=== design 1 ===
[src/rtl/hazard_pkg.sv]
// ---------------------------------------------------------------------------
// Module : hazard_pkg
// Brief  : Shared types and constants for the pipeline hazard controller.
// Rev    : 1.0  initial release
// ---------------------------------------------------------------------------
`default_nettype none

package hazard_pkg;

  // Sequencer states. RUN is the normal flowing state.
  typedef enum logic [1:0] {
    RUN      = 2'd0,
    LU_STALL = 2'd1,
    MD_WAIT  = 2'd2
  } hz_state_e;

  // Writes to $zero are discarded, so it can never be a hazard source.
  localparam logic [4:0] REG_ZERO = 5'd0;

  // Default mul/div latency (cycles from start to result).
  localparam int DEFAULT_MULDIV_LAT = 4;

endpackage : hazard_pkg

`default_nettype wire

[src/rtl/load_use_detect.sv]
// ---------------------------------------------------------------------------
// Module : load_use_detect
// Brief  : Combinational load-use hazard detector between ID and EX.
// Rev    : 1.0  initial release
// ---------------------------------------------------------------------------
`default_nettype none

module load_use_detect
  import hazard_pkg::*;
(
  input  logic [4:0] id_rs,
  input  logic [4:0] id_rt,
  input  logic       id_uses_rt,
  input  logic       ex_mem_read,
  input  logic [4:0] ex_dst_reg,
  output logic       lu
);

  // A load in EX whose (non-zero) destination is read by the ID instruction.
  always_comb begin
    lu = ex_mem_read && (ex_dst_reg != REG_ZERO) &&
         ((ex_dst_reg == id_rs) || (id_uses_rt && (ex_dst_reg == id_rt)));
  end

endmodule : load_use_detect

`default_nettype wire

[src/rtl/pipeline_hazard_controller.sv]
// ---------------------------------------------------------------------------
// Module : pipeline_hazard_controller
// Brief  : Stall/flush sequencer for the 5-stage pipeline: load-use stalls,
//          MEM-resolved branch flushes and multi-cycle mul/div front-end hold,
//          plus a saturating count of stalled cycles.
// Rev    : 1.0  initial release
// ---------------------------------------------------------------------------
`default_nettype none

module pipeline_hazard_controller
  import hazard_pkg::*;
#(
  parameter int MULDIV_LAT = DEFAULT_MULDIV_LAT,
  parameter int CNT_W      = 16
) (
  input  logic             clk,
  input  logic             rst,
  input  logic [4:0]       id_rs,
  input  logic [4:0]       id_rt,
  input  logic             id_uses_rt,
  input  logic             id_muldiv,
  input  logic             ex_mem_read,
  input  logic [4:0]       ex_dst_reg,
  input  logic             mem_branch_taken,
  output logic             pc_write,
  output logic             if_id_write,
  output logic             if_id_flush,
  output logic             id_ex_flush,
  output logic             ex_mem_flush,
  output logic             muldiv_start,
  output logic             muldiv_abort,
  output logic             muldiv_done,
  output logic [CNT_W-1:0] stall_cnt
);

  // Start value of the wait counter: the start cycle itself is one of the
  // MULDIV_LAT stalled cycles, and the md_cnt==0 cycle is the release cycle.
  localparam logic [7:0] MD_LOAD = 8'(MULDIV_LAT - 1);

  hz_state_e        state_q, state_d;
  logic [7:0]       md_cnt_q, md_cnt_d;
  logic [CNT_W-1:0] stall_cnt_q, stall_cnt_d;
  logic             lu;

  load_use_detect u_load_use_detect (
    .id_rs       (id_rs),
    .id_rt       (id_rt),
    .id_uses_rt  (id_uses_rt),
    .ex_mem_read (ex_mem_read),
    .ex_dst_reg  (ex_dst_reg),
    .lu          (lu)
  );

  // Next-state and Mealy output decode; branch flush overrides everything
  // and can only force the stall enables high.
  always_comb begin
    pc_write     = 1'b1;
    if_id_write  = 1'b1;
    if_id_flush  = 1'b0;
    id_ex_flush  = 1'b0;
    ex_mem_flush = 1'b0;
    muldiv_start = 1'b0;
    muldiv_abort = 1'b0;
    muldiv_done  = 1'b0;
    state_d      = state_q;
    md_cnt_d     = md_cnt_q;

    if (!rst) begin
      if (mem_branch_taken) begin
        if_id_flush  = 1'b1;
        id_ex_flush  = 1'b1;
        ex_mem_flush = 1'b1;
        muldiv_abort = (state_q == MD_WAIT);
        state_d      = RUN;
        md_cnt_d     = 8'd0;
      end else begin
        case (state_q)
          RUN: begin
            if (lu) begin
              pc_write    = 1'b0;
              if_id_write = 1'b0;
              id_ex_flush = 1'b1;
              state_d     = LU_STALL;
            end else if (id_muldiv) begin
              muldiv_start = 1'b1;
              pc_write     = 1'b0;
              if_id_write  = 1'b0;
              id_ex_flush  = 1'b1;
              md_cnt_d     = MD_LOAD;
              state_d      = MD_WAIT;
            end
          end
          LU_STALL: begin
            state_d = RUN;
          end
          MD_WAIT: begin
            if (md_cnt_q != 8'd0) begin
              pc_write    = 1'b0;
              if_id_write = 1'b0;
              id_ex_flush = 1'b1;
              md_cnt_d    = md_cnt_q - 8'd1;
            end else begin
              muldiv_done = 1'b1;
              state_d     = RUN;
            end
          end
          default: begin
            state_d  = RUN;
            md_cnt_d = 8'd0;
          end
        endcase
      end
    end
  end

  // Saturating stall counter: counts cycles with the PC held.
  always_comb begin
    stall_cnt_d = stall_cnt_q;
    if (!pc_write && (stall_cnt_q != {CNT_W{1'b1}})) begin
      stall_cnt_d = stall_cnt_q + {{(CNT_W-1){1'b0}}, 1'b1};
    end
  end

  // State, wait counter and performance counter registers.
  always_ff @(posedge clk or posedge rst) begin
    if (rst) begin
      state_q     <= RUN;
      md_cnt_q    <= 8'd0;
      stall_cnt_q <= '0;
    end else begin
      state_q     <= state_d;
      md_cnt_q    <= md_cnt_d;
      stall_cnt_q <= stall_cnt_d;
    end
  end

  assign stall_cnt = stall_cnt_q;

endmodule : pipeline_hazard_controller

`default_nettype wire

[config.mk]
export PLATFORM = sky130hd
export DESIGN_NAME = pipeline_hazard_controller
export DESIGN_NICKNAME = d
export VERILOG_FILES = /design/src/rtl/hazard_pkg.sv /design/src/rtl/load_use_detect.sv /design/src/rtl/pipeline_hazard_controller.sv
export SDC_FILE = /design/constraint.sdc
export NUM_CORES = 1
export LEC_CHECK = 0
export CORE_UTILIZATION = 51
export DETAILED_ROUTE_END_ITERATION = 6
export GPL_TIMING_DRIVEN = 1
export HOLD_SLACK_MARGIN = 0.15
export MAX_ROUTING_LAYER = met4
export PLACE_DENSITY = 0.95
export SYNTH_ARGS = -nofsm -noshare
export SYNTH_HDL_FRONTEND = slang
export SYNTH_SLANG_ARGS = --single-unit
[constraint.sdc]
create_clock -name clk -period 6.9 [get_ports clk]
set_input_delay 0.69 -clock clk [delete_from_list [all_inputs] [get_ports clk]]
set_output_delay 0.69 -clock clk [all_outputs]
set_load 0.03 [all_outputs]
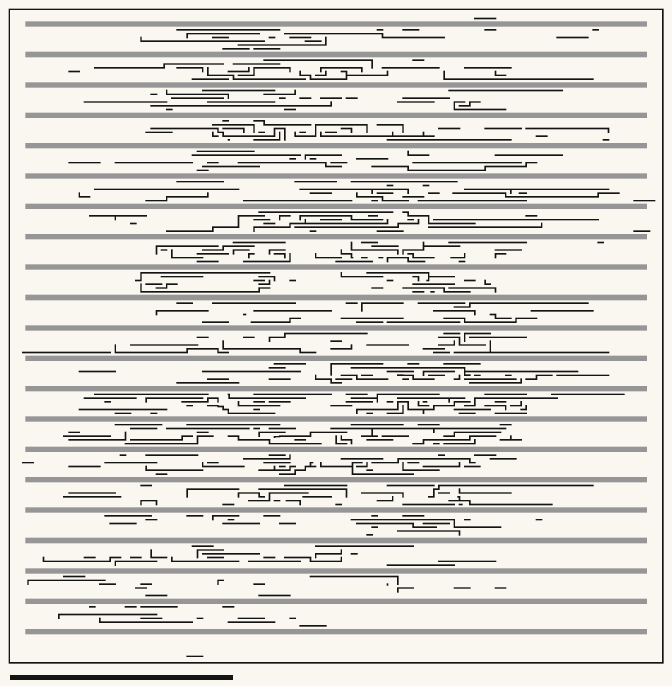
Design 1: met1 routing
Scale bar: 20 microns. Supply wires on this layer in grey.
nets with wire on the layer: 208
share of all routed wire: 46%
main direction: horizontal
wire length on this layer: 1650 microns
longest straight run: 16.1 microns
routing usage on met1: 0.323
WL final: 3580 microns
DR vias: 1367

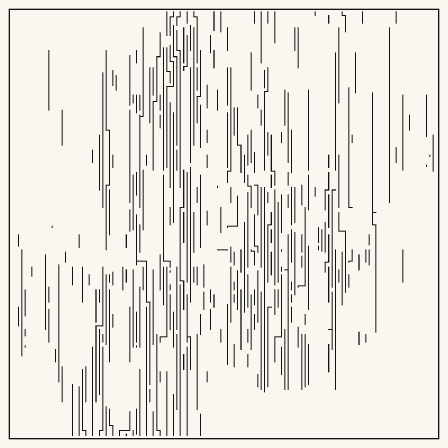
Design 1: met2 routing
main direction: vertical
nets with wire on the layer: 192
met2 Usage GRT: 0.368

==> flow_summary.json <==
{
  "status": "finished, final reports clean",
  "drtIter0Drc": 66,
  "met3_length_microns": 89,
  "antenna_left": 0,
  "clkCellAreaFrac": 0.0247,
  "dieWidth_microns": 58.4,
  "syn_nets": 190,
  "seq_cell_power_mw": 0.210,
  "rsz0062_at_grt": "false",
  "ys_ff": 26,
  "finClkSkew_ns": 0.0118,
  "syn_inst": 167,
  "cpMostUsedCell": "clkdlybuf4s50_1",
  "cts_buffers": 3,
  "cts_hold_buffers": 0,
  "largest_reg_flops": 16,
  "wl_met1_microns": 1650,
  "final_cell_area_sq_um": 2130,
  "aoi_share": 0.0926,
  "clock_path_buffers": 2,
  "utilization": 0.703,
  "top_area_frac": 0.401,
  "htreeDepth": 1,
  "dr.pass1.iters": 4,
  "grt_pass1_vias": 1270,
  "cts_root_buf": "clkbuf_4",
  "async_flop_share": 1.00,
  "rows": 20,
  "clock.latency.late_pin_ns": 0.32,
  "nets": 233,
  "worst_slew_pin_slew_ns": 0.949,
  "ir_drop_mv": 0.175,
  "wl_per_cell_microns": 14.1,
  "avgSynthCellArea_sq_um": 9.71,
  "dpl.cell_count": 249,
  "powerDensity_nw_per_um2": 243,
  "io_buffer_count": 44,
  "fp_util": 0.536,
  "busiest_layer": "met2",
  "cts_tree": "done",
  "yosysWarnings": 0,
  "final_layout_top_logic_cell": "clkdlybuf4s50_1",
  "place_ws_ns": 3.06,
  "seq_cells": 26
}
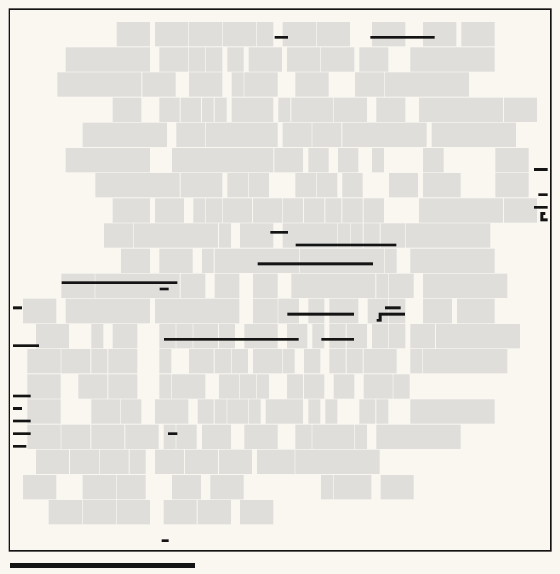
Design 1: signal wires on met3
Scale bar: 20 microns.
longest straight run: 14.3 microns
main direction: horizontal
global routing usage on met3: 0.0440


=== design 2 ===
Design 2, selected gate families:
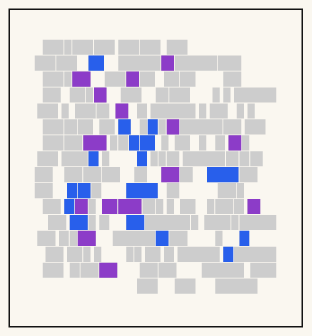
Design 2, met1 routing:
Scale bar: 10 microns. Supply wires on this layer in grey.
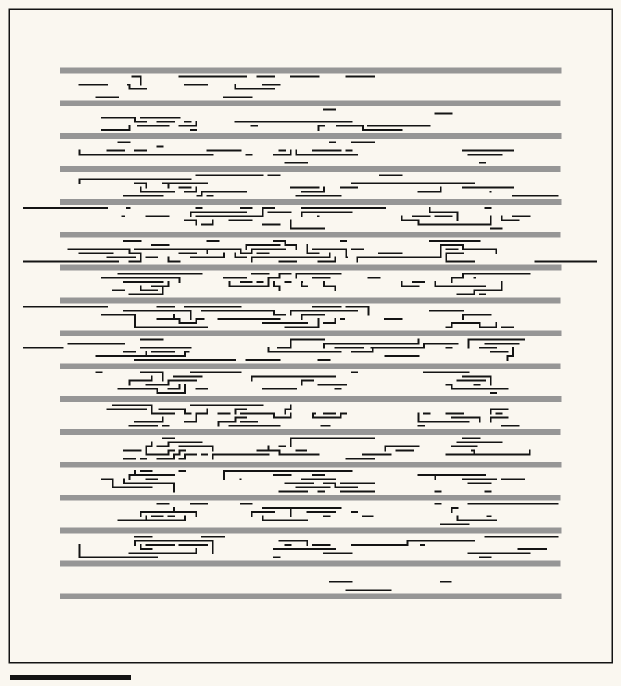
Design 2, met2 routing:
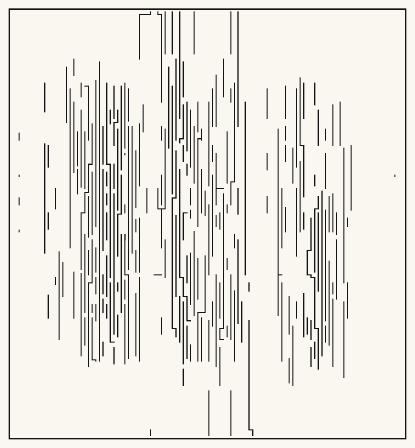
--- src/rtl/rv_ctrl_pkg.sv ---
// Shared RV32I control encodings: opcodes, FSM states and
// datapath mux select values used by decoder, datapath and control.
package rv_ctrl_pkg;

  localparam logic [6:0] LUI      = 7'b0110111;
  localparam logic [6:0] AUIPC    = 7'b0010111;
  localparam logic [6:0] JAL      = 7'b1101111;
  localparam logic [6:0] JALR     = 7'b1100111;
  localparam logic [6:0] BTYPE    = 7'b1100011;
  localparam logic [6:0] LOADS    = 7'b0000011;
  localparam logic [6:0] STORES   = 7'b0100011;
  localparam logic [6:0] ARITHM_I = 7'b0010011;
  localparam logic [6:0] ARITHM_R = 7'b0110011;

  typedef enum logic [2:0] {
    S_FETCH,
    S_DECODE,
    S_EXEC,
    S_MEM,
    S_WB,
    S_HALT
  } state_t;

  localparam logic [1:0] PC_PLUS4   = 2'd0;
  localparam logic [1:0] PC_IMM     = 2'd1;
  localparam logic [1:0] PC_RS1_IMM = 2'd2;

  localparam logic [1:0] WB_ALU = 2'd0;
  localparam logic [1:0] WB_MEM = 2'd1;
  localparam logic [1:0] WB_PC4 = 2'd2;
  localparam logic [1:0] WB_IMM = 2'd3;

  localparam logic ADDR_PC  = 1'b0;
  localparam logic ADDR_ALU = 1'b1;

  localparam logic [2:0] SIZE_WORD = 3'b010;

  function automatic logic is_known(input logic [6:0] op);
    return op inside {LUI, AUIPC, JAL, JALR, BTYPE,
                      LOADS, STORES, ARITHM_I, ARITHM_R};
  endfunction

endpackage

--- src/rtl/mem_wait_timer.sv ---
// Counts memory request cycles without ready and flags the cycle
// in which the wait reaches MEM_TIMEOUT (0 disables the timeout).
module mem_wait_timer #(
  parameter int MEM_TIMEOUT = 255
) (
  input  logic clk,
  input  logic rst,
  input  logic req,
  input  logic ready,
  output logic expired
);

  localparam int CW = (MEM_TIMEOUT > 0) ? $clog2(MEM_TIMEOUT + 1) : 1;

  logic [CW-1:0] cnt;

  always_ff @(posedge clk) begin
    if (rst || !req || ready)
      cnt <= '0;
    else
      cnt <= cnt + CW'(1);
  end

  generate
    if (MEM_TIMEOUT > 0) begin : g_to
      // Expire on the edge that would push the count to the limit
      assign expired = req && !ready &&
        (({1'b0, cnt} + (CW+1)'(1)) == (CW+1)'(MEM_TIMEOUT));
    end else begin : g_no_to
      assign expired = 1'b0;
    end
  endgenerate

endmodule

--- src/rtl/multicycle_ctrl.sv ---
// Multi-cycle RV32I control FSM: FETCH/DECODE/EXEC/MEM/WB.
// Define CTRL_ILLEGAL_HALT_EN to halt on unknown opcodes.
module multicycle_ctrl #(
  parameter int MEM_TIMEOUT = 255
) (
  input  logic       CLK,
  input  logic       RST,
  input  logic [6:0] OPCODE,
  input  logic [2:0] FUNCT3,
  input  logic       BR_TAKEN,
  input  logic       MEM_READY,
  output logic       MEM_REQ,
  output logic       MEM_WE,
  output logic [2:0] MEM_SIZE,
  output logic       ADDR_SEL,
  output logic       IR_WE,
  output logic       PC_WE,
  output logic [1:0] PC_SEL,
  output logic       REG_WE,
  output logic [1:0] WB_SEL,
  output logic       ALU_A_SEL,
  output logic       ALU_B_SEL,
  output logic       HALTED
);

  import rv_ctrl_pkg::*;

  state_t state;
  state_t state_nxt;
  logic   halted;
  logic   timeout;
  logic   req_st;

  logic op_lui, op_auipc, op_jal, op_jalr;
  logic op_br, op_ld, op_st, op_i, op_r;

  assign op_lui   = OPCODE == LUI;
  assign op_auipc = OPCODE == AUIPC;
  assign op_jal   = OPCODE == JAL;
  assign op_jalr  = OPCODE == JALR;
  assign op_br    = OPCODE == BTYPE;
  assign op_ld    = OPCODE == LOADS;
  assign op_st    = OPCODE == STORES;
  assign op_i     = OPCODE == ARITHM_I;
  assign op_r     = OPCODE == ARITHM_R;

  assign req_st = (state == S_FETCH) || (state == S_MEM);

  mem_wait_timer #(
    .MEM_TIMEOUT(MEM_TIMEOUT)
  ) u_timer (
    .clk    (CLK),
    .rst    (RST),
    .req    (req_st),
    .ready  (MEM_READY),
    .expired(timeout)
  );

  always_comb begin
    state_nxt = state;
    unique case (state)
      S_FETCH: begin
        if (MEM_READY)    state_nxt = S_DECODE;
        else if (timeout) state_nxt = S_HALT;
      end
      S_DECODE: state_nxt = S_EXEC;
      S_EXEC: begin
        unique case (1'b1)
          op_ld, op_st: state_nxt = S_MEM;
          op_br:        state_nxt = S_FETCH;
          op_r, op_i, op_lui, op_auipc,
          op_jal, op_jalr: state_nxt = S_WB;
`ifdef CTRL_ILLEGAL_HALT_EN
          default:      state_nxt = S_HALT;
`else
          default:      state_nxt = S_FETCH;
`endif
        endcase
      end
      S_MEM: begin
        if (MEM_READY)    state_nxt = op_st ? S_FETCH : S_WB;
        else if (timeout) state_nxt = S_HALT;
      end
      S_WB:    state_nxt = S_FETCH;
      S_HALT:  state_nxt = S_HALT;
      default: state_nxt = S_FETCH;
    endcase
  end

  always_ff @(posedge CLK) begin
    if (RST) begin
      state  <= S_FETCH;
      halted <= 1'b0;
    end else begin
      state  <= state_nxt;
      halted <= halted || (state_nxt == S_HALT);
    end
  end

  always_comb begin
    MEM_REQ   = 1'b0;
    MEM_WE    = 1'b0;
    MEM_SIZE  = 3'b000;
    ADDR_SEL  = ADDR_PC;
    IR_WE     = 1'b0;
    PC_WE     = 1'b0;
    PC_SEL    = PC_PLUS4;
    REG_WE    = 1'b0;
    WB_SEL    = WB_ALU;
    ALU_A_SEL = 1'b0;
    ALU_B_SEL = 1'b0;
    HALTED    = 1'b0;
    if (!RST) begin
      unique case (state)
        S_FETCH: begin
          MEM_REQ  = 1'b1;
          MEM_SIZE = SIZE_WORD;
          IR_WE    = MEM_READY;
        end
        S_EXEC: begin
          ALU_A_SEL = op_auipc;
          ALU_B_SEL = is_known(OPCODE) && !op_r && !op_br;
          if (op_br) begin
            PC_WE  = 1'b1;
            PC_SEL = BR_TAKEN ? PC_IMM : PC_PLUS4;
          end
`ifndef CTRL_ILLEGAL_HALT_EN
          else if (!is_known(OPCODE)) begin
            PC_WE = 1'b1;
          end
`endif
        end
        S_MEM: begin
          MEM_REQ  = 1'b1;
          ADDR_SEL = ADDR_ALU;
          MEM_WE   = op_st;
          MEM_SIZE = FUNCT3;
          PC_WE    = op_st && MEM_READY;
        end
        S_WB: begin
          REG_WE = 1'b1;
          PC_WE  = 1'b1;
          unique case (1'b1)
            op_ld:            WB_SEL = WB_MEM;
            op_jal, op_jalr:  WB_SEL = WB_PC4;
            op_lui:           WB_SEL = WB_IMM;
            default:          WB_SEL = WB_ALU;
          endcase
          PC_SEL = op_jal  ? PC_IMM :
                   op_jalr ? PC_RS1_IMM : PC_PLUS4;
        end
        S_HALT:  HALTED = halted;
        default: ;
      endcase
    end
  end

endmodule

--- config.mk ---
export PLATFORM = sky130hd
export DESIGN_NAME = multicycle_ctrl
export DESIGN_NICKNAME = d
export VERILOG_FILES = /design/src/rtl/rv_ctrl_pkg.sv /design/src/rtl/mem_wait_timer.sv /design/src/rtl/multicycle_ctrl.sv
export SDC_FILE = /design/constraint.sdc
export NUM_CORES = 1
export LEC_CHECK = 0
export CAP_MARGIN = 10
export CORE_ASPECT_RATIO = 1.1
export CORE_MARGIN = 4
export CORE_UTILIZATION = 49
export CTS_CLUSTER_DIAMETER = 40
export DETAILED_ROUTE_END_ITERATION = 6
export PLACE_DENSITY = 0.85
export SETUP_SLACK_MARGIN = 0.4
export SKIP_LAST_GASP = 1
export SLEW_MARGIN = 20
export SYNTH_ARGS = -nofsm -noshare
export SYNTH_HDL_FRONTEND = slang
export SYNTH_HIERARCHICAL = 1
export SYNTH_SLANG_ARGS = --single-unit
--- constraint.sdc ---
create_clock -name CLK -period 3.1 [get_ports CLK]
set_input_delay 0.465 -clock CLK [delete_from_list [all_inputs] [get_ports CLK]]
set_output_delay 0.465 -clock CLK [all_outputs]
set_load 0.005 [all_outputs]
==> flow_summary.json <==
{
  "cpPeakStageDelay_ns": 0.50,
  "tap_cells": 18,
  "post-route-drc-count": 0,
  "drtIter0Drc": 15,
  "crit_buf_inv": 1,
  "cts_hold_buffers": 0,
  "reg2reg_from": "u_timer/cnt[0]",
  "rsz0062_at_grt": "true",
  "antenna_found_initial": 0,
  "p_clk_frac": 0.282,
  "fillCellCount": 169,
  "finClkSkew_ns": 0.00189,
  "cp-startpoint": "state[2]",
  "reg_top3": "u_timer/cnt x8, state x3, halted x1",
  "cellLeakagePower_nw": 0.469,
  "worst_ep_arrival_time_ns": 2.15,
  "core_area_sq_um": 1800,
  "slew_headroom": 0.700,
  "cts_resized": 14,
  "drv_slew": 0,
  "status": "finished, final reports clean",
  "gr-total-overflow": 0,
  "clock_path_buffers": 2,
  "worstSetupEndpoint": "ALU_B_SEL",
  "grt_pass1_wl_microns": 4150,
  "flop_area_sq_um": 243,
  "tool_warnings": 28,
  "cts_root_buf": "clkbuf_4",
  "nets": 171,
  "hp-class": "reg -> reg",
  "viasPerCell": 5.96,
  "powerDensity_nw_per_um2": 252,
  "die_h_microns": 54.0,
  "wl_met2_microns": 1410,
  "ioPinCount": 30
}
About 'selected gate families' of design 2:
| family | colour | cells | most used |
|---|---|---|---|
| AND and OR gates | purple | 15 | and3_1 |
| inverting AOI/OAI gates | blue | 17 | a21oi_1 |
most frequent logic cell in the layout: nor2_1
logic share of the area: 0.527
fin cells: 171

About 'met1 routing' of design 2:
wire length on this layer: 933 microns
share of all routed wire: 38%
main direction: horizontal
nets with wire on the layer: 148
longest straight run: 11.0 microns
routing usage on met1: 0.169
WL final: 2480 microns
DR vias: 1020

About 'met2 routing' of design 2:
longest straight run: 37.7 microns
wire length on this layer: 1410 microns
main direction: vertical
nets with wire on the layer: 150
share of all routed wire: 57%
met2 Usage GRT: 0.438


=== design 3 ===
Design 3, met1 routing:
Scale bar: 20 microns. Supply wires on this layer in grey.
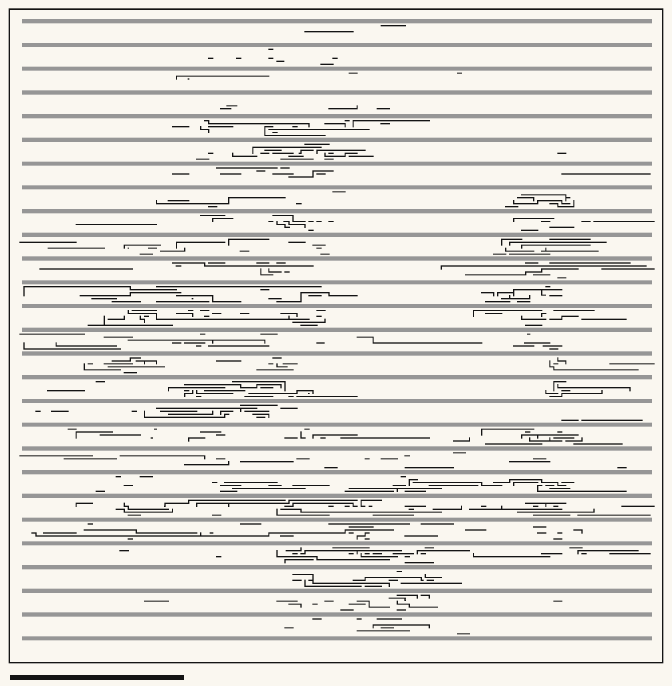
Design 3, met2 routing:
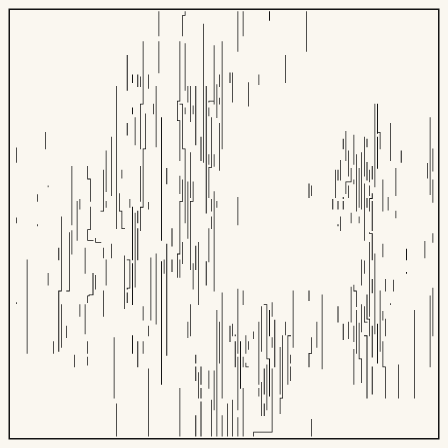
### config.mk
export PLATFORM = sky130hd
export DESIGN_NAME = cpu_controller
export DESIGN_NICKNAME = d
export VERILOG_FILES = /design/src/rtl/cpu_controller.sv
export SDC_FILE = /design/constraint.sdc
export NUM_CORES = 1
export LEC_CHECK = 0
export CAP_MARGIN = 20
export CORE_UTILIZATION = 25
export DETAILED_ROUTE_END_ITERATION = 10
export MAX_ROUTING_LAYER = met4
export SETUP_SLACK_MARGIN = 0.02
export SLEW_MARGIN = 20
export SYNTH_ARGS = -nofsm -noshare
export SYNTH_HDL_FRONTEND = slang
export SYNTH_SLANG_ARGS = --single-unit
### constraint.sdc
create_clock -name clk -period 4 [get_ports clk]
set_input_delay 1.2 -clock clk [delete_from_list [all_inputs] [get_ports clk]]
set_output_delay 1.2 -clock clk [all_outputs]
set_load 0.03 [all_outputs]
### src/rtl/cpu_controller.sv
// Multi-cycle control FSM: sequences fetch, decode, execute, memory access and
// writeback, and counts retired instructions (cycles that update the PC).
module cpu_controller (
    input  logic        clk,
    input  logic        reset,
    input  logic [7:0]  instructionOp,
    input  logic [3:0]  flagOp,
    input  logic [4:0]  flags,
    input  logic        memReady,
    output logic        irLoad,
    output logic        pcEn,
    output logic [1:0]  pcSel,
    output logic        regWrite,
    output logic [1:0]  wbSel,
    output logic        flagWrite,
    output logic        memReq,
    output logic        memWrite,
    output logic        addrSel,
    output logic [2:0]  state,
    output logic [15:0] instrCount
);

    typedef enum logic [2:0] {
        S_FETCH  = 3'd0,
        S_DECODE = 3'd1,
        S_EXEC   = 3'd2,
        S_MEM    = 3'd3,
        S_WB     = 3'd4
    } state_e;

    state_e      state_q, state_d;
    logic [15:0] instr_count_q, instr_count_d;

    logic [3:0] op_hi;
    logic       is_alu, is_load, is_stor, is_jal, is_jcond, is_bcond;
    logic       writes_flags, cond_true;
    logic       flag_z, flag_c, flag_f, flag_n, flag_l;

    assign op_hi        = instructionOp[7:4];
    assign is_alu       = (op_hi == 4'h0) || instructionOp[5] || instructionOp[4]
                          || (op_hi == 4'h8);
    assign is_load      = (instructionOp == 8'h40);
    assign is_stor      = (instructionOp == 8'h44);
    assign is_jal       = (instructionOp == 8'h48);
    assign is_jcond     = (op_hi == 4'h4) && (instructionOp[3:0] == 4'hC);
    assign is_bcond     = (op_hi == 4'hC);
    // MOV, MOVI and LUI only move data, so they leave the PSR untouched.
    assign writes_flags = !((instructionOp == 8'h0D) || (op_hi == 4'hD) || (op_hi == 4'hF));

    assign {flag_z, flag_c, flag_f, flag_n, flag_l} = flags;

    always_comb begin
        case (flagOp)
            4'h0:    cond_true = flag_z;
            4'h1:    cond_true = !flag_z;
            4'h2:    cond_true = flag_c;
            4'h3:    cond_true = !flag_c;
            4'h4:    cond_true = flag_l;
            4'h5:    cond_true = !flag_l;
            4'h6:    cond_true = flag_n;
            4'h7:    cond_true = !flag_n;
            4'h8:    cond_true = flag_f;
            4'h9:    cond_true = !flag_f;
            4'hA:    cond_true = !flag_l && !flag_z;
            4'hB:    cond_true = flag_l || flag_z;
            4'hC:    cond_true = !flag_n && !flag_z;
            4'hD:    cond_true = flag_n || flag_z;
            4'hE:    cond_true = 1'b1;
            default: cond_true = 1'b0;
        endcase
    end

    // NOTE: every output and next-state value gets a default before the case so
    // no path leaves a signal unassigned, which would otherwise infer a latch.
    always_comb begin
        irLoad        = 1'b0;
        pcEn          = 1'b0;
        pcSel         = 2'b00;
        regWrite      = 1'b0;
        wbSel         = 2'b00;
        flagWrite     = 1'b0;
        memReq        = 1'b0;
        memWrite      = 1'b0;
        addrSel       = 1'b0;
        state_d       = state_q;
        instr_count_d = instr_count_q;

        case (state_q)
            S_FETCH: begin
                memReq = 1'b1;
                if (memReady) begin
                    irLoad  = 1'b1;
                    state_d = S_DECODE;
                end
            end
            S_DECODE: state_d = S_EXEC;
            S_EXEC: begin
                state_d = S_FETCH;
                if (is_alu) begin
                    regWrite  = 1'b1;
                    pcEn      = 1'b1;
                    flagWrite = writes_flags;
                end else if (is_load || is_stor) begin
                    state_d = S_MEM;
                end else if (is_jal) begin
                    regWrite = 1'b1;
                    wbSel    = 2'b10;
                    pcEn     = 1'b1;
                    pcSel    = 2'b10;
                end else if (is_jcond) begin
                    pcEn  = 1'b1;
                    pcSel = cond_true ? 2'b10 : 2'b00;
                end else if (is_bcond) begin
                    pcEn  = 1'b1;
                    pcSel = cond_true ? 2'b01 : 2'b00;
                end else begin
                    pcEn = 1'b1;
                end
            end
            S_MEM: begin
                memReq   = 1'b1;
                addrSel  = 1'b1;
                memWrite = is_stor;
                if (memReady) begin
                    if (is_stor) begin
                        pcEn    = 1'b1;
                        state_d = S_FETCH;
                    end else begin
                        state_d = S_WB;
                    end
                end
            end
            S_WB: begin
                regWrite = 1'b1;
                wbSel    = 2'b01;
                pcEn     = 1'b1;
                state_d  = S_FETCH;
            end
            default: state_d = S_FETCH;
        endcase

        if (reset) begin
            irLoad    = 1'b0;
            pcEn      = 1'b0;
            pcSel     = 2'b00;
            regWrite  = 1'b0;
            wbSel     = 2'b00;
            flagWrite = 1'b0;
            memReq    = 1'b0;
            memWrite  = 1'b0;
            addrSel   = 1'b0;
        end

        if (pcEn) begin
            instr_count_d = instr_count_q + 16'd1;
        end
    end

    // NOTE: state registers use non-blocking assignments so every flop samples
    // its pre-edge value regardless of statement order.
    always_ff @(posedge clk) begin
        if (reset) begin
            state_q       <= S_FETCH;
            instr_count_q <= 16'h0000;
        end else begin
            state_q       <= state_d;
            instr_count_q <= instr_count_d;
        end
    end

    assign state      = state_q;
    assign instrCount = instr_count_q;

endmodule

==> flow_summary.json <==
{
  "status": "finished, final reports clean",
  "powerDensity_nw_per_um2": 207,
  "logic_area_sq_um": 908,
  "synth_adder_area_share": 0.00946,
  "top_area_cell": "dfxtp_1",
  "wl_met2_microns": 1580,
  "finalCritPeriodShare": 0.983,
  "switchingPower_mw": 0.110,
  "wl_per_cell_microns": 11.7,
  "final_layout_top_logic_cell": "clkdlybuf4s50_1",
  "cts_setup_buffers": 0,
  "ys_top_cells_by_count": "23 x nor2_1, 19 x dfxtp_1, 11 x a21oi_1",
  "sw_frac_of_total": 0.263,
  "min_period_ns": 3.93,
  "critical_path.cell_chain": "clkdlybuf4s50_1 -> buf_4 -> o41a_1 -> and3_1 -> a21oi_1 -> buf_4",
  "place_area_sq_um": 1940,
  "ir_drop_mv": 0.113,
  "p_clk_frac": 0.315,
  "fin_hold_ws_ns": 0.523,
  "worstHoldPathCells": 2,
  "htreeDepth": 1,
  "reg2reg_from": "state[1]",
  "largest_reg_flops": 16,
  "syn_inst": 157,
  "cts_hold_buffers": 0,
  "rows": 26
}
About 'met1 routing' of design 3:
share of all routed wire: 46%
nets with wire on the layer: 203
routing usage on met1: 0.153
DR vias: 1346
WL final: 3330 microns

About 'met2 routing' of design 3:
nets with wire on the layer: 203
longest straight run: 24.8 microns
wire length on this layer: 1580 microns
share of all routed wire: 47%
met2 Usage GRT: 0.200


=== design 4 ===
===== src/rtl/fm_pkg.sv =====
// Shared FM/FSK definitions: demodulator state encoding, default RX parameters
// and the NCO tuning words used by the matching transmitter.
package fm_pkg;

  typedef enum logic [1:0] {
    ACQUIRE = 2'd0,
    MEASURE = 2'd1,
    LOST    = 2'd2
  } demod_state_t;

  localparam int unsigned DEMOD_PERIODS     = 64;
  localparam int unsigned DEMOD_CNT_W       = 16;
  localparam int unsigned DEMOD_THRESH_200M = 2560;
  localparam int unsigned DEMOD_HYST        = 8;
  localparam int unsigned DEMOD_TIMEOUT     = 255;

  // 32-bit phase increments at 200 MHz: low tone ~4.95 MHz, high tone ~5.05 MHz
  localparam int unsigned NCO_W = 32;
  localparam logic [NCO_W-1:0] NCO_TW_LOW_TONE  = 32'd106300441;
  localparam logic [NCO_W-1:0] NCO_TW_HIGH_TONE = 32'd108447924;

endpackage


===== src/rtl/edge_sync.sv =====
// Two-flop synchronizer for an asynchronous level, plus a registered
// rising-edge pulse taken one flop further down the chain.
module edge_sync (
  input  logic clk,
  input  logic reset,
  input  logic async_i,
  output logic level_o,
  output logic rise_o
);

  logic meta;
  logic sync;
  logic prev;

  always_ff @(posedge clk) begin
    if (reset) begin
      meta   <= 1'b0;
      sync   <= 1'b0;
      prev   <= 1'b0;
      rise_o <= 1'b0;
    end else begin
      meta   <= async_i;
      sync   <= meta;
      prev   <= sync;
      rise_o <= sync & ~prev;
    end
  end

  assign level_o = sync;

endmodule


===== src/rtl/fsk_period_demod.sv =====
// FSK demodulator: times a fixed number of received carrier periods in clk
// cycles and slices the count against a hysteresis band to recover the bit.
module fsk_period_demod
  import fm_pkg::*;
#(
  parameter int unsigned PERIODS = DEMOD_PERIODS,
  parameter int unsigned CNT_W   = DEMOD_CNT_W,
  parameter int unsigned THRESH  = DEMOD_THRESH_200M,
  parameter int unsigned HYST    = DEMOD_HYST,
  parameter int unsigned TIMEOUT = DEMOD_TIMEOUT
) (
  input  logic             clk,
  input  logic             reset,
  input  logic             rx_fm_i,
  output logic             bit_o,
  output logic             bit_valid_o,
  output logic [CNT_W-1:0] count_o,
  output logic             carrier_ok_o
);

  localparam int unsigned EDGE_W = $clog2(PERIODS);
  localparam int unsigned GAP_W  = $clog2(TIMEOUT + 1);
  localparam int unsigned CMP_W  = CNT_W + 1;

  // Slicer limits, one bit wider than the count; lower limit clamps at zero
  localparam logic [CMP_W-1:0] HI_LIM = CMP_W'(THRESH + HYST);
  localparam logic [CMP_W-1:0] LO_LIM = (THRESH > HYST) ? CMP_W'(THRESH - HYST) : '0;

  demod_state_t      state;
  logic [CNT_W-1:0]  win_cnt;
  logic [EDGE_W-1:0] edge_cnt;
  logic [GAP_W-1:0]  gap_cnt;
  logic              rx_rise;
  logic              rx_level_unused;

  logic [CNT_W-1:0]  win_inc_c;
  logic [CMP_W-1:0]  cmp_c;
  logic              gap_hit_c;
  logic              win_done_c;

  edge_sync u_edge_sync (
    .clk     (clk),
    .reset   (reset),
    .async_i (rx_fm_i),
    .level_o (rx_level_unused),
    .rise_o  (rx_rise)
  );

  assign win_inc_c  = (win_cnt == {CNT_W{1'b1}}) ? win_cnt : win_cnt + CNT_W'(1);
  assign cmp_c      = {1'b0, win_inc_c};
  assign gap_hit_c  = (gap_cnt >= GAP_W'(TIMEOUT));
  assign win_done_c = (edge_cnt == EDGE_W'(PERIODS - 1));

  always_ff @(posedge clk) begin
    if (reset) begin
      state        <= ACQUIRE;
      win_cnt      <= '0;
      edge_cnt     <= '0;
      gap_cnt      <= '0;
      bit_o        <= 1'b0;
      bit_valid_o  <= 1'b0;
      count_o      <= '0;
      carrier_ok_o <= 1'b0;
    end else begin
      bit_valid_o <= 1'b0;

      // Edge watchdog
      if (rx_rise) begin
        gap_cnt <= '0;
      end else if (gap_cnt != {GAP_W{1'b1}}) begin
        gap_cnt <= gap_cnt + GAP_W'(1);
      end

      case (state)
        ACQUIRE, LOST: begin
          if (rx_rise) begin
            state    <= MEASURE;
            win_cnt  <= '0;
            edge_cnt <= '0;
          end
        end
        MEASURE: begin
          if (rx_rise) begin
            if (win_done_c) begin
              // Window closes on this edge; the next window starts without a gap
              count_o      <= win_inc_c;
              bit_valid_o  <= 1'b1;
              carrier_ok_o <= 1'b1;
              win_cnt      <= '0;
              edge_cnt     <= '0;
              if (cmp_c > HI_LIM) begin
                bit_o <= 1'b1;
              end else if (cmp_c < LO_LIM) begin
                bit_o <= 1'b0;
              end
            end else begin
              edge_cnt <= edge_cnt + EDGE_W'(1);
              win_cnt  <= win_inc_c;
            end
          end else if (gap_hit_c) begin
            state        <= LOST;
            carrier_ok_o <= 1'b0;
            win_cnt      <= '0;
            edge_cnt     <= '0;
          end else begin
            win_cnt <= win_inc_c;
          end
        end
        default: state <= ACQUIRE;
      endcase
    end
  end

endmodule


===== config.mk =====
export PLATFORM = sky130hd
export DESIGN_NAME = fsk_period_demod
export DESIGN_NICKNAME = d
export VERILOG_FILES = /design/src/rtl/fm_pkg.sv /design/src/rtl/edge_sync.sv /design/src/rtl/fsk_period_demod.sv
export SDC_FILE = /design/constraint.sdc
export NUM_CORES = 1
export LEC_CHECK = 0
export CAP_MARGIN = 20
export CORE_UTILIZATION = 30
export CTS_CLUSTER_SIZE = 8
export DETAILED_ROUTE_END_ITERATION = 6
export GPL_TIMING_DRIVEN = 0
export SYNTH_ARGS = -nofsm -noshare
export SYNTH_HDL_FRONTEND = slang
export SYNTH_HIERARCHICAL = 1
export SYNTH_SLANG_ARGS = --single-unit

===== constraint.sdc =====
create_clock -name clk -period 3.5 [get_ports clk]
set_clock_uncertainty 0.1 [all_clocks]
set_input_delay 0.35 -clock clk [delete_from_list [all_inputs] [get_ports clk]]
set_output_delay 0.35 -clock clk [all_outputs]
set_load 0.01 [all_outputs]

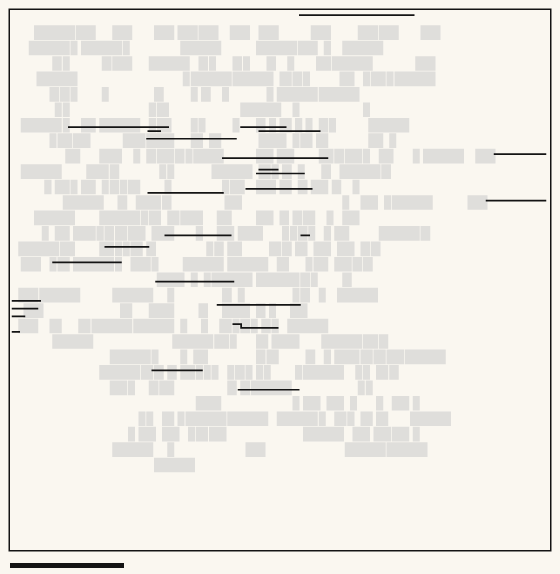
Design 4: signal wires on met3
Scale bar: 20 microns.
longest straight run: 20.0 microns
wire length on this layer: 248 microns
WL final: 5960 microns
DR vias: 2266
global routing usage on met3: 0.0263

==> flow_summary.json <==
{
  "top_area_cell": "dfxtp_1",
  "cpMaxStageDelayCell": "nor4_2",
  "drive_above_1_share": 0.0580,
  "cpLargestDelayFamily": "simple AND/OR/NAND/NOR gates",
  "rows": 33,
  "cp_num_cells": 8,
  "wl_met2_microns": 2640,
  "critical_path.cell_chain": "ha_1 -> nand4_4 -> nor4_2 -> nor3b_1 -> xnor2_1 -> nor4_1 -> o22ai_1 -> o211ai_1",
  "status": "finished, final reports clean",
  "nets": 352,
  "synth.area.mux_share": 0.0212,
  "worstSetupEndpoint": "bit_o",
  "dpl.cell_count": 444,
  "ys_cells": 318,
  "ys_seq_share": 0.423,
  "pwr-share-seq": 0.637,
  "hold_path.startpoint": "u_edge_sync/prev",
  "die_area_sq_um": 9040,
  "n_all_inverters": 4,
  "min_period_ns": 3.19,
  "seq_cells": 55,
  "hpwl_microns": 4320,
  "aoi_share": 0.161,
  "mostFrequentLayoutCells": "55 x dfxtp_1, 47 x nand2_1, 45 x nor2_1",
  "grt_pass1_vias": 1958,
  "p_int_mw": 0.778
}

=== design 5 ===
Design 5, met2 routing:
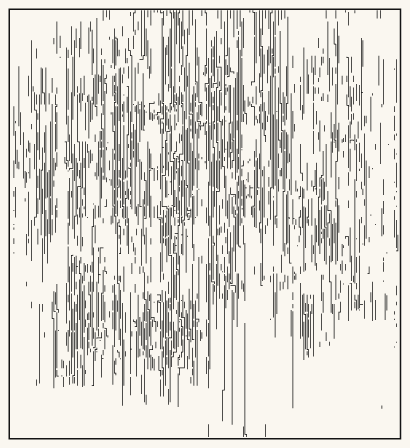
Design 5, clock routing:
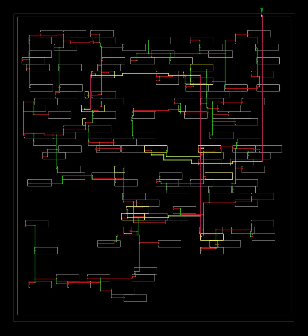
`src/rtl/uart_csr.sv`:
```
// UART control/status register file: bus-side registers, frame format, FIFO watermarks,
// RX prefetch holding register, idle-timeout and error interrupts.
module uart_csr #(
  parameter int          FIFO_ADDR_WIDTH  = 3,
  parameter logic [15:0] DEFAULT_BAUD_DIV = 16'h0004
) (
  input  logic                     uart_clk,
  input  logic                     rst_n,
  input  logic [3:0]               reg_addr,
  input  logic [31:0]              reg_wdata,
  input  logic                     reg_wen,
  input  logic                     reg_ren,
  output logic [31:0]              reg_rdata,
  output logic                     reg_error,
  output logic [7:0]               wr_data,
  output logic                     wr_en,
  input  logic                     tx_empty,
  input  logic                     tx_full,
  input  logic                     tx_active,
  input  logic [FIFO_ADDR_WIDTH:0] tx_level,
  input  logic [7:0]               rx_data,
  output logic                     rd_en,
  input  logic                     rx_empty,
  input  logic                     rx_full,
  input  logic                     rx_active,
  input  logic [FIFO_ADDR_WIDTH:0] rx_level,
  input  logic                     frame_error,
  input  logic                     overrun_error,
  input  logic                     parity_error,
  input  logic                     bit_tick,
  output logic [15:0]              baud_divisor,
  output logic                     baud_enable,
  output logic [1:0]               data_bits,
  output logic [1:0]               parity_mode,
  output logic                     stop2,
  output logic                     loopback,
  output logic                     tx_fifo_rst,
  output logic                     rx_fifo_rst,
  output logic                     irq
);
  localparam int LW = FIFO_ADDR_WIDTH + 1;
  localparam logic [LW-1:0] RX_WM_RST = LW'((1 << FIFO_ADDR_WIDTH) / 2);
  localparam logic [3:0] A_CTRL = 4'd0, A_STATUS = 4'd1, A_TXD = 4'd2, A_RXD = 4'd3,
                         A_BAUD = 4'd4, A_IEN = 4'd5, A_IST = 4'd6, A_FIFO = 4'd7,
                         A_WM = 4'd8, A_TMO = 4'd9;

  typedef enum logic [1:0] {IDLE, FETCH, HOLD} rx_state_t;

  rx_state_t   rx_state_reg;
  logic [7:0]  hold_data_reg;
  logic [7:0]  ctrl_reg;
  logic [15:0] baud_reg;
  logic [5:0]  int_en_reg, int_status_reg, int_status_next, int_set, int_clr;
  logic [2:0]  sticky_reg, sticky_next;
  logic [LW-1:0] tx_wm_reg, rx_wm_reg, rx_level_prev_reg;
  logic [7:0]  timeout_reg;
  logic        tx_fifo_rst_reg, rx_fifo_rst_reg, reg_error_reg;
  logic [31:0] reg_rdata_reg, rdata_mux;
  logic        tx_low_prev_reg, rx_high_prev_reg;
  logic [11:0] tmo_cnt_reg, tmo_cnt_next, tmo_limit;
  logic        wr_reject, rd_reject, wr_acc, rx_read, hold_valid;
  logic        tx_low_cond, rx_high_cond, tmo_run, tmo_clear, tmo_step, tmo_hit;
  logic        unused_bits;

  assign unused_bits = ^reg_wdata;

  // Access checking: rejected writes are blocked from every register update below.
  assign wr_reject = reg_wen && (reg_addr >= 4'd10 || reg_addr == A_STATUS ||
                                 reg_addr == A_RXD || (reg_addr == A_TXD && tx_full));
  assign rd_reject = reg_ren && (reg_addr >= 4'd10 || reg_addr == A_TXD);
  assign wr_acc    = reg_wen && !wr_reject;
  assign rx_read   = reg_ren && reg_addr == A_RXD;
  assign hold_valid = (rx_state_reg == HOLD);

  assign wr_en   = wr_acc && reg_addr == A_TXD;
  assign wr_data = reg_wdata[7:0];
  assign rd_en   = !rx_fifo_rst_reg && !rx_empty &&
                   (rx_state_reg == IDLE || (rx_state_reg == HOLD && rx_read));

  assign tx_low_cond  = tx_level <= tx_wm_reg;
  assign rx_high_cond = rx_level >= rx_wm_reg;

  assign tmo_limit = 12'(timeout_reg) * 12'd10;
  assign tmo_run   = (hold_valid || !rx_empty) && timeout_reg != 8'd0;
  assign tmo_clear = !tmo_run || rx_level > rx_level_prev_reg || rx_read ||
                     (wr_acc && reg_addr == A_TMO);
  assign tmo_step  = bit_tick && !rx_active && tmo_cnt_reg != tmo_limit;
  assign tmo_hit   = !tmo_clear && tmo_step && (tmo_cnt_reg + 12'd1 == tmo_limit);

  always_comb begin
    tmo_cnt_next = tmo_cnt_reg;
    if (tmo_clear)
      tmo_cnt_next = '0;
    else if (tmo_step)
      tmo_cnt_next = tmo_cnt_reg + 12'd1;
  end

  assign int_set = {tmo_hit, parity_error, overrun_error, frame_error,
                    ctrl_reg[1] && rx_high_cond && !rx_high_prev_reg,
                    ctrl_reg[0] && tx_low_cond && !tx_low_prev_reg};
  assign int_clr = (wr_acc && reg_addr == A_IST) ? reg_wdata[5:0] : 6'd0;

  // A set event in the same cycle as its W1C clear wins.
  genvar gi;
  for (gi = 0; gi < 6; gi++) begin : g_int
    assign int_status_next[gi] = (int_status_reg[gi] & ~int_clr[gi]) | int_set[gi];
  end
  for (gi = 0; gi < 3; gi++) begin : g_sticky
    assign sticky_next[gi] = (sticky_reg[gi] & ~int_clr[gi+2]) | int_set[gi+2];
  end

  always_comb begin
    rdata_mux = '0;
    case (reg_addr)
      A_CTRL:   rdata_mux[7:0] = ctrl_reg;
      A_STATUS: rdata_mux = {8'(tx_level), 8'(rx_level), 6'd0, hold_valid,
                             sticky_reg[2], sticky_reg[1], sticky_reg[0],
                             rx_active, tx_active, rx_full, rx_empty, tx_full, tx_empty};
      A_RXD:    rdata_mux[8:0] = hold_valid ? {1'b1, hold_data_reg} : 9'd0;
      A_BAUD:   rdata_mux[15:0] = baud_reg;
      A_IEN:    rdata_mux[5:0] = int_en_reg;
      A_IST:    rdata_mux[5:0] = int_status_reg;
      A_WM: begin
        rdata_mux[LW-1:0]  = tx_wm_reg;
        rdata_mux[8 +: LW] = rx_wm_reg;
      end
      A_TMO:    rdata_mux[7:0] = timeout_reg;
      default:  rdata_mux = '0;
    endcase
  end

  always_ff @(posedge uart_clk or negedge rst_n) begin
    if (!rst_n) begin
      ctrl_reg          <= 8'h0C;
      baud_reg          <= DEFAULT_BAUD_DIV;
      int_en_reg        <= '0;
      int_status_reg    <= '0;
      sticky_reg        <= '0;
      tx_wm_reg         <= LW'(1);
      rx_wm_reg         <= RX_WM_RST;
      timeout_reg       <= '0;
      tx_fifo_rst_reg   <= 1'b0;
      rx_fifo_rst_reg   <= 1'b0;
      reg_rdata_reg     <= '0;
      reg_error_reg     <= 1'b0;
      tx_low_prev_reg   <= 1'b0;
      rx_high_prev_reg  <= 1'b0;
      rx_level_prev_reg <= '0;
      tmo_cnt_reg       <= '0;
    end else begin
      if (wr_acc && reg_addr == A_CTRL)
        ctrl_reg <= {reg_wdata[7:6], (reg_wdata[5:4] == 2'd3) ? 2'd0 : reg_wdata[5:4],
                     reg_wdata[3:0]};
      if (wr_acc && reg_addr == A_BAUD && reg_wdata[15:0] != 16'd0)
        baud_reg <= reg_wdata[15:0];
      if (wr_acc && reg_addr == A_IEN)
        int_en_reg <= reg_wdata[5:0];
      if (wr_acc && reg_addr == A_WM) begin
        tx_wm_reg <= reg_wdata[LW-1:0];
        rx_wm_reg <= reg_wdata[8 +: LW];
      end
      if (wr_acc && reg_addr == A_TMO)
        timeout_reg <= reg_wdata[7:0];
      int_status_reg    <= int_status_next;
      sticky_reg        <= sticky_next;
      tx_fifo_rst_reg   <= wr_acc && reg_addr == A_FIFO && reg_wdata[0];
      rx_fifo_rst_reg   <= wr_acc && reg_addr == A_FIFO && reg_wdata[1];
      if (reg_ren)
        reg_rdata_reg <= rd_reject ? 32'd0 : rdata_mux;
      reg_error_reg     <= wr_reject || rd_reject;
      tx_low_prev_reg   <= tx_low_cond;
      rx_high_prev_reg  <= rx_high_cond;
      rx_level_prev_reg <= rx_level;
      tmo_cnt_reg       <= tmo_cnt_next;
    end
  end

  // Prefetch: keep one byte staged so RX_DATA reads never wait on FIFO latency.
  always_ff @(posedge uart_clk or negedge rst_n) begin
    if (!rst_n) begin
      rx_state_reg  <= IDLE;
      hold_data_reg <= '0;
    end else if (rx_fifo_rst_reg) begin
      rx_state_reg <= IDLE;
    end else begin
      case (rx_state_reg)
        IDLE:  if (!rx_empty) rx_state_reg <= FETCH;
        FETCH: begin
          hold_data_reg <= rx_data;
          rx_state_reg  <= HOLD;
        end
        HOLD:  if (rx_read) rx_state_reg <= rx_empty ? IDLE : FETCH;
        default: rx_state_reg <= IDLE;
      endcase
    end
  end

  assign reg_rdata    = reg_rdata_reg;
  assign reg_error    = reg_error_reg;
  assign baud_divisor = baud_reg;
  assign baud_enable  = ctrl_reg[0] | ctrl_reg[1];
  assign data_bits    = ctrl_reg[3:2];
  assign parity_mode  = ctrl_reg[5:4];
  assign stop2        = ctrl_reg[6];
  assign loopback     = ctrl_reg[7];
  assign tx_fifo_rst  = tx_fifo_rst_reg;
  assign rx_fifo_rst  = rx_fifo_rst_reg;
  assign irq          = |(int_status_reg & int_en_reg);
endmodule
```
`config.mk`:
```
export PLATFORM = sky130hd
export DESIGN_NAME = uart_csr
export DESIGN_NICKNAME = d
export VERILOG_FILES = /design/src/rtl/uart_csr.sv
export SDC_FILE = /design/constraint.sdc
export NUM_CORES = 1
export LEC_CHECK = 0
export CAP_MARGIN = 25
export CORE_ASPECT_RATIO = 1.1
export CORE_UTILIZATION = 46
export CTS_CLUSTER_DIAMETER = 80
export DETAILED_ROUTE_END_ITERATION = 16
export MAX_ROUTING_LAYER = met4
export PLACE_DENSITY = 0.75
export RECOVER_POWER = 25
export SLEW_MARGIN = 20
export SYNTH_ARGS = -nofsm -noshare
export SYNTH_HDL_FRONTEND = slang
export SYNTH_SLANG_ARGS = --single-unit
```
`constraint.sdc`:
```
create_clock -name uart_clk -period 3.15 [get_ports uart_clk]
set_clock_uncertainty 0.1 [all_clocks]
set_input_delay 0.315 -clock uart_clk [delete_from_list [all_inputs] [get_ports uart_clk]]
set_output_delay 0.315 -clock uart_clk [all_outputs]
set_load 0.02 [all_outputs]
```
==> flow_summary.json <==
{
  "dr.max_layer_used": "met4",
  "wl_per_cell_microns": 18.9,
  "grt_use_met3": 0.0345,
  "clock.latency.late_pin_ns": 0.35,
  "critical_path.cell_chain": "ha_4 -> ha_4 -> inv_2 -> fa_1 -> xor2_2 -> nand4_1 -> nor4_4 -> nor3b_4 -> a31oi_4 -> buf_12 -> a211o_1 -> nand2_1",
  "most_common_cell": "dfrtp_1",
  "top_area_frac": 0.425,
  "cpPeakStageDelay_ns": 0.54,
  "grt_pass1_wl_microns": 26700,
  "tap_cells": 161,
  "status": "finished, final reports clean",
  "worstSetupEndpoint": "tmo_cnt_reg[4]",
  "worst_ep_arrival_time_ns": 3.22,
  "nets": 831,
  "post-route-drc-count": 0,
  "netlist_area_sq_um": 6180,
  "largest_class": "logic gates",
  "ir_drop_mv": 0.369,
  "setup.worst_path.end_class": "flop",
  "r2r_setup_slack_ns": 0.12,
  "setup_violations": 0
}
## Picture notes: 'met2 routing' of design 5
main direction: vertical
nets with wire on the layer: 720
WL final: 17100 microns
DR vias: 5335

## Picture notes: 'clock routing' of design 5
total CTS buffers: 9
Seq cells: 110
CLK BUF: 11
Clock Power: 1.16 mW


=== design 6 ===
Design 6, met1 routing:
Scale bar: 100 microns. Supply wires on this layer in grey.
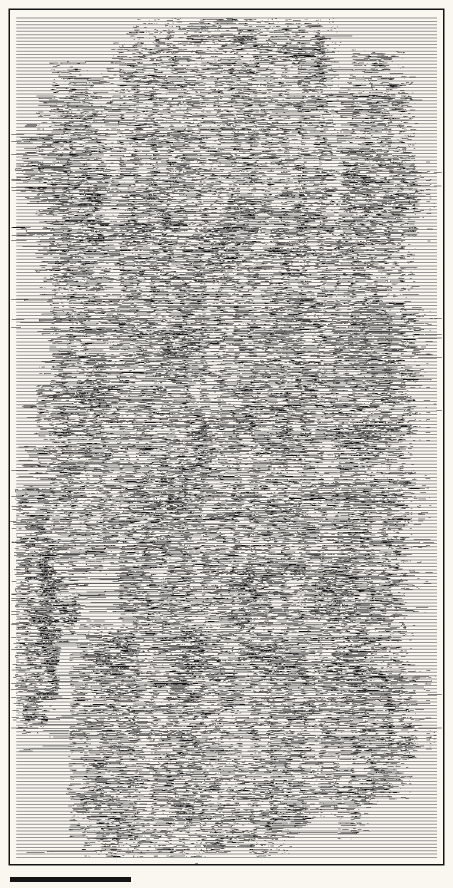
Design 6, met2 routing:
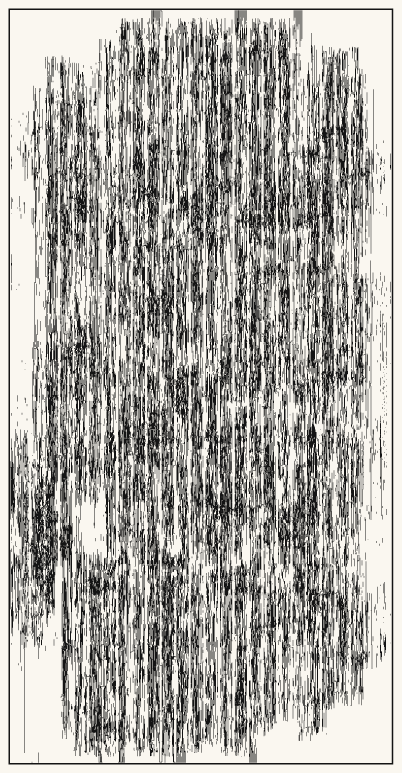
--- src/rtl/hitmap_link_pkg.sv ---
// Shared constants for the crate fiber hit link: framing word, map geometry,
// hit-word field layout and the encoder FSM state encoding.
package hitmap_link_pkg;

    localparam logic [15:0] SYNC_WORD = 16'hAAAA;
    localparam int unsigned ROW_W     = 38;
    localparam int unsigned N_CH      = 16;
    localparam int unsigned N_CYC     = 16;
    localparam int unsigned CAP       = N_CH * N_CYC;

    localparam int unsigned C_BIT = 12;
    localparam int unsigned X_MSB = 11;
    localparam int unsigned Y_MSB = 5;
    localparam int unsigned HIT_W = C_BIT + 1;

    localparam logic [2:0] ST_IDLE    = 3'd0;
    localparam logic [2:0] ST_COLLECT = 3'd1;
    localparam logic [2:0] ST_SYNC    = 3'd2;
    localparam logic [2:0] ST_DATA    = 3'd3;
    localparam logic [2:0] ST_TRAIL   = 3'd4;
    localparam logic [2:0] ST_GAP     = 3'd5;

    // Coordinates are sent minus one, modulo 64; the receiver adds one back.
    function automatic logic [HIT_W-1:0] hit_word(input logic [5:0] x, input logic [5:0] y);
        logic [HIT_W-1:0] w;
        w              = '0;
        w[C_BIT]       = 1'b1;
        w[X_MSB -: 6]  = x - 6'd1;
        w[Y_MSB -: 6]  = y - 6'd1;
        return w;
    endfunction

endpackage

--- src/rtl/hitenc_bank.sv ---
// One hit channel's frame storage: DEPTH x W register file with a single write
// port, an asynchronous read port, per-entry valid bits and a bulk clear.
module hitenc_bank
    import hitmap_link_pkg::*;
#(
    parameter int unsigned DEPTH = N_CYC,
    parameter int unsigned W     = HIT_W
) (
    input  logic                     clk,
    input  logic                     rst_n,
    input  logic                     clr,
    input  logic                     we,
    input  logic [$clog2(DEPTH)-1:0] waddr,
    input  logic [W-1:0]             wdata,
    input  logic [$clog2(DEPTH)-1:0] raddr,
    output logic [W-1:0]             rdata,
    output logic                     rvalid
);

    logic [W-1:0]     mem_q [DEPTH];
    logic [DEPTH-1:0] vld_q;
    logic [DEPTH-1:0] vld_d;

    always_comb begin
        vld_d = vld_q;
        if (clr) begin
            vld_d = '0;
        end else if (we) begin
            vld_d[waddr] = 1'b1;
        end
    end

    always_ff @(posedge clk or negedge rst_n) begin
        if (!rst_n) begin
            vld_q <= '0;
        end else begin
            vld_q <= vld_d;
        end
    end

    // Payload needs no reset: every read is qualified by its valid bit.
    always_ff @(posedge clk) begin
        if (we && !clr) begin
            mem_q[waddr] <= wdata;
        end
    end

    assign rdata  = mem_q[raddr];
    assign rvalid = vld_q[raddr];

endmodule

--- src/rtl/hitmap_fiber_encoder.sv ---
// Fiber hit-link transmitter: row-by-row hit map in, SYNC / 16 data cycles / TRAIL frames out.
// Optional HITMAP_ENC_STATS_EN adds free-running stat_hits / stat_drops counters.
module hitmap_fiber_encoder
    import hitmap_link_pkg::*;
(
    input  logic             clk,
    input  logic             rst,
    input  logic             row_valid,
    output logic             row_ready,
    input  logic [5:0]       row_y,
    input  logic [ROW_W-1:0] row_bits,
    input  logic             row_last,
    input  logic [9:0]       fiber_id,
    output logic [15:0]      fiber,
    output logic [15:0]      fxch00,
    output logic [15:0]      fxch01,
    output logic [15:0]      fxch02,
    output logic [15:0]      fxch03,
    output logic [15:0]      fxch04,
    output logic [15:0]      fxch05,
    output logic [15:0]      fxch06,
    output logic [15:0]      fxch07,
    output logic [15:0]      fxch08,
    output logic [15:0]      fxch09,
    output logic [15:0]      fxch10,
    output logic [15:0]      fxch11,
    output logic [15:0]      fxch12,
    output logic [15:0]      fxch13,
    output logic [15:0]      fxch14,
    output logic [15:0]      fxch15,
    output logic             busy,
    output logic             overflow
`ifdef HITMAP_ENC_STATS_EN
    ,
    output logic [31:0]      stat_hits,
    output logic [31:0]      stat_drops
`endif
);

    logic [2:0]       state_q, state_d;
    logic [3:0]       cyc_q, cyc_d;
    logic [ROW_W-1:0] held_bits_q, held_bits_d;
    logic [5:0]       held_y_q, held_y_d;
    logic             held_last_q, held_last_d;
    logic             held_vld_q, held_vld_d;
    logic [9:0]       id_q, id_d;
    logic [8:0]       cnt_q, cnt_d;
    logic             drop_q, drop_d;
    logic             ready_q, ready_d;
    logic             busy_q, busy_d;
    logic             ovf_q, ovf_d;
    logic [15:0]      fiber_q, fiber_d;
    logic [15:0]      fx_q [N_CH];
    logic [15:0]      fx_d [N_CH];

    logic [5:0]       lo_x;
    logic             lo_found;
    logic [ROW_W-1:0] rest_bits;
    logic             row_done;
    logic             accept;
    logic             keep_hit;
    logic             drop_hit;
    logic             bank_clr;
    logic [N_CH-1:0]  bank_we;
    logic [HIT_W-1:0] hit_wdata;
    logic [HIT_W-1:0] rd_data [N_CH];
    logic [N_CH-1:0]  rd_vld;

    always_comb begin
        lo_x     = '0;
        lo_found = 1'b0;
        // Scanning downward leaves the lowest set bit as the final winner.
        for (int unsigned i = ROW_W; i > 0; i--) begin
            if (held_bits_q[i-1]) begin
                lo_x     = 6'(i - 1);
                lo_found = 1'b1;
            end
        end
        rest_bits = held_bits_q & (held_bits_q - ROW_W'(1));
    end

    assign row_done  = held_vld_q && (rest_bits == '0);
    assign accept    = row_valid && ready_q;
    assign keep_hit  = held_vld_q && lo_found && (cnt_q < 9'(CAP));
    assign drop_hit  = held_vld_q && lo_found && !(cnt_q < 9'(CAP));
    assign bank_clr  = (state_q == ST_IDLE);
    assign hit_wdata = hit_word(lo_x, held_y_q);

    always_comb begin
        for (int unsigned ch = 0; ch < N_CH; ch++) begin
            bank_we[ch] = keep_hit && (cnt_q[3:0] == 4'(ch));
        end
    end

    for (genvar g = 0; g < N_CH; g++) begin : g_bank
        hitenc_bank #(
            .DEPTH (N_CYC),
            .W     (HIT_W)
        ) u_bank (
            .clk    (clk),
            .rst_n  (rst),
            .clr    (bank_clr),
            .we     (bank_we[g]),
            .waddr  (cnt_q[7:4]),
            .wdata  (hit_wdata),
            .raddr  (cyc_q),
            .rdata  (rd_data[g]),
            .rvalid (rd_vld[g])
        );
    end

    always_comb begin
        held_bits_d = held_bits_q;
        held_y_d    = held_y_q;
        held_last_d = held_last_q;
        held_vld_d  = held_vld_q;
        id_d        = id_q;
        if (held_vld_q) begin
            held_bits_d = rest_bits;
            if (row_done) begin
                held_vld_d = 1'b0;
            end
        end
        if (accept) begin
            held_vld_d  = 1'b1;
            held_bits_d = row_bits;
            held_y_d    = row_y;
            held_last_d = row_last;
            if (row_last) begin
                id_d = fiber_id;
            end
        end
    end

    always_comb begin
        cnt_d  = cnt_q;
        drop_d = drop_q;
        if (state_q == ST_IDLE) begin
            cnt_d  = '0;
            drop_d = 1'b0;
        end
        if (keep_hit) begin
            cnt_d = cnt_q + 9'd1;
        end
        if (drop_hit) begin
            drop_d = 1'b1;
        end
    end

    always_comb begin
        state_d = state_q;
        cyc_d   = cyc_q;
        case (state_q)
            ST_IDLE: begin
                if (accept) begin
                    state_d = ST_COLLECT;
                end
            end
            ST_COLLECT: begin
                if (held_last_q && row_done) begin
                    state_d = ST_SYNC;
                end
            end
            ST_SYNC: begin
                state_d = ST_DATA;
                cyc_d   = '0;
            end
            ST_DATA: begin
                cyc_d = cyc_q + 4'd1;
                if (cyc_q == 4'(N_CYC - 1)) begin
                    state_d = ST_TRAIL;
                end
            end
            ST_TRAIL: state_d = ST_GAP;
            ST_GAP:   state_d = ST_IDLE;
            default:  state_d = ST_IDLE;
        endcase
    end

    // Handshake and busy are registered from next-state so they read 0 under reset.
    always_comb begin
        ready_d = ((state_d == ST_IDLE) || (state_d == ST_COLLECT)) && !held_vld_d;
        busy_d  = (state_d != ST_IDLE);
        fiber_d = '0;
        ovf_d   = 1'b0;
        for (int unsigned ch = 0; ch < N_CH; ch++) begin
            fx_d[ch] = '0;
        end
        case (state_q)
            ST_SYNC: fiber_d = SYNC_WORD;
            ST_DATA: begin
                for (int unsigned ch = 0; ch < N_CH; ch++) begin
                    fx_d[ch] = rd_vld[ch] ? {3'b000, rd_data[ch]} : '0;
                end
            end
            ST_TRAIL: begin
                fiber_d = {drop_q, 5'b00000, id_q};
                ovf_d   = drop_q;
            end
            default: ;
        endcase
    end

    always_ff @(posedge clk or negedge rst) begin
        if (!rst) begin
            state_q     <= ST_IDLE;
            cyc_q       <= '0;
            held_bits_q <= '0;
            held_y_q    <= '0;
            held_last_q <= 1'b0;
            held_vld_q  <= 1'b0;
            id_q        <= '0;
            cnt_q       <= '0;
            drop_q      <= 1'b0;
            ready_q     <= 1'b0;
            busy_q      <= 1'b0;
            ovf_q       <= 1'b0;
            fiber_q     <= '0;
            for (int unsigned ch = 0; ch < N_CH; ch++) begin
                fx_q[ch] <= '0;
            end
        end else begin
            state_q     <= state_d;
            cyc_q       <= cyc_d;
            held_bits_q <= held_bits_d;
            held_y_q    <= held_y_d;
            held_last_q <= held_last_d;
            held_vld_q  <= held_vld_d;
            id_q        <= id_d;
            cnt_q       <= cnt_d;
            drop_q      <= drop_d;
            ready_q     <= ready_d;
            busy_q      <= busy_d;
            ovf_q       <= ovf_d;
            fiber_q     <= fiber_d;
            for (int unsigned ch = 0; ch < N_CH; ch++) begin
                fx_q[ch] <= fx_d[ch];
            end
        end
    end

`ifdef HITMAP_ENC_STATS_EN
    logic [31:0] stat_hits_q, stat_hits_d;
    logic [31:0] stat_drops_q, stat_drops_d;

    always_comb begin
        stat_hits_d  = stat_hits_q + (keep_hit ? 32'd1 : 32'd0);
        stat_drops_d = stat_drops_q + (drop_hit ? 32'd1 : 32'd0);
    end

    always_ff @(posedge clk or negedge rst) begin
        if (!rst) begin
            stat_hits_q  <= '0;
            stat_drops_q <= '0;
        end else begin
            stat_hits_q  <= stat_hits_d;
            stat_drops_q <= stat_drops_d;
        end
    end

    assign stat_hits  = stat_hits_q;
    assign stat_drops = stat_drops_q;
`endif

    assign row_ready = ready_q;
    assign busy      = busy_q;
    assign overflow  = ovf_q;
    assign fiber     = fiber_q;
    assign fxch00    = fx_q[0];
    assign fxch01    = fx_q[1];
    assign fxch02    = fx_q[2];
    assign fxch03    = fx_q[3];
    assign fxch04    = fx_q[4];
    assign fxch05    = fx_q[5];
    assign fxch06    = fx_q[6];
    assign fxch07    = fx_q[7];
    assign fxch08    = fx_q[8];
    assign fxch09    = fx_q[9];
    assign fxch10    = fx_q[10];
    assign fxch11    = fx_q[11];
    assign fxch12    = fx_q[12];
    assign fxch13    = fx_q[13];
    assign fxch14    = fx_q[14];
    assign fxch15    = fx_q[15];

endmodule
--- config.mk ---
export PLATFORM = sky130hd
export DESIGN_NAME = hitmap_fiber_encoder
export DESIGN_NICKNAME = d
export VERILOG_FILES = /design/src/rtl/hitmap_link_pkg.sv /design/src/rtl/hitenc_bank.sv /design/src/rtl/hitmap_fiber_encoder.sv
export SDC_FILE = /design/constraint.sdc
export NUM_CORES = 2
export LEC_CHECK = 0
export CAP_MARGIN = 20
export CORE_ASPECT_RATIO = 2
export CORE_MARGIN = 5
export CORE_UTILIZATION = 62
export DETAILED_ROUTE_END_ITERATION = 6
export GPL_TIMING_DRIVEN = 0
export PLACE_DENSITY = 0.79
export REMOVE_ABC_BUFFERS = 1
export SYNTH_ARGS = -nofsm -noshare
export SYNTH_HDL_FRONTEND = slang
export SYNTH_HIERARCHICAL = 1
export SYNTH_SLANG_ARGS = --single-unit
--- constraint.sdc ---
create_clock -name clk -period 14.8 [get_ports clk]
set_clock_uncertainty 0.2 [all_clocks]
set_input_delay 2.96 -clock clk [delete_from_list [all_inputs] [get_ports clk]]
set_output_delay 2.96 -clock clk [all_outputs]
set_load 0.03 [all_outputs]
==> flow_summary.json <==
{
  "max_cap_viol_count": 0,
  "grt_pass1_vias": 81200,
  "wl_per_cell_microns": 29.6,
  "wl_met2_microns": 188000,
  "violations": "DRC",
  "largest_class": "flip-flops and latches",
  "status": "finished, violations left",
  "fp_util": 0.622,
  "edf_count": 3328,
  "fmax_mhz": 188,
  "cellLeakagePower_nw": 59.2,
  "critPathLaunchType": "flop",
  "nets": 8228,
  "mostFrequentLayoutCells": "3328 x edfxtp_1, 896 x mux4_2, 544 x dfrtp_1",
  "cp_num_cells": 1,
  "die_area_sq_um": 251000,
  "dieWidth_microns": 356,
  "finalCritPeriodShare": 0.360,
  "switchingPower_mw": 10.5,
  "ys_seq_share": 0.764,
  "worstHoldPathCells": 1,
  "top_area_frac": 0.671,
  "dr.max_layer_used": "met4",
  "final_hold_viol_count": 0,
  "powerDensity_nw_per_um2": 201,
  "antenna_left": 0,
  "cts_root_buf": "clkbuf_16",
  "post-route-drc-count": 4,
  "synth.area.mux_share": 0.137,
  "drtIter0Drc": 9025,
  "sh_seq_area": 0.665,
  "wl_met1_microns": 115000,
  "min_period_ns": 5.32,
  "clock_path_buffers": 4,
  "layout.cells.non_filler": 11600,
  "place.gp.congestion": 0.907,
  "comb-cell-share": 0.199,
  "tool_warnings": 69,
  "seq_cell_power_mw": 17.1,
  "cts_hold_buffers": 0,
  "worstSetupPathType": "reg -> out",
  "drive_above_1_share": 0.229,
  "synthTopCellsByArea": "edfxtp_1 67%, mux4_2 14%, dfrtp_1 9.3%",
  "comb_cells": 3205,
  "avgSynthCellArea_sq_um": 20.5
}
About 'met1 routing' of design 6:
share of all routed wire: 33%
longest straight run: 82.3 microns
wire length on this layer: 115 mm
nets with wire on the layer: 7926
WL final: 344000 microns
routing usage on met1: 0.342
DR vias: 76100

About 'met2 routing' of design 6:
share of all routed wire: 55%
nets with wire on the layer: 7759
wire length on this layer: 188 mm
longest straight run: 159 microns
main direction: vertical
met2 Usage GRT: 0.498


=== design 7 ===
## config.mk

```make
export PLATFORM = sky130hd
export DESIGN_NAME = led_scan_ctrl
export DESIGN_NICKNAME = d
export VERILOG_FILES = /design/src/rtl/led_pkg.sv /design/src/rtl/led_hex_decode.sv /design/src/rtl/led_scan_ctrl.sv
export SDC_FILE = /design/constraint.sdc
export NUM_CORES = 1
export LEC_CHECK = 0
export ABC_AREA = 0
export ABC_CLOCK_PERIOD_IN_PS = 2650
export CAP_MARGIN = 40
export CORE_ASPECT_RATIO = 1.25
export CORE_MARGIN = 2
export CORE_UTILIZATION = 35
export CTS_CLUSTER_DIAMETER = 30
export CTS_CLUSTER_SIZE = 30
export DETAILED_ROUTE_END_ITERATION = 10
export PLACE_DENSITY = 0.53
export SKIP_LAST_GASP = 1
export SLEW_MARGIN = 20
export SYNTH_ARGS = -nofsm -noshare
export SYNTH_HDL_FRONTEND = slang
export SYNTH_SLANG_ARGS = --single-unit
```

## constraint.sdc

```tcl
create_clock -name clk -period 2.65 [get_ports clk]
set_input_delay 0.795 -clock clk [delete_from_list [all_inputs] [get_ports clk]]
set_output_delay 0.795 -clock clk [all_outputs]
set_load 0.01 [all_outputs]
```

## src/rtl/led_pkg.sv

```systemverilog
// Shared types and constants for the multiplexed seven-segment scanner.
package led_pkg;

  typedef enum logic {BLANK = 1'b0, DRIVE = 1'b1} state_t;

  localparam logic [7:0] SEG_OFF = 8'hFF;

  // Active-low glyphs {A,B,C,D,E,F,G,DP}, DP left off; entry 0 is the LSB.
  localparam logic [15:0][7:0] GLYPH = {
    8'h71, 8'h61, 8'h85, 8'h63, 8'hC1, 8'h11, 8'h09, 8'h01,
    8'h1F, 8'h41, 8'h49, 8'h99, 8'h0D, 8'h25, 8'h9F, 8'h03
  };

endpackage

```

## src/rtl/led_hex_decode.sv

```systemverilog
// {dp, hex} to active-low segment pattern {A..G, DP}.
module led_hex_decode
  import led_pkg::*;
(
  input  logic [4:0] digit,
  output logic [7:0] seg
);

  assign seg = GLYPH[digit[3:0]] & {7'h7F, ~digit[4]};

endmodule

```

## src/rtl/led_scan_ctrl.sv

```systemverilog
// Multiplexed LED digit scanner with shadow/active buffers and frame-aligned commit.
// Optional leading-zero blanking: define LED_SCAN_LEADING_ZERO_BLANK_EN.
module led_scan_ctrl
  import led_pkg::*;
#(
  parameter int NUM_DIGITS = 4,
  parameter int SCAN_DIV   = 1000,
  parameter int DEAD_CYC   = 4
) (
  input  logic                  clk,
  input  logic                  rst_n,
  input  logic                  en,
  input  logic                  wr_en,
  input  logic [2:0]            wr_addr,
  input  logic [4:0]            wr_data,
  input  logic                  commit,
  output logic [7:0]            seg_ABCDEFG_DP,
  output logic [NUM_DIGITS-1:0] digit_an,
  output logic                  frame_done,
  output logic                  commit_ack
);

  localparam int IW   = $clog2(NUM_DIGITS);
  localparam int CMAX = (SCAN_DIV > DEAD_CYC) ? SCAN_DIV : DEAD_CYC;
  localparam int CW   = $clog2(CMAX);
  localparam logic [IW-1:0]         LAST     = IW'(NUM_DIGITS - 1);
  localparam logic [CW-1:0]         DEAD_END = CW'(DEAD_CYC - 1);
  localparam logic [CW-1:0]         DRV_END  = CW'(SCAN_DIV - 1);
  localparam logic [NUM_DIGITS-1:0] AN_ONE   = NUM_DIGITS'(1);

  logic [NUM_DIGITS-1:0][4:0] shadow, active;
  state_t          state;
  logic [IW-1:0]   idx;
  logic [CW-1:0]   cnt;
  logic            pending;
  logic            wr_ok, boundary;
  logic [7:0]      dec_seg, drv_seg;

  assign wr_ok    = wr_en && (int'({29'd0, wr_addr}) < NUM_DIGITS);
  // Last cycle of the last digit's drive window; the copy lands on its closing edge.
  assign boundary = en && (state == DRIVE) && (cnt == DRV_END) && (idx == LAST);

  led_hex_decode u_dec (
    .digit (active[idx]),
    .seg   (dec_seg)
  );

`ifdef LED_SCAN_LEADING_ZERO_BLANK_EN
  logic lz_blank;
  always_comb begin
    lz_blank = (idx != '0);
    for (int j = 0; j < NUM_DIGITS; j++)
      if (j >= int'(idx) && active[j] != 5'h00) lz_blank = 1'b0;
  end
  assign drv_seg = lz_blank ? SEG_OFF : dec_seg;
`else
  assign drv_seg = dec_seg;
`endif

  always_ff @(posedge clk or negedge rst_n) begin
    if (!rst_n) begin
      state          <= BLANK;
      idx            <= '0;
      cnt            <= '0;
      pending        <= 1'b0;
      shadow         <= '0;
      active         <= '0;
      seg_ABCDEFG_DP <= SEG_OFF;
      digit_an       <= '1;
      frame_done     <= 1'b0;
      commit_ack     <= 1'b0;
    end else begin
      frame_done <= 1'b0;
      commit_ack <= 1'b0;
      if (wr_ok) shadow[wr_addr[IW-1:0]] <= wr_data;

      // A commit arriving on the boundary itself waits for the following frame.
      if (boundary)    pending <= commit;
      else if (commit) pending <= 1'b1;

      if (!en) begin
        state          <= BLANK;
        idx            <= '0;
        cnt            <= '0;
        seg_ABCDEFG_DP <= SEG_OFF;
        digit_an       <= '1;
      end else begin
        case (state)
          BLANK: begin
            if (cnt == DEAD_END) begin
              state          <= DRIVE;
              cnt            <= '0;
              seg_ABCDEFG_DP <= drv_seg;
              digit_an       <= ~(AN_ONE << idx);
            end else begin
              cnt <= cnt + 1'b1;
            end
          end
          DRIVE: begin
            if (cnt == DRV_END) begin
              state          <= BLANK;
              cnt            <= '0;
              seg_ABCDEFG_DP <= SEG_OFF;
              digit_an       <= '1;
              if (idx == LAST) begin
                idx        <= '0;
                frame_done <= 1'b1;
                if (pending) begin
                  active     <= shadow;
                  commit_ack <= 1'b1;
                end
              end else begin
                idx <= idx + 1'b1;
              end
            end else begin
              cnt <= cnt + 1'b1;
            end
          end
          default: state <= BLANK;
        endcase
      end
    end
  end

endmodule

```

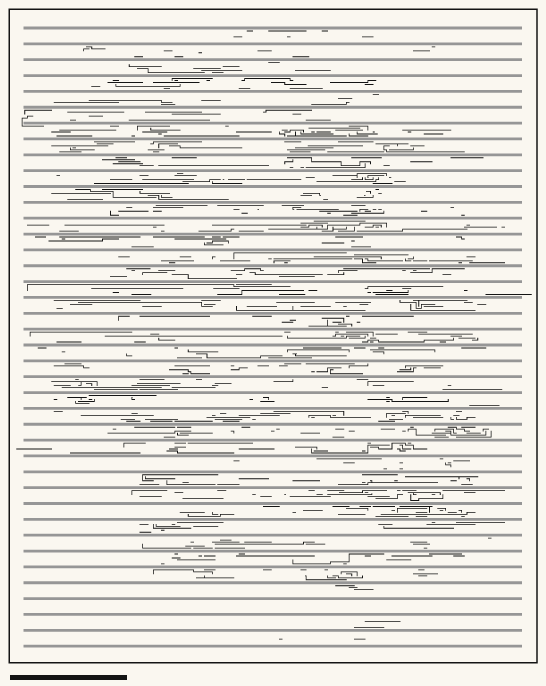
Design 7: met1 routing
Scale bar: 20 microns. Supply wires on this layer in grey.
longest straight run: 35.4 microns
wire length on this layer: 2810 microns
main direction: horizontal
routing usage on met1: 0.167
DR vias: 1970

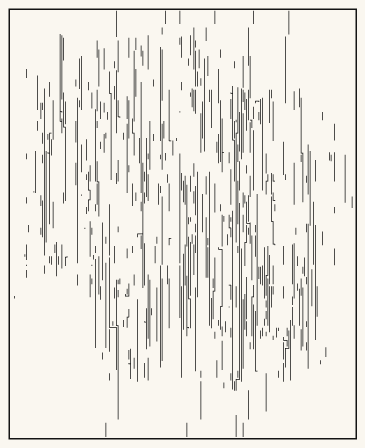
Design 7: met2 routing
nets with wire on the layer: 256
longest straight run: 46.6 microns
share of all routed wire: 51%
main direction: vertical
met2 Usage GRT: 0.233
WL final: 6270 microns

==> flow_summary.json <==
{
  "synthTopCellsByArea": "dfrtp_1 43%, mux2_2 14%, dfstp_2 9.7%",
  "hpwl_microns": 4490,
  "powerClk_mw": 1.29,
  "critical_path.cell_chain": "mux4_1 -> ha_1 -> mux2_4 -> a221o_1 -> mux2_4",
  "logic_family": "multiplexers",
  "worst_ep_arrival_time_ns": 2.57,
  "edf_count": 0,
  "fillCellCount": 867,
  "cpMostUsedCell": "mux2_4",
  "comb-cell-share": 0.364,
  "ys_top_cells_by_count": "56 x dfrtp_1, 40 x mux2_2, 20 x nor2_1",
  "gr-total-overflow": 0,
  "finalCritPeriodShare": 0.874,
  "sw_frac_of_total": 0.216,
  "fin_hold_ws_ns": 0.406,
  "ys_seq_share": 0.527,
  "worstSetupEndpoint": "seg_ABCDEFG_DP[7]",
  "layout.cells.non_filler": 409,
  "flop_cell": "dfrtp_1",
  "rows": 39,
  "synth_adder_area_share": 0.0422,
  "yosysWarnings": 0,
  "place.gp.congestion": 0.728,
  "cts_setup_buffers": 0,
  "setup.worst_path.end_class": "flop",
  "clk_pin_slew_ns": 0.06,
  "setup_violations": 0,
  "powerComb_mw": 0.226,
  "core_area_sq_um": 9080,
  "switchingPower_mw": 0.586,
  "drtIter0Drc": 78,
  "clkCellAreaFrac": 0.0810,
  "final_cell_area_sq_um": 4020,
  "status": "finished, final reports clean",
  "min_period_ns": 2.32,
  "required_ns": 2.90,
  "power_leader": "clock",
  "path_max_fanout": 5,
  "p_int_mw": 2.12,
  "clock.latency.late_pin_ns": 0.33,
  "busiest_layer": "met2"
}

=== design 8 ===
Design 8, met1 routing:
Scale bar: 20 microns. Supply wires on this layer in grey.
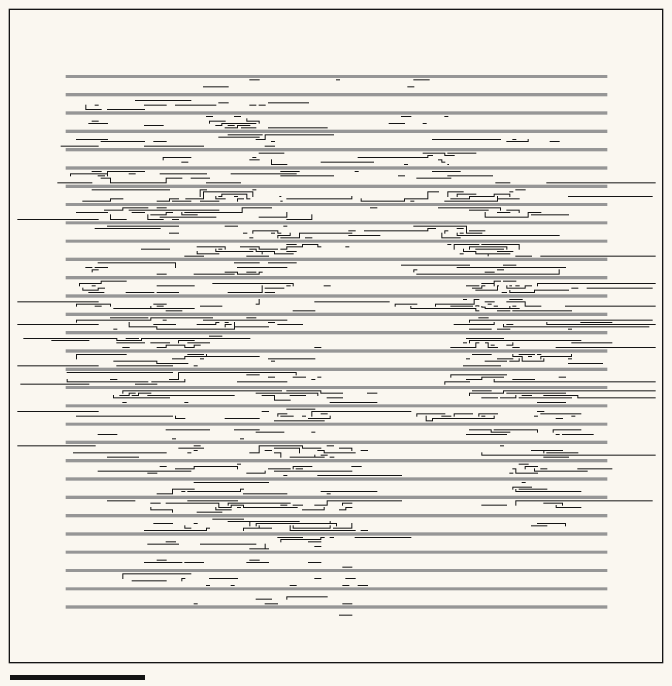
<file path="config.mk">
export PLATFORM = sky130hd
export DESIGN_NAME = mc_control
export DESIGN_NICKNAME = d
export VERILOG_FILES = /design/src/rtl/mc_control.sv
export SDC_FILE = /design/constraint.sdc
export NUM_CORES = 1
export LEC_CHECK = 0
export CORE_MARGIN = 8
export CORE_UTILIZATION = 30
export CTS_BUF_LIST = sky130_fd_sc_hd__clkbuf_4 sky130_fd_sc_hd__clkbuf_8
export CTS_CLUSTER_DIAMETER = 120
export DETAILED_ROUTE_END_ITERATION = 8
export GPL_TIMING_DRIVEN = 0
export PLACE_DENSITY = 0.6
export SKIP_CTS_REPAIR_TIMING = 1
export SYNTH_ARGS = -nofsm -noshare
export SYNTH_HDL_FRONTEND = slang
export SYNTH_SLANG_ARGS = --single-unit
</file>
<file path="constraint.sdc">
create_clock -name clk -period 3.1 [get_ports clk]
set_input_delay 0.775 -clock clk [delete_from_list [all_inputs] [get_ports clk]]
set_output_delay 0.775 -clock clk [all_outputs]
set_load 0.01 [all_outputs]
</file>
<file path="src/rtl/mc_control.sv">
// mc_control: multi-cycle sequencing controller for the 32-bit MIPS datapath.
// It steps each instruction through FETCH, DECODE, EXEC, MEM and WB, driving
// the datapath enables and mux selects in each state. It also counts retired
// instructions.
//
// Optional feature macro: MC_MEM_WAIT_EN
//   defined   - MEM stalls while mem_ready is low.
//   undefined - mem_ready is ignored and MEM always lasts one cycle.
//
// Ports:
//   clk        in   rising-edge clock
//   reset      in   asynchronous active-low reset
//   opcode     in   instruction[31:26] from the instruction register
//   funct      in   instruction[5:0]
//   eq_zero    in   ALU zero flag, selects the beq target
//   mem_ready  in   data_ram access complete (MC_MEM_WAIT_EN only)
//   ir_write   out  load the IR from inst_ram
//   pc_write   out  load the PC from the pc_src mux
//   pc_src     out  0 pc+4, 1 branch target, 2 jump target
//   reg_write  out  regfile write enable
//   reg_dest   out  1 rd, 0 rt
//   mem_to_reg out  1 memory, 0 ALU
//   alu_src    out  1 sign-extended immediate, 0 rt
//   alu_op     out  000 ADD, 001 SUB, 010 AND, 011 OR, 100 SLT
//   mem_read   out  data_ram read strobe
//   mem_write  out  data_ram write strobe
//   trap       out  illegal instruction decoded
//   state      out  current state, for debug
//   retired    out  retired-instruction count, wraps at 2^32
module mc_control (
    input  logic        clk,
    input  logic        reset,
    input  logic [5:0]  opcode,
    input  logic [5:0]  funct,
    input  logic        eq_zero,
    input  logic        mem_ready,
    output logic        ir_write,
    output logic        pc_write,
    output logic [1:0]  pc_src,
    output logic        reg_write,
    output logic        reg_dest,
    output logic        mem_to_reg,
    output logic        alu_src,
    output logic [2:0]  alu_op,
    output logic        mem_read,
    output logic        mem_write,
    output logic        trap,
    output logic [2:0]  state,
    output logic [31:0] retired
);

    typedef enum logic [2:0] {
        StIdle   = 3'd0,
        StFetch  = 3'd1,
        StDecode = 3'd2,
        StExec   = 3'd3,
        StMem    = 3'd4,
        StWb     = 3'd5,
        StTrap   = 3'd7
    } state_e;

    localparam logic [2:0] AluAdd = 3'b000;
    localparam logic [2:0] AluSub = 3'b001;
    localparam logic [2:0] AluAnd = 3'b010;
    localparam logic [2:0] AluOr  = 3'b011;
    localparam logic [2:0] AluSlt = 3'b100;

    state_e      state_q, state_d;
    logic [31:0] retired_q;

    // Instruction decode
    logic       is_r, is_lw, is_sw, is_addi, is_beq, is_j, legal;
    logic [2:0] r_alu_op;
    logic       r_funct_ok;

    always_comb begin
        r_funct_ok = 1'b1;
        r_alu_op   = AluAdd;
        unique case (funct)
            6'b100000: r_alu_op = AluAdd;
            6'b100010: r_alu_op = AluSub;
            6'b100100: r_alu_op = AluAnd;
            6'b100101: r_alu_op = AluOr;
            6'b101010: r_alu_op = AluSlt;
            default:   r_funct_ok = 1'b0;
        endcase
    end

    assign is_r    = (opcode == 6'b000000) && r_funct_ok;
    assign is_lw   = (opcode == 6'b100011);
    assign is_sw   = (opcode == 6'b101011);
    assign is_addi = (opcode == 6'b001000);
    assign is_beq  = (opcode == 6'b000100);
    assign is_j    = (opcode == 6'b000010);
    assign legal   = is_r | is_lw | is_sw | is_addi | is_beq | is_j;

    logic mem_done;
`ifdef MC_MEM_WAIT_EN
    assign mem_done = mem_ready;
`else
    logic unused_mem_ready;
    assign unused_mem_ready = mem_ready;
    assign mem_done         = 1'b1;
`endif

    always_comb begin
        state_d    = state_q;
        ir_write   = 1'b0;
        pc_write   = 1'b0;
        pc_src     = 2'd0;
        reg_write  = 1'b0;
        reg_dest   = 1'b0;
        mem_to_reg = 1'b0;
        alu_src    = 1'b0;
        alu_op     = AluAdd;
        mem_read   = 1'b0;
        mem_write  = 1'b0;
        trap       = 1'b0;
        unique case (state_q)
            StIdle:   state_d = StFetch;
            StFetch: begin
                ir_write = 1'b1;
                state_d  = StDecode;
            end
            StDecode: state_d = legal ? StExec : StTrap;
            StExec: begin
                state_d = StFetch;
                if (is_r) begin
                    alu_op  = r_alu_op;
                    state_d = StWb;
                end else if (is_lw || is_sw) begin
                    alu_src = 1'b1;
                    state_d = StMem;
                end else if (is_addi) begin
                    alu_src = 1'b1;
                    state_d = StWb;
                end else if (is_beq) begin
                    alu_op   = AluSub;
                    pc_write = 1'b1;
                    pc_src   = eq_zero ? 2'd1 : 2'd0;
                end else if (is_j) begin
                    pc_write = 1'b1;
                    pc_src   = 2'd2;
                end
            end
            StMem: begin
                // ADD with the immediate is held so the address stays stable.
                alu_src = 1'b1;
                if (is_lw) begin
                    mem_read = 1'b1;
                    if (mem_done) state_d = StWb;
                end else if (is_sw) begin
                    mem_write = 1'b1;
                    pc_write  = mem_done;
                    if (mem_done) state_d = StFetch;
                end else begin
                    state_d = StFetch;
                end
            end
            StWb: begin
                reg_write = 1'b1;
                pc_write  = 1'b1;
                state_d   = StFetch;
                if (is_r) begin
                    reg_dest = 1'b1;
                end else if (is_lw) begin
                    mem_to_reg = 1'b1;
                    alu_src    = 1'b1;
                end else if (is_addi) begin
                    alu_src = 1'b1;
                end
            end
            StTrap:   trap = 1'b1;
            default:  state_d = StIdle;
        endcase
    end

    always_ff @(posedge clk or negedge reset) begin
        if (!reset) begin
            state_q <= StIdle;
        end else begin
            state_q <= state_d;
        end
    end

    // pc_write fires exactly once per retired instruction.
    always_ff @(posedge clk or negedge reset) begin
        if (!reset) begin
            retired_q <= 32'd0;
        end else if (pc_write) begin
            retired_q <= retired_q + 32'd1;
        end
    end

    assign state   = state_q;
    assign retired = retired_q;

endmodule

</file>
==> flow_summary.json <==
{
  "syn_nets": 201,
  "avgSynthCellArea_sq_um": 10.7,
  "mostFrequentLayoutCells": "46 x clkdlybuf4s50_1, 35 x dfrtp_1, 25 x xnor2_1",
  "comb_power_share": 0.385,
  "wl_met2_microns": 2400,
  "sh_seq_area": 0.297,
  "cpPeakStageDelay_ns": 0.57,
  "async_flop_share": 1.00,
  "ys_ff": 35,
  "required_ns": 2.32,
  "seq_cells": 35,
  "seq_cell_power_mw": 0.554,
  "num-nonclk-buffers": 77,
  "core_area_sq_um": 6350,
  "setup_slack_ns": 0.0119,
  "ys_top_cells_by_count": "35 x dfrtp_1, 25 x xnor2_1, 18 x nand3_1",
  "synth_cell_types": 40,
  "worst_slew_pin_slew_ns": 0.767,
  "status": "finished, final reports clean",
  "flop_cell": "dfrtp_1",
  "rsz0062_at_grt": "true",
  "critical_path.cell_chain": "clkdlybuf4s50_1 -> nor2_2 -> nand2_1 -> nor3_1 -> clkdlybuf4s50_1",
  "most_common_cell": "dfrtp_1",
  "clock_path_buffers": 2,
  "dpl.cell_count": 323,
  "hp-class": "reg -> reg",
  "grt_usage": 0.103
}
About 'met1 routing' of design 8:
main direction: horizontal
nets with wire on the layer: 250
longest straight run: 27.1 microns
share of all routed wire: 47%
WL final: 5190 microns
routing usage on met1: 0.131
DR vias: 1679


=== design 9 ===
File: config.mk
export PLATFORM = sky130hd
export DESIGN_NAME = exmem_skid_stage
export DESIGN_NICKNAME = d
export VERILOG_FILES = /design/src/rtl/exmem_skid_stage_pkg.sv /design/src/rtl/exmem_skid_stage_entry_reg.sv /design/src/rtl/exmem_skid_stage.sv
export SDC_FILE = /design/constraint.sdc
export NUM_CORES = 1
export LEC_CHECK = 0
export ABC_AREA = 1
export CAP_MARGIN = 10
export CORE_ASPECT_RATIO = 1.25
export CORE_MARGIN = 1.5
export CORE_UTILIZATION = 30
export CTS_CLUSTER_DIAMETER = 80
export CTS_CLUSTER_SIZE = 10
export DETAILED_ROUTE_END_ITERATION = 10
export GPL_ROUTABILITY_DRIVEN = 1
export PLACE_DENSITY = 0.65
export SKIP_CTS_REPAIR_TIMING = 1
export SLEW_MARGIN = 20
export SYNTH_ARGS = -nofsm -noshare
export SYNTH_HDL_FRONTEND = slang
export SYNTH_SLANG_ARGS = --single-unit
File: constraint.sdc
create_clock -name clk -period 13.1 [get_ports clk]
set_input_delay 2.62 -clock clk [delete_from_list [all_inputs] [get_ports clk]]
set_output_delay 2.62 -clock clk [all_outputs]
set_load 0.02 [all_outputs]
File: src/rtl/exmem_skid_stage_pkg.sv
// Shared definitions for the EX/MEM skid-buffer pipeline stage:
// control-bit positions, state encoding and default widths.
package exmem_skid_stage_pkg;

  localparam int unsigned DEFAULT_XLEN    = 64;
  localparam int unsigned DEFAULT_RADDR_W = 5;
  localparam int unsigned CTRL_W          = 5;

  localparam int unsigned CTRL_MEM_TO_REG = 4;
  localparam int unsigned CTRL_REG_WRITE  = 3;
  localparam int unsigned CTRL_BRANCH     = 2;
  localparam int unsigned CTRL_MEM_READ   = 1;
  localparam int unsigned CTRL_MEM_WRITE  = 0;

  // Encoding doubles as the occupancy count
  typedef enum logic [1:0] {
    ST_EMPTY = 2'd0,
    ST_ONE   = 2'd1,
    ST_FULL  = 2'd2
  } stage_state_e;

  // A bubble must never write anything, and a write to x0 is meaningless
  function automatic logic [CTRL_W-1:0] gateCtrl(input logic [CTRL_W-1:0] ctrl,
                                                 input logic              valid,
                                                 input logic              rdIsZero);
    logic [CTRL_W-1:0] gated;
    gated = valid ? ctrl : '0;
    if (rdIsZero) begin
      gated[CTRL_REG_WRITE] = 1'b0;
    end
    return gated;
  endfunction

endpackage

File: src/rtl/exmem_skid_stage_entry_reg.sv
// One payload slot of the skid stage: load-enabled register that is
// cleared asynchronously by reset.
module stage_entry_reg #(
  parameter int unsigned W = 8
) (
  input  logic         clk,
  input  logic         rst,
  input  logic         load_i,
  input  logic [W-1:0] d_i,
  output logic [W-1:0] q_o
);

  logic [W-1:0] data_q;

  // Capture the payload when loaded; reset wipes it immediately
  always_ff @(posedge clk or posedge rst) begin
    if (rst) begin
      data_q <= '0;
    end else if (load_i) begin
      data_q <= d_i;
    end
  end

  assign q_o = data_q;

endmodule

File: src/rtl/exmem_skid_stage.sv
// EX/MEM pipeline register with a two-entry skid buffer. The main entry
// drives the outputs; the skid entry catches one beat while downstream
// stalls so that in_ready can come straight from a register.
module exmem_skid_stage
  import exmem_skid_stage_pkg::*;
#(
  parameter int unsigned XLEN    = DEFAULT_XLEN,
  parameter int unsigned RADDR_W = DEFAULT_RADDR_W
) (
  input  logic               clk,
  input  logic               rst,
  input  logic               flush,
  input  logic               in_valid,
  output logic               in_ready,
  input  logic [CTRL_W-1:0]  in_ctrl,
  input  logic [XLEN-1:0]    in_pc_branch,
  input  logic [XLEN-1:0]    in_alu_result,
  input  logic               in_alu_zero,
  input  logic [XLEN-1:0]    in_rs2_data,
  input  logic [RADDR_W-1:0] in_rd,
  output logic               out_valid,
  input  logic               out_ready,
  output logic [CTRL_W-1:0]  out_ctrl,
  output logic [XLEN-1:0]    out_pc_branch,
  output logic [XLEN-1:0]    out_alu_result,
  output logic               out_alu_zero,
  output logic [XLEN-1:0]    out_rs2_data,
  output logic [RADDR_W-1:0] out_rd,
  output logic [1:0]         occupancy
);

  localparam int unsigned PAYLOAD_W = CTRL_W + 3 * XLEN + 1 + RADDR_W;

  stage_state_e          state_q, state_d;
  logic [PAYLOAD_W-1:0]  inPayload;
  logic [PAYLOAD_W-1:0]  mainPayload_d;
  logic [PAYLOAD_W-1:0]  mainPayload_q;
  logic [PAYLOAD_W-1:0]  skidPayload_q;
  logic [CTRL_W-1:0]     headCtrl;
  logic                  push;
  logic                  pop;
  logic                  loadMain;
  logic                  loadSkid;
  logic                  mainFromSkid;

  assign inPayload = {in_ctrl, in_pc_branch, in_alu_result, in_alu_zero, in_rs2_data, in_rd};

  assign in_ready  = (state_q != ST_FULL);
  assign out_valid = (state_q != ST_EMPTY);
  assign occupancy = state_q;

  assign push = in_valid && in_ready;
  assign pop  = out_valid && out_ready;

  // State register; reset empties the stage without waiting for an edge
  always_ff @(posedge clk or posedge rst) begin
    if (rst) begin
      state_q <= ST_EMPTY;
    end else begin
      state_q <= state_d;
    end
  end

  // Next state and slot load controls; flush overrides any push or pop
  always_comb begin
    state_d      = state_q;
    loadMain     = 1'b0;
    loadSkid     = 1'b0;
    mainFromSkid = 1'b0;
    if (flush) begin
      state_d = ST_EMPTY;
    end else begin
      unique case (state_q)
        ST_EMPTY: begin
          if (push) begin
            state_d  = ST_ONE;
            loadMain = 1'b1;
          end
        end
        ST_ONE: begin
          if (push && pop) begin
            loadMain = 1'b1;
          end else if (push) begin
            state_d  = ST_FULL;
            loadSkid = 1'b1;
          end else if (pop) begin
            state_d  = ST_EMPTY;
          end
        end
        ST_FULL: begin
          if (pop) begin
            state_d      = ST_ONE;
            loadMain     = 1'b1;
            mainFromSkid = 1'b1;
          end
        end
        default: begin
          state_d = ST_EMPTY;
        end
      endcase
    end
  end

  assign mainPayload_d = mainFromSkid ? skidPayload_q : inPayload;

  stage_entry_reg #(.W(PAYLOAD_W)) u_main (
    .clk    (clk),
    .rst    (rst),
    .load_i (loadMain),
    .d_i    (mainPayload_d),
    .q_o    (mainPayload_q)
  );

  stage_entry_reg #(.W(PAYLOAD_W)) u_skid (
    .clk    (clk),
    .rst    (rst),
    .load_i (loadSkid),
    .d_i    (inPayload),
    .q_o    (skidPayload_q)
  );

  assign {headCtrl, out_pc_branch, out_alu_result, out_alu_zero, out_rs2_data, out_rd} = mainPayload_q;

  assign out_ctrl = gateCtrl(headCtrl, out_valid, (out_rd == '0));

endmodule

==> flow_summary.json <==
{
  "status": "finished, final reports clean",
  "synth_cell_types": 20,
  "yosysWarnings": 0,
  "ys_cells": 2408,
  "powerComb_mw": 1.29,
  "clk_pin_slew_ns": 0.05,
  "max_cap_viol_count": 0,
  "final_layout_top_logic_cell": "nand2_1",
  "dpl.cell_count": 3349,
  "avgSynthCellArea_sq_um": 7.99,
  "comb_cells": 1454,
  "simple_gate_area_frac": 0.206,
  "cpPeakStageDelay_ns": 0.87,
  "tns_ns": 0,
  "place_ws_ns": 6.85,
  "logic_area_sq_um": 6030,
  "worst_ep_arrival_time_ns": 6.04,
  "cpMostUsedCell": "buf_4",
  "flop_area_sq_um": 10200,
  "antenna_left": 0,
  "cp-startpoint": "flush",
  "hpwl_microns": 31700,
  "syn_nets": 2616,
  "critical_path.cell_chain": "clkdlybuf4s50_1 -> inv_1 -> nand4_1 -> nor2_4 -> buf_4 -> buf_4 -> o21ai_0",
  "place.gp.congestion": 0.778,
  "whs_endpoint": "u_main.q_o[55]",
  "layout.cells.non_filler": 3409,
  "clkCellAreaFrac": 0.0526,
  "ys_seq_share": 0.531,
  "powerDensity_nw_per_um2": 184,
  "critPathLaunchType": "primary input",
  "dr.pass1.iters": 5,
  "setup_slack_ns": 7.48,
  "powerClk_mw": 1.15,
  "dr.max_layer_used": "met5",
  "clock.latency.late_pin_ns": 0.57,
  "ir_drop_mv": 0.0944,
  "wl_met1_microns": 21000,
  "num-clock-buffers": 48,
  "aoi_share": 0.107,
  "cts_buffers": 47,
  "r2r_end": "u_skid.q_o[148]",
  "worstSetupPathType": "in -> reg",
  "sw_frac_of_total": 0.326
}
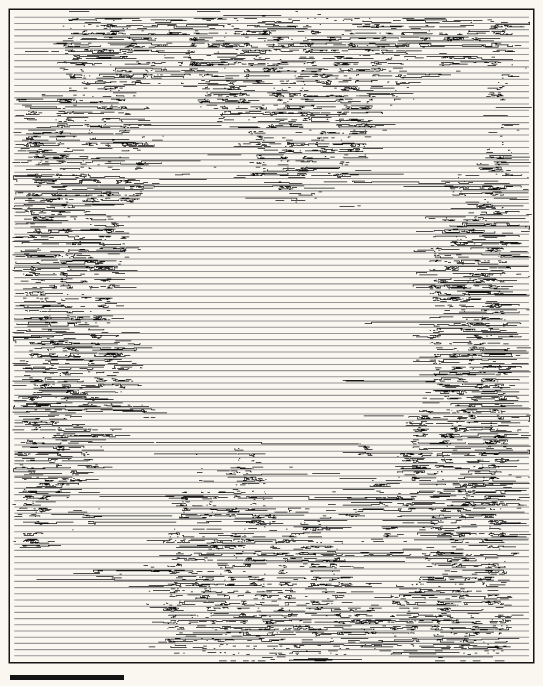
Design 9: met1 routing
Scale bar: 50 microns. Supply wires on this layer in grey.
share of all routed wire: 43%
main direction: horizontal
longest straight run: 52.0 microns
nets with wire on the layer: 2484
routing usage on met1: 0.187
DR vias: 14800
WL final: 49100 microns

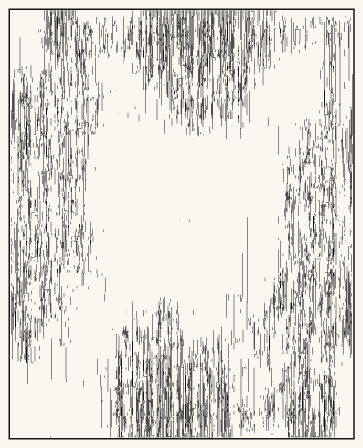
Design 9: met2 routing
nets with wire on the layer: 2089
main direction: vertical
met2 Usage GRT: 0.242


=== design 10 ===
File: src/rtl/nibble_mult_sched_pkg.sv
// Shared constants and state encoding for the nibble-serial multiply sequencer.
package nibble_mult_sched_pkg;

  localparam int NIB_W  = 4;
  localparam int PASS_W = 4;

  typedef enum logic [1:0] {
    ST_IDLE  = 2'd0,
    ST_RUN   = 2'd1,
    ST_DRAIN = 2'd2,
    ST_DONE  = 2'd3
  } state_t;

endpackage

File: src/rtl/nibble_mult_sched.sv
// Sequences one shared 4x4 multiplier over all nibble pairs of two OPW-bit operands,
// shifting and accumulating the partial products into a 2*OPW-bit result.
module nibble_mult_sched
  import nibble_mult_sched_pkg::*;
#(
  parameter int OPW     = 8,
  parameter int MUL_LAT = 0
) (
  input  logic               clk,
  input  logic               rst,
  input  logic               in_valid,
  output logic               in_ready,
  input  logic [OPW-1:0]     in_a,
  input  logic [OPW-1:0]     in_b,
  output logic [3:0]         mul_m,
  output logic [3:0]         mul_q,
  input  logic [7:0]         mul_p,
  output logic               out_valid,
  input  logic               out_ready,
  output logic [2*OPW-1:0]   out_prod,
  output logic               busy,
  output logic [3:0]         pass_idx
);

  localparam int NIB    = OPW / NIB_W;
  localparam int PASSES = NIB * NIB;
  localparam int PW     = 2 * OPW;
  localparam logic [PASS_W-1:0] LAST_K = PASS_W'(PASSES - 1);

  state_t              r_state;
  state_t              w_state_nxt;
  logic [PASS_W-1:0]   r_k;
  logic [OPW-1:0]      r_a;
  logic [OPW-1:0]      r_b;
  logic [PW-1:0]       r_acc;
  logic                w_accept;
  logic                w_last;
  logic                w_acc_en;
  logic [PASS_W-1:0]   w_acc_k;

  // Partial product of pass k lands at weight 4*(i+j), i = k mod NIB, j = k div NIB.
  function automatic logic [PW-1:0] shifted_pp(input logic [7:0] p, input logic [PASS_W-1:0] k);
    logic [PW-1:0] t;
    int            sh;
    t      = '0;
    t[7:0] = p;
    sh     = NIB_W * ((int'(k) % NIB) + (int'(k) / NIB));
    return t << sh;
  endfunction

  function automatic logic [3:0] nibble(input logic [OPW-1:0] v, input int idx);
    return 4'(v >> (NIB_W * idx));
  endfunction

  assign w_accept = (r_state == ST_IDLE) && in_valid;
  assign w_last   = (r_k == LAST_K);

  always_comb begin
    w_state_nxt = r_state;
    in_ready    = 1'b0;
    out_valid   = 1'b0;
    busy        = 1'b1;
    pass_idx    = '0;
    mul_m       = '0;
    mul_q       = '0;
    out_prod    = '0;
    case (r_state)
      ST_IDLE: begin
        in_ready = 1'b1;
        busy     = 1'b0;
        if (in_valid) w_state_nxt = ST_RUN;
      end
      ST_RUN: begin
        pass_idx = r_k;
        mul_m    = nibble(r_a, int'(r_k) % NIB);
        mul_q    = nibble(r_b, int'(r_k) / NIB);
        if (w_last) w_state_nxt = (MUL_LAT == 1) ? ST_DRAIN : ST_DONE;
      end
      ST_DRAIN: begin
        w_state_nxt = ST_DONE;
      end
      ST_DONE: begin
        out_valid = 1'b1;
        out_prod  = r_acc;
        if (out_ready) w_state_nxt = ST_IDLE;
      end
      default: w_state_nxt = ST_IDLE;
    endcase
  end

  always_ff @(posedge clk) begin
    if (rst) r_state <= ST_IDLE;
    else     r_state <= w_state_nxt;
  end

  always_ff @(posedge clk) begin
    if (rst)                              r_k <= '0;
    else if (w_accept)                    r_k <= '0;
    else if (r_state == ST_RUN && !w_last) r_k <= r_k + 1'b1;
  end

  // Operands are latched once so later changes on in_a/in_b cannot disturb a running op.
  always_ff @(posedge clk) begin
    if (w_accept) begin
      r_a <= in_a;
      r_b <= in_b;
    end
  end

  // With a registered multiplier the product trails its issue by a cycle, so the pass
  // index and an accumulate-enable travel one stage behind the issued k.
  generate
    if (MUL_LAT == 1) begin : g_pipe
      logic              r_vld_p1;
      logic [PASS_W-1:0] r_k_p1;

      always_ff @(posedge clk) begin
        if (rst) r_vld_p1 <= 1'b0;
        else     r_vld_p1 <= (r_state == ST_RUN);
      end

      always_ff @(posedge clk) begin
        r_k_p1 <= r_k;
      end

      assign w_acc_en = r_vld_p1;
      assign w_acc_k  = r_k_p1;
    end else begin : g_comb
      assign w_acc_en = (r_state == ST_RUN);
      assign w_acc_k  = r_k;
    end
  endgenerate

  always_ff @(posedge clk) begin
    if (rst)           r_acc <= '0;
    else if (w_accept) r_acc <= '0;
    else if (w_acc_en) r_acc <= r_acc + shifted_pp(mul_p, w_acc_k);
  end

endmodule

File: config.mk
export PLATFORM = sky130hd
export DESIGN_NAME = nibble_mult_sched
export DESIGN_NICKNAME = d
export VERILOG_FILES = /design/src/rtl/nibble_mult_sched_pkg.sv /design/src/rtl/nibble_mult_sched.sv
export SDC_FILE = /design/constraint.sdc
export NUM_CORES = 1
export LEC_CHECK = 0
export CORE_MARGIN = 4
export CORE_UTILIZATION = 40
export DETAILED_ROUTE_END_ITERATION = 12
export HOLD_SLACK_MARGIN = 0.08
export MAX_ROUTING_LAYER = met4
export PLACE_DENSITY = 0.69
export RECOVER_POWER = 25
export SLEW_MARGIN = 20
export SYNTH_ARGS = -nofsm -noshare
export SYNTH_HDL_FRONTEND = slang
export SYNTH_SLANG_ARGS = --single-unit
File: constraint.sdc
create_clock -name clk -period 3.1 [get_ports clk]
set_input_delay 0.31 -clock clk [delete_from_list [all_inputs] [get_ports clk]]
set_output_delay 0.31 -clock clk [all_outputs]
set_load 0.02 [all_outputs]
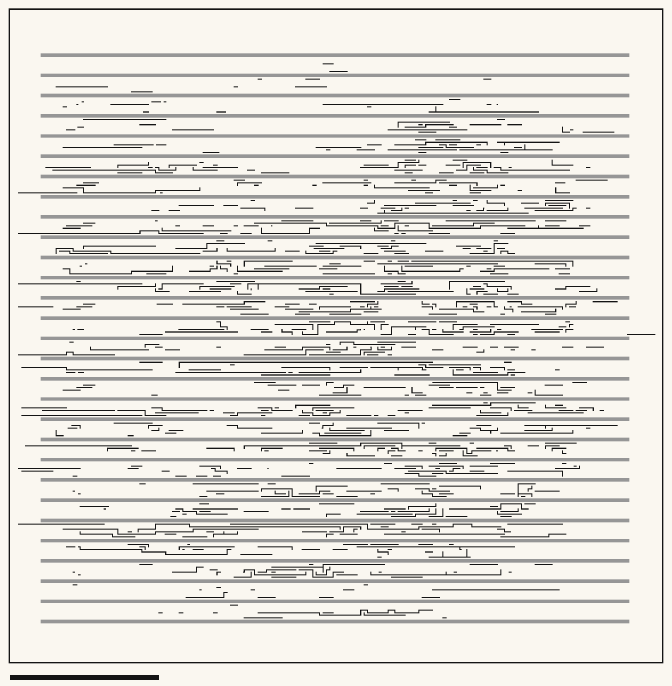
Design 10: met1 routing
Scale bar: 20 microns. Supply wires on this layer in grey.
wire length on this layer: 2740 microns
nets with wire on the layer: 366
main direction: horizontal
longest straight run: 34.0 microns
routing usage on met1: 0.202
WL final: 6440 microns
DR vias: 2306

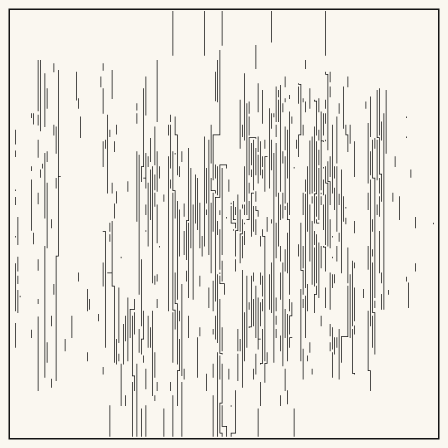
Design 10: met2 routing
longest straight run: 42.8 microns
main direction: vertical
share of all routed wire: 49%
met2 Usage GRT: 0.300

==> flow_summary.json <==
{
  "ys_cells": 286,
  "worst_slew_pin_slew_ns": 0.576,
  "max_cap_viol_count": 0,
  "comb-cell-share": 0.468,
  "tns_ns": 0,
  "num_antenna_cells": 0,
  "rsz0062_at_grt": "true",
  "powerDensity_nw_per_um2": 594,
  "nets": 408,
  "cpMostUsedCell": "ha_4",
  "layout.cells.non_filler": 434,
  "required_ns": 3.34,
  "powerComb_mw": 1.04,
  "n_all_inverters": 10,
  "ff2ff_path_depth": 15,
  "yosys-stat-area_sq_um": 2540,
  "post-route-drc-count": 0,
  "io_buffer_count": 58,
  "setup.worst_path.end_class": "flop",
  "cts_buffers": 5,
  "path_max_fanout": 4,
  "die_area_sq_um": 7690,
  "p_int_mw": 1.26,
  "utilization": 0.582,
  "power_leader": "combinational logic",
  "core_area_sq_um": 6030,
  "flop_area_sq_um": 923,
  "p_clk_frac": 0.180,
  "htreeDepth": 2,
  "comb_power_share": 0.499,
  "seq_cells": 38,
  "dieWidth_microns": 87.7,
  "status": "finished, final reports clean",
  "dpl.cell_count": 422,
  "cts_resized": 3,
  "synth_adder_area_share": 0.111,
  "cts_hold_buffers": 0,
  "finalCritPeriodShare": 0.981,
  "synthTopCellsByArea": "edfxtp_1 19%, dfxtp_1 17%, ha_1 10%",
  "crit_buf_inv": 1,
  "cpLargestDelayFamily": "simple AND/OR/NAND/NOR gates",
  "ir_drop_mv": 0.404,
  "grt_usage": 0.176,
  "fin_hold_ws_ns": 0.474,
  "cp_num_cells": 15
}

=== design 11 ===
Design 11, met1 routing:
Scale bar: 20 microns. Supply wires on this layer in grey.
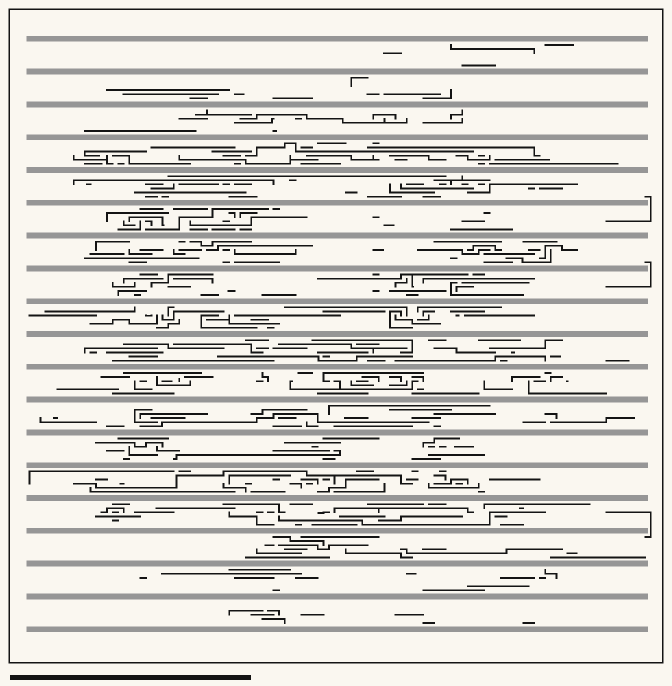
Design 11, met2 routing:
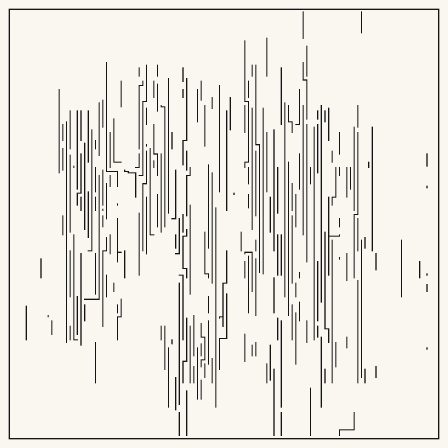
Design 11, signal wires on met3:
Scale bar: 20 microns.
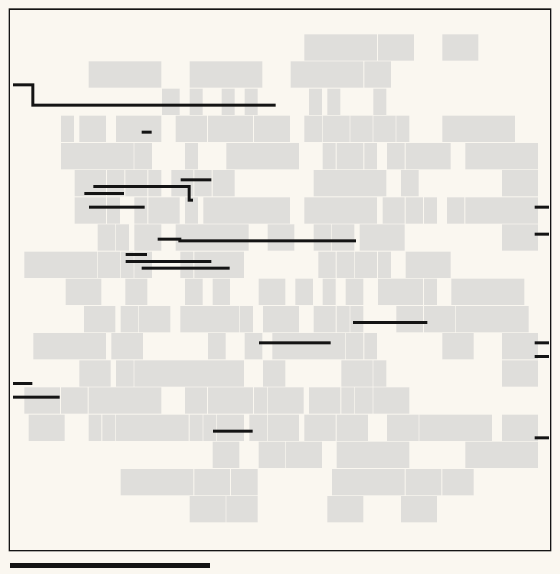
[src/rtl/gate_bist_ctrl.sv]
// BIST sequencer for a single 2-input gate: walks {a,b} through 00..11,
// samples gate_y at the end of each settle window and checks it against EXP_TT.
//
// state  | meaning
// -------+-----------------------------------------------------------
// IDLE   | waiting for start, gate inputs parked at 0, results held
// RUN    | driving vector idx, counting the settle window
// FIN    | one-cycle done pulse, pass resolved, then back to IDLE
module gate_bist_ctrl #(
    parameter int unsigned SETTLE_CYC = 2,
    parameter logic [3:0]  EXP_TT     = 4'b1000
) (
    input  logic       clk,
    input  logic       rst_n,
    input  logic       start,
    input  logic       gate_y,
    output logic       gate_a,
    output logic       gate_b,
    output logic       busy,
    output logic       done,
    output logic       pass,
    output logic [2:0] err_cnt,
    output logic [3:0] fail_vec
);

    typedef enum logic [1:0] {
        S_IDLE = 2'd0,
        S_RUN  = 2'd1,
        S_FIN  = 2'd2
    } state_t;

    localparam logic [7:0] LAST_CNT = 8'(SETTLE_CYC - 1);

    state_t     state_q, state_d;
    logic [1:0] idx_q, idx_d;
    logic [7:0] cnt_q, cnt_d;
    logic       gate_a_d, gate_b_d, busy_d, done_d, pass_d;
    logic [2:0] err_cnt_d;
    logic [3:0] fail_vec_d;
    logic       mismatch;

    always_ff @(posedge clk) begin
        if (!rst_n) begin
            state_q  <= S_IDLE;
            idx_q    <= 2'd0;
            cnt_q    <= 8'd0;
            gate_a   <= 1'b0;
            gate_b   <= 1'b0;
            busy     <= 1'b0;
            done     <= 1'b0;
            pass     <= 1'b0;
            err_cnt  <= 3'd0;
            fail_vec <= 4'd0;
        end else begin
            state_q  <= state_d;
            idx_q    <= idx_d;
            cnt_q    <= cnt_d;
            gate_a   <= gate_a_d;
            gate_b   <= gate_b_d;
            busy     <= busy_d;
            done     <= done_d;
            pass     <= pass_d;
            err_cnt  <= err_cnt_d;
            fail_vec <= fail_vec_d;
        end
    end

    // Every output is computed here one cycle early so the ports come straight from flops.
    always_comb begin
        state_d    = state_q;
        idx_d      = idx_q;
        cnt_d      = cnt_q;
        gate_a_d   = 1'b0;
        gate_b_d   = 1'b0;
        busy_d     = 1'b0;
        done_d     = 1'b0;
        pass_d     = pass;
        err_cnt_d  = err_cnt;
        fail_vec_d = fail_vec;
        // Case inequality so an X/Z gate output is a failure, never a silent pass.
        mismatch   = (gate_y !== EXP_TT[idx_q]);

        case (state_q)
            S_IDLE: begin
                if (start) begin
                    state_d    = S_RUN;
                    idx_d      = 2'd0;
                    cnt_d      = 8'd0;
                    err_cnt_d  = 3'd0;
                    fail_vec_d = 4'd0;
                    pass_d     = 1'b0;
                    busy_d     = 1'b1;
                end
            end
            S_RUN: begin
                busy_d               = 1'b1;
                {gate_a_d, gate_b_d} = idx_q;
                cnt_d                = cnt_q + 8'd1;
                if (cnt_q == LAST_CNT) begin
                    cnt_d = 8'd0;
                    if (mismatch) begin
                        err_cnt_d         = err_cnt + 3'd1;
                        fail_vec_d[idx_q] = 1'b1;
                    end
                    if (idx_q == 2'd3) begin
                        state_d              = S_FIN;
                        busy_d               = 1'b0;
                        done_d               = 1'b1;
                        {gate_a_d, gate_b_d} = 2'b00;
                        pass_d               = (err_cnt_d == 3'd0);
                    end else begin
                        idx_d                = idx_q + 2'd1;
                        {gate_a_d, gate_b_d} = idx_q + 2'd1;
                    end
                end
            end
            S_FIN: begin
                state_d = S_IDLE;
            end
            default: begin
                state_d = S_IDLE;
            end
        endcase
    end

endmodule

[config.mk]
export PLATFORM = sky130hd
export DESIGN_NAME = gate_bist_ctrl
export DESIGN_NICKNAME = d
export VERILOG_FILES = /design/src/rtl/gate_bist_ctrl.sv
export SDC_FILE = /design/constraint.sdc
export NUM_CORES = 1
export LEC_CHECK = 0
export CORE_UTILIZATION = 45
export CTS_CLUSTER_SIZE = 8
export DETAILED_ROUTE_END_ITERATION = 8
export PLACE_DENSITY = 0.67
export SLEW_MARGIN = 20
export SYNTH_ARGS = -nofsm -noshare
export SYNTH_HDL_FRONTEND = slang
export SYNTH_SLANG_ARGS = --single-unit
export TNS_END_PERCENT = 30
[constraint.sdc]
create_clock -name clk -period 2.4 [get_ports clk]
set_input_delay 0.6 -clock clk [delete_from_list [all_inputs] [get_ports clk]]
set_output_delay 0.6 -clock clk [all_outputs]
set_load 0.05 [all_outputs]
==> flow_summary.json <==
{
  "hold_path.startpoint": "fail_vec[2]",
  "status": "finished, final reports clean",
  "netlist_area_sq_um": 1220,
  "final_hold_viol_count": 0,
  "finalCritPeriodShare": 0.927,
  "nets": 169,
  "synthTopCellsByArea": "dfxtp_1 39%, ha_1 7.2%, nand2_1 4.9%",
  "synth_adder_area_share": 0.0718,
  "slew_headroom": 0.613,
  "ys_seq_share": 0.394,
  "comb_power_share": 0.147,
  "final_layout_top_logic_cell": "dfxtp_1",
  "place_ws_ns": 0.233,
  "worstSetupPathType": "reg -> out",
  "grt_usage": 0.225,
  "worst_slew_pin_slew_ns": 0.581,
  "rsz0062_at_grt": "false",
  "dpl.cell_count": 183,
  "cts_root_buf": "clkbuf_4",
  "comb_cells": 105,
  "clkCellAreaFrac": 0.0356,
  "p_int_mw": 0.621,
  "drv_slew": 0,
  "min_period_ns": 2.22,
  "n_all_inverters": 5,
  "power_leader": "registers",
  "hpwl_microns": 2060,
  "busiest_layer": "met2",
  "top_area_cell": "dfxtp_1",
  "met3_length_microns": 119,
  "rows": 18,
  "yosysWarnings": 0,
  "flop_area_sq_um": 480,
  "finClkSkew_ns": 0.00512
}
About 'met1 routing' of design 11:
nets with wire on the layer: 149
longest straight run: 23.0 microns
main direction: horizontal
routing usage on met1: 0.277
WL final: 2820 microns

About 'met2 routing' of design 11:
main direction: vertical
wire length on this layer: 1340 microns
nets with wire on the layer: 142
longest straight run: 27.9 microns
share of all routed wire: 47%
DR vias: 1100
met2 Usage GRT: 0.381

About 'signal wires on met3' of design 11:
nets with wire on the layer: 15
main direction: horizontal
share of all routed wire: 4.2%
global routing usage on met3: 0.0650


=== design 12 ===
Design 12, met1 routing:
Scale bar: 20 microns. Supply wires on this layer in grey.
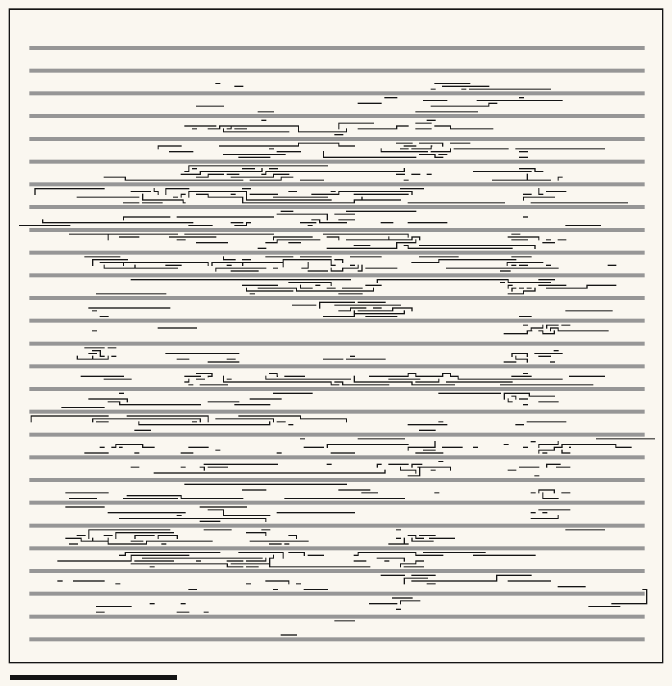
Design 12, met2 routing:
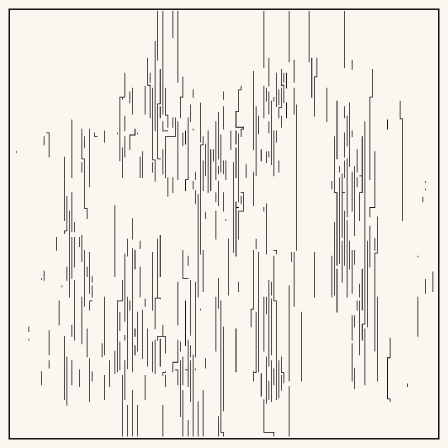
$ cat config.mk
export PLATFORM = sky130hd
export DESIGN_NAME = three_parallel_crc_engine
export DESIGN_NICKNAME = d
export VERILOG_FILES = /design/src/rtl/crc_pkg.sv /design/src/rtl/crc_par_step.sv /design/src/rtl/three_parallel_crc_engine.sv
export SDC_FILE = /design/constraint.sdc
export NUM_CORES = 1
export LEC_CHECK = 0
export CAP_MARGIN = 15
export CELL_PAD_IN_SITES_DETAIL_PLACEMENT = 0
export CELL_PAD_IN_SITES_GLOBAL_PLACEMENT = 1
export CORE_MARGIN = 2
export CORE_UTILIZATION = 30
export CTS_CLUSTER_DIAMETER = 100
export DETAILED_ROUTE_END_ITERATION = 7
export HOLD_SLACK_MARGIN = 0.12
export PLACE_DENSITY_LB_ADDON = 0.1
export SYNTH_ARGS = -nofsm -noshare
export SYNTH_HDL_FRONTEND = slang
export SYNTH_SLANG_ARGS = --single-unit
$ cat constraint.sdc
create_clock -name clk -period 2.1 [get_ports clk]
set_input_delay 0.21 -clock clk [delete_from_list [all_inputs] [get_ports clk]]
set_output_delay 0.21 -clock clk [all_outputs]
set_load 0.01 [all_outputs]
$ cat src/rtl/crc_pkg.sv
// Shared types and default constants for the parallel CRC engine.
package crc_pkg;

    typedef enum logic [1:0] {
        StIdle,
        StBusy,
        StDone
    } crc_state_e;

    localparam int unsigned CRC_W_DEF = 9;
    localparam logic [8:0]  POLY_DEF  = 9'h103;
    localparam int unsigned PAR_DEF   = 3;

endpackage

$ cat src/rtl/crc_par_step.sv
// Combinational PAR-bit step of a serial CRC LFSR; the earliest bit (MSB of data) goes in first.
module crc_par_step #(
    parameter int unsigned      CRC_W = 9,
    parameter logic [CRC_W-1:0] POLY  = 9'h103,
    parameter int unsigned      PAR   = 3
) (
    input  logic [CRC_W-1:0] rem_in,
    input  logic [PAR-1:0]   data,
    output logic [CRC_W-1:0] rem_out
);

    always_comb begin
        logic [CRC_W-1:0] r;
        logic             fb;
        r  = rem_in;
        fb = 1'b0;
        for (int i = int'(PAR) - 1; i >= 0; i--) begin
            fb = data[i] ^ r[CRC_W-1];
            r  = (r << 1) ^ (fb ? POLY : '0);
        end
        rem_out = r;
    end

endmodule

$ cat src/rtl/three_parallel_crc_engine.sv
// Streaming CRC generator/checker consuming PAR message bits per beat, one result per message.
module three_parallel_crc_engine
    import crc_pkg::*;
#(
    parameter int unsigned      CRC_W = CRC_W_DEF,
    parameter logic [CRC_W-1:0] POLY  = CRC_W'(POLY_DEF),
    parameter int unsigned      PAR   = PAR_DEF,
    parameter int unsigned      CNT_W = 16
) (
    input  logic             clk,
    input  logic             reset,
    input  logic             in_valid,
    output logic             in_ready,
    input  logic             in_sop,
    input  logic             in_eop,
    input  logic [PAR-1:0]   in_data,
    input  logic             chk_mode,
    output logic             crc_valid,
    input  logic             crc_ready,
    output logic [CRC_W-1:0] crc_out,
    output logic             crc_ok,
    output logic [CNT_W-1:0] beat_cnt
);

    crc_state_e       state_q, state_d;
    logic [CRC_W-1:0] rem_q, rem_d;
    logic [CNT_W-1:0] cnt_q, cnt_d;
    logic             mode_q, mode_d;

    logic             done;
    logic             accept;
    logic             take;
    logic             load;
    logic             extend;
    logic [CRC_W-1:0] step_in;
    logic [CRC_W-1:0] step_out;

    assign done     = (state_q == StDone);
    assign in_ready = !done || crc_ready;
    assign accept   = in_valid && in_ready;
    assign take     = done && crc_ready;
    assign load     = accept && in_sop;
    // Non-sop beats only count while a message is open; in IDLE or DONE they are dropped.
    assign extend   = accept && !in_sop && (state_q == StBusy);
    assign step_in  = in_sop ? '0 : rem_q;

    crc_par_step #(
        .CRC_W (CRC_W),
        .POLY  (POLY),
        .PAR   (PAR)
    ) u_step (
        .rem_in  (step_in),
        .data    (in_data),
        .rem_out (step_out)
    );

    always_comb begin
        state_d = state_q;
        unique case (state_q)
            StIdle: begin
                if (load) begin
                    state_d = in_eop ? StDone : StBusy;
                end
            end
            StBusy: begin
                if (accept && in_eop) begin
                    state_d = StDone;
                end
            end
            StDone: begin
                if (load) begin
                    state_d = in_eop ? StDone : StBusy;
                end else if (take) begin
                    state_d = StIdle;
                end
            end
            default: state_d = StIdle;
        endcase
    end

    always_comb begin
        rem_d  = rem_q;
        cnt_d  = cnt_q;
        mode_d = mode_q;
        if (load) begin
            rem_d  = step_out;
            cnt_d  = CNT_W'(1);
            mode_d = chk_mode;
        end else if (extend) begin
            rem_d = step_out;
            if (cnt_q != '1) begin
                cnt_d = cnt_q + CNT_W'(1);
            end
        end
    end

    always_ff @(posedge clk or negedge reset) begin
        if (!reset) begin
            state_q <= StIdle;
            rem_q   <= '0;
            cnt_q   <= '0;
            mode_q  <= 1'b0;
        end else begin
            state_q <= state_d;
            rem_q   <= rem_d;
            cnt_q   <= cnt_d;
            mode_q  <= mode_d;
        end
    end

    assign crc_valid = done;
    assign crc_out   = done ? rem_q : '0;
    assign crc_ok    = done && mode_q && (rem_q == '0);
    assign beat_cnt  = cnt_q;

endmodule

==> flow_summary.json <==
{
  "status": "finished, final reports clean",
  "finClkSkew_ns": 0.00282,
  "avgSynthCellArea_sq_um": 9.54,
  "finalCritPeriodShare": 0.980,
  "flop_area_sq_um": 702,
  "num_antenna_cells": 0,
  "seq_cell_power_mw": 0.736,
  "reg2reg_from": "state_q[1]",
  "final_layout_top_logic_cell": "clkdlybuf4s50_1",
  "place.gp.congestion": 0.772,
  "logic_area_sq_um": 900,
  "wl_met1_microns": 1890,
  "htreeDepth": 1,
  "powerComb_mw": 0.531,
  "cpPeakStageDelay_ns": 0.49,
  "aoi_share": 0.184,
  "sh_seq_area": 0.314,
  "top_area_frac": 0.427,
  "syn_nets": 183,
  "ys_seq_share": 0.427,
  "layout.cells.non_filler": 288,
  "power_leader": "registers",
  "num-clock-buffers": 4,
  "cellLeakagePower_nw": 0.912,
  "drv_slew": 0,
  "clock.latency.late_pin_ns": 0.28,
  "busiest_layer": "met2",
  "clk_pin_slew_ns": 0.10,
  "clkCellAreaFrac": 0.0246,
  "die_h_microns": 78.0,
  "critPathLaunchType": "flop",
  "n_all_inverters": 4,
  "synth_adder_area_share": 0.00762,
  "antenna_left": 0,
  "setup_slack_ns": 0.0410,
  "xor_share": 0.0991,
  "tap_cells": 70,
  "path_max_fanout": 8,
  "fp_util": 0.315,
  "r2r_setup_slack_ns": 0.16,
  "comb_cells": 131,
  "setup_violations": 0,
  "tool_warnings": 27,
  "grt_use_met3": 0.0244,
  "cp-startpoint": "state_q[0]"
}
About 'met1 routing' of design 12:
nets with wire on the layer: 200
longest straight run: 27.6 microns
wire length on this layer: 1890 microns
DR vias: 1453
WL final: 4200 microns
routing usage on met1: 0.191

About 'met2 routing' of design 12:
longest straight run: 36.9 microns
main direction: vertical
met2 Usage GRT: 0.272



==> notes/layouts.md <==
Pictures saved along the way, in no particular order.

Signal wires on met3.
panel A
Scale bar: 20 microns.
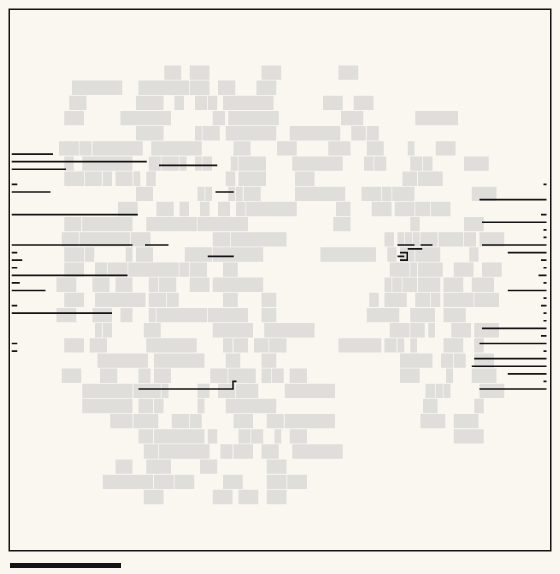
panel B
Scale bar: 20 microns.
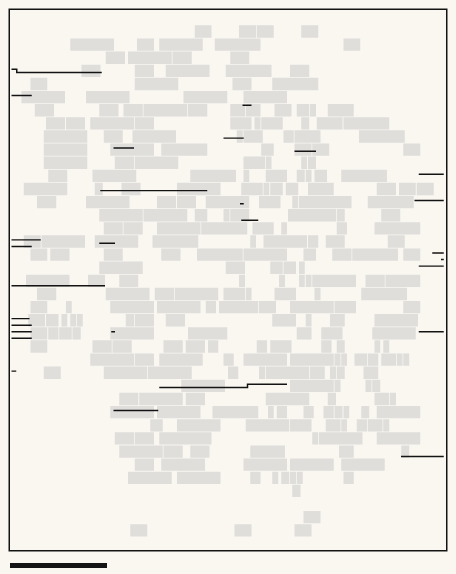
panel C
Scale bar: 20 microns.
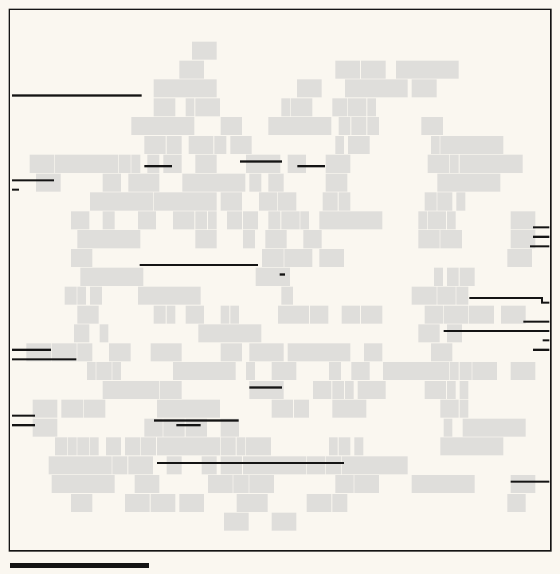
panel D
Scale bar: 50 microns.
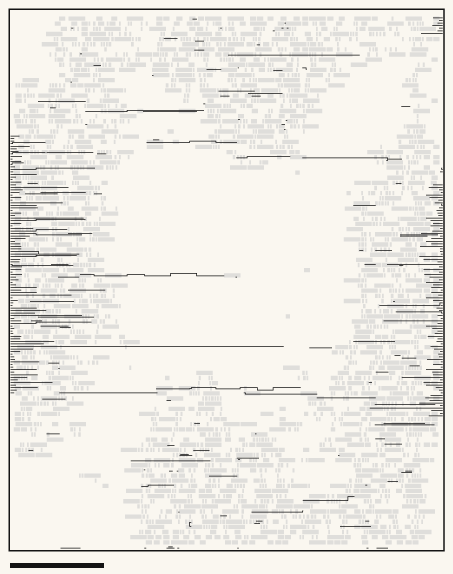
panel E
Scale bar: 20 microns.
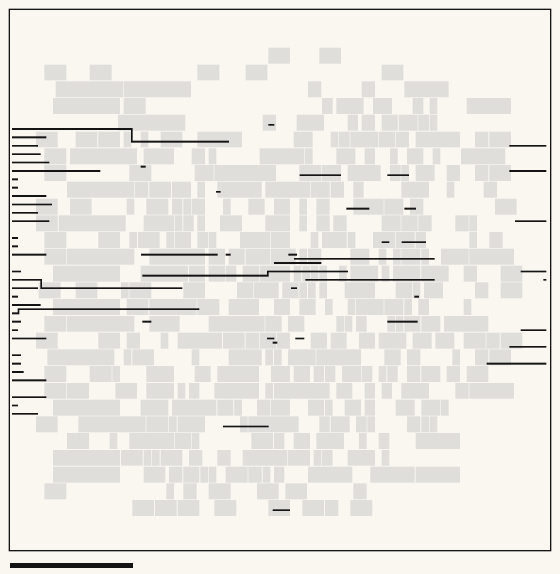
panel F
Scale bar: 100 microns.
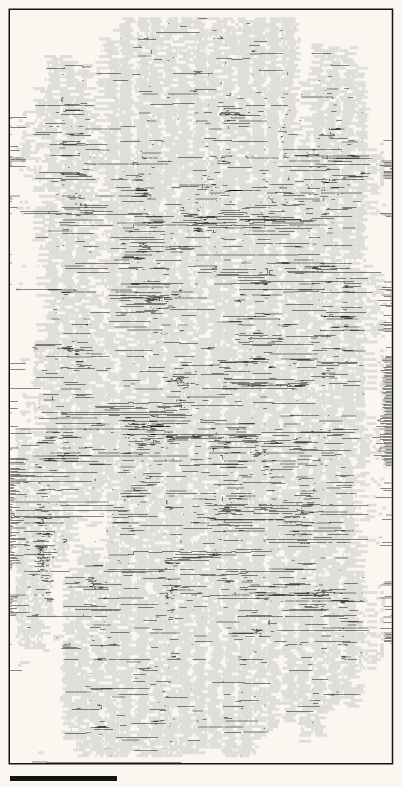
design 12 -> panel C
design 9 -> panel D
design 6 -> panel F
design 10 -> panel E
design 7 -> panel B
design 8 -> panel A
Of these, largest die: panel F
Of these, smallest die: panel C

Key to panel E:
main direction: horizontal
wire length on this layer: 372 microns
nets with wire on the layer: 52
longest straight run: 29.2 microns


==> layout pictures side by side <==
Selected gate families.
image #1
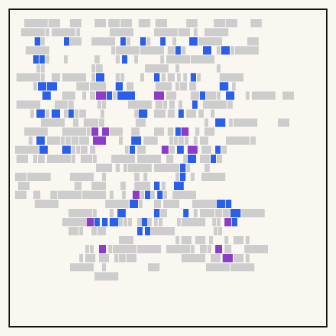
image #2
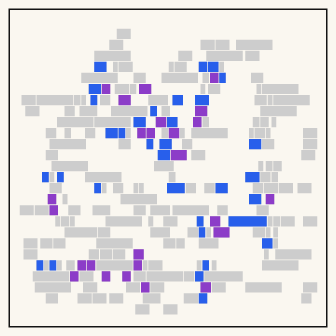
image #3
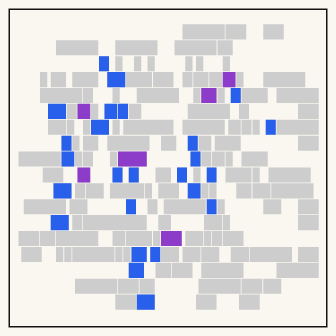
image #4
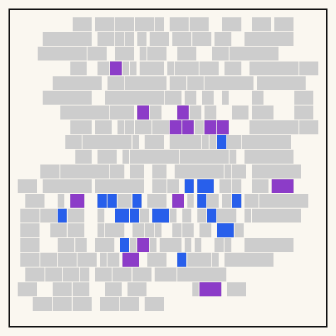
image #5
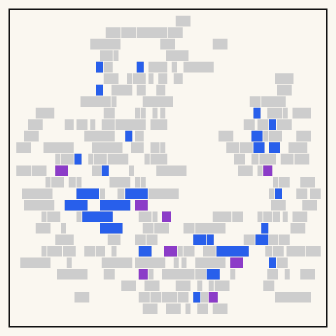
image #6
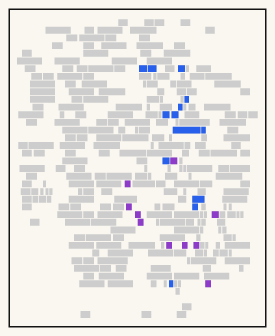
| from | picture |
|---|---|
| design 4 | image #1 |
| design 1 | image #4 |
| design 3 | image #5 |
| design 7 | image #6 |
| design 11 | image #3 |
| design 12 | image #2 |
The one with the fewest cells is image #3.

Power is estimated from default activity; no workload was simulated.
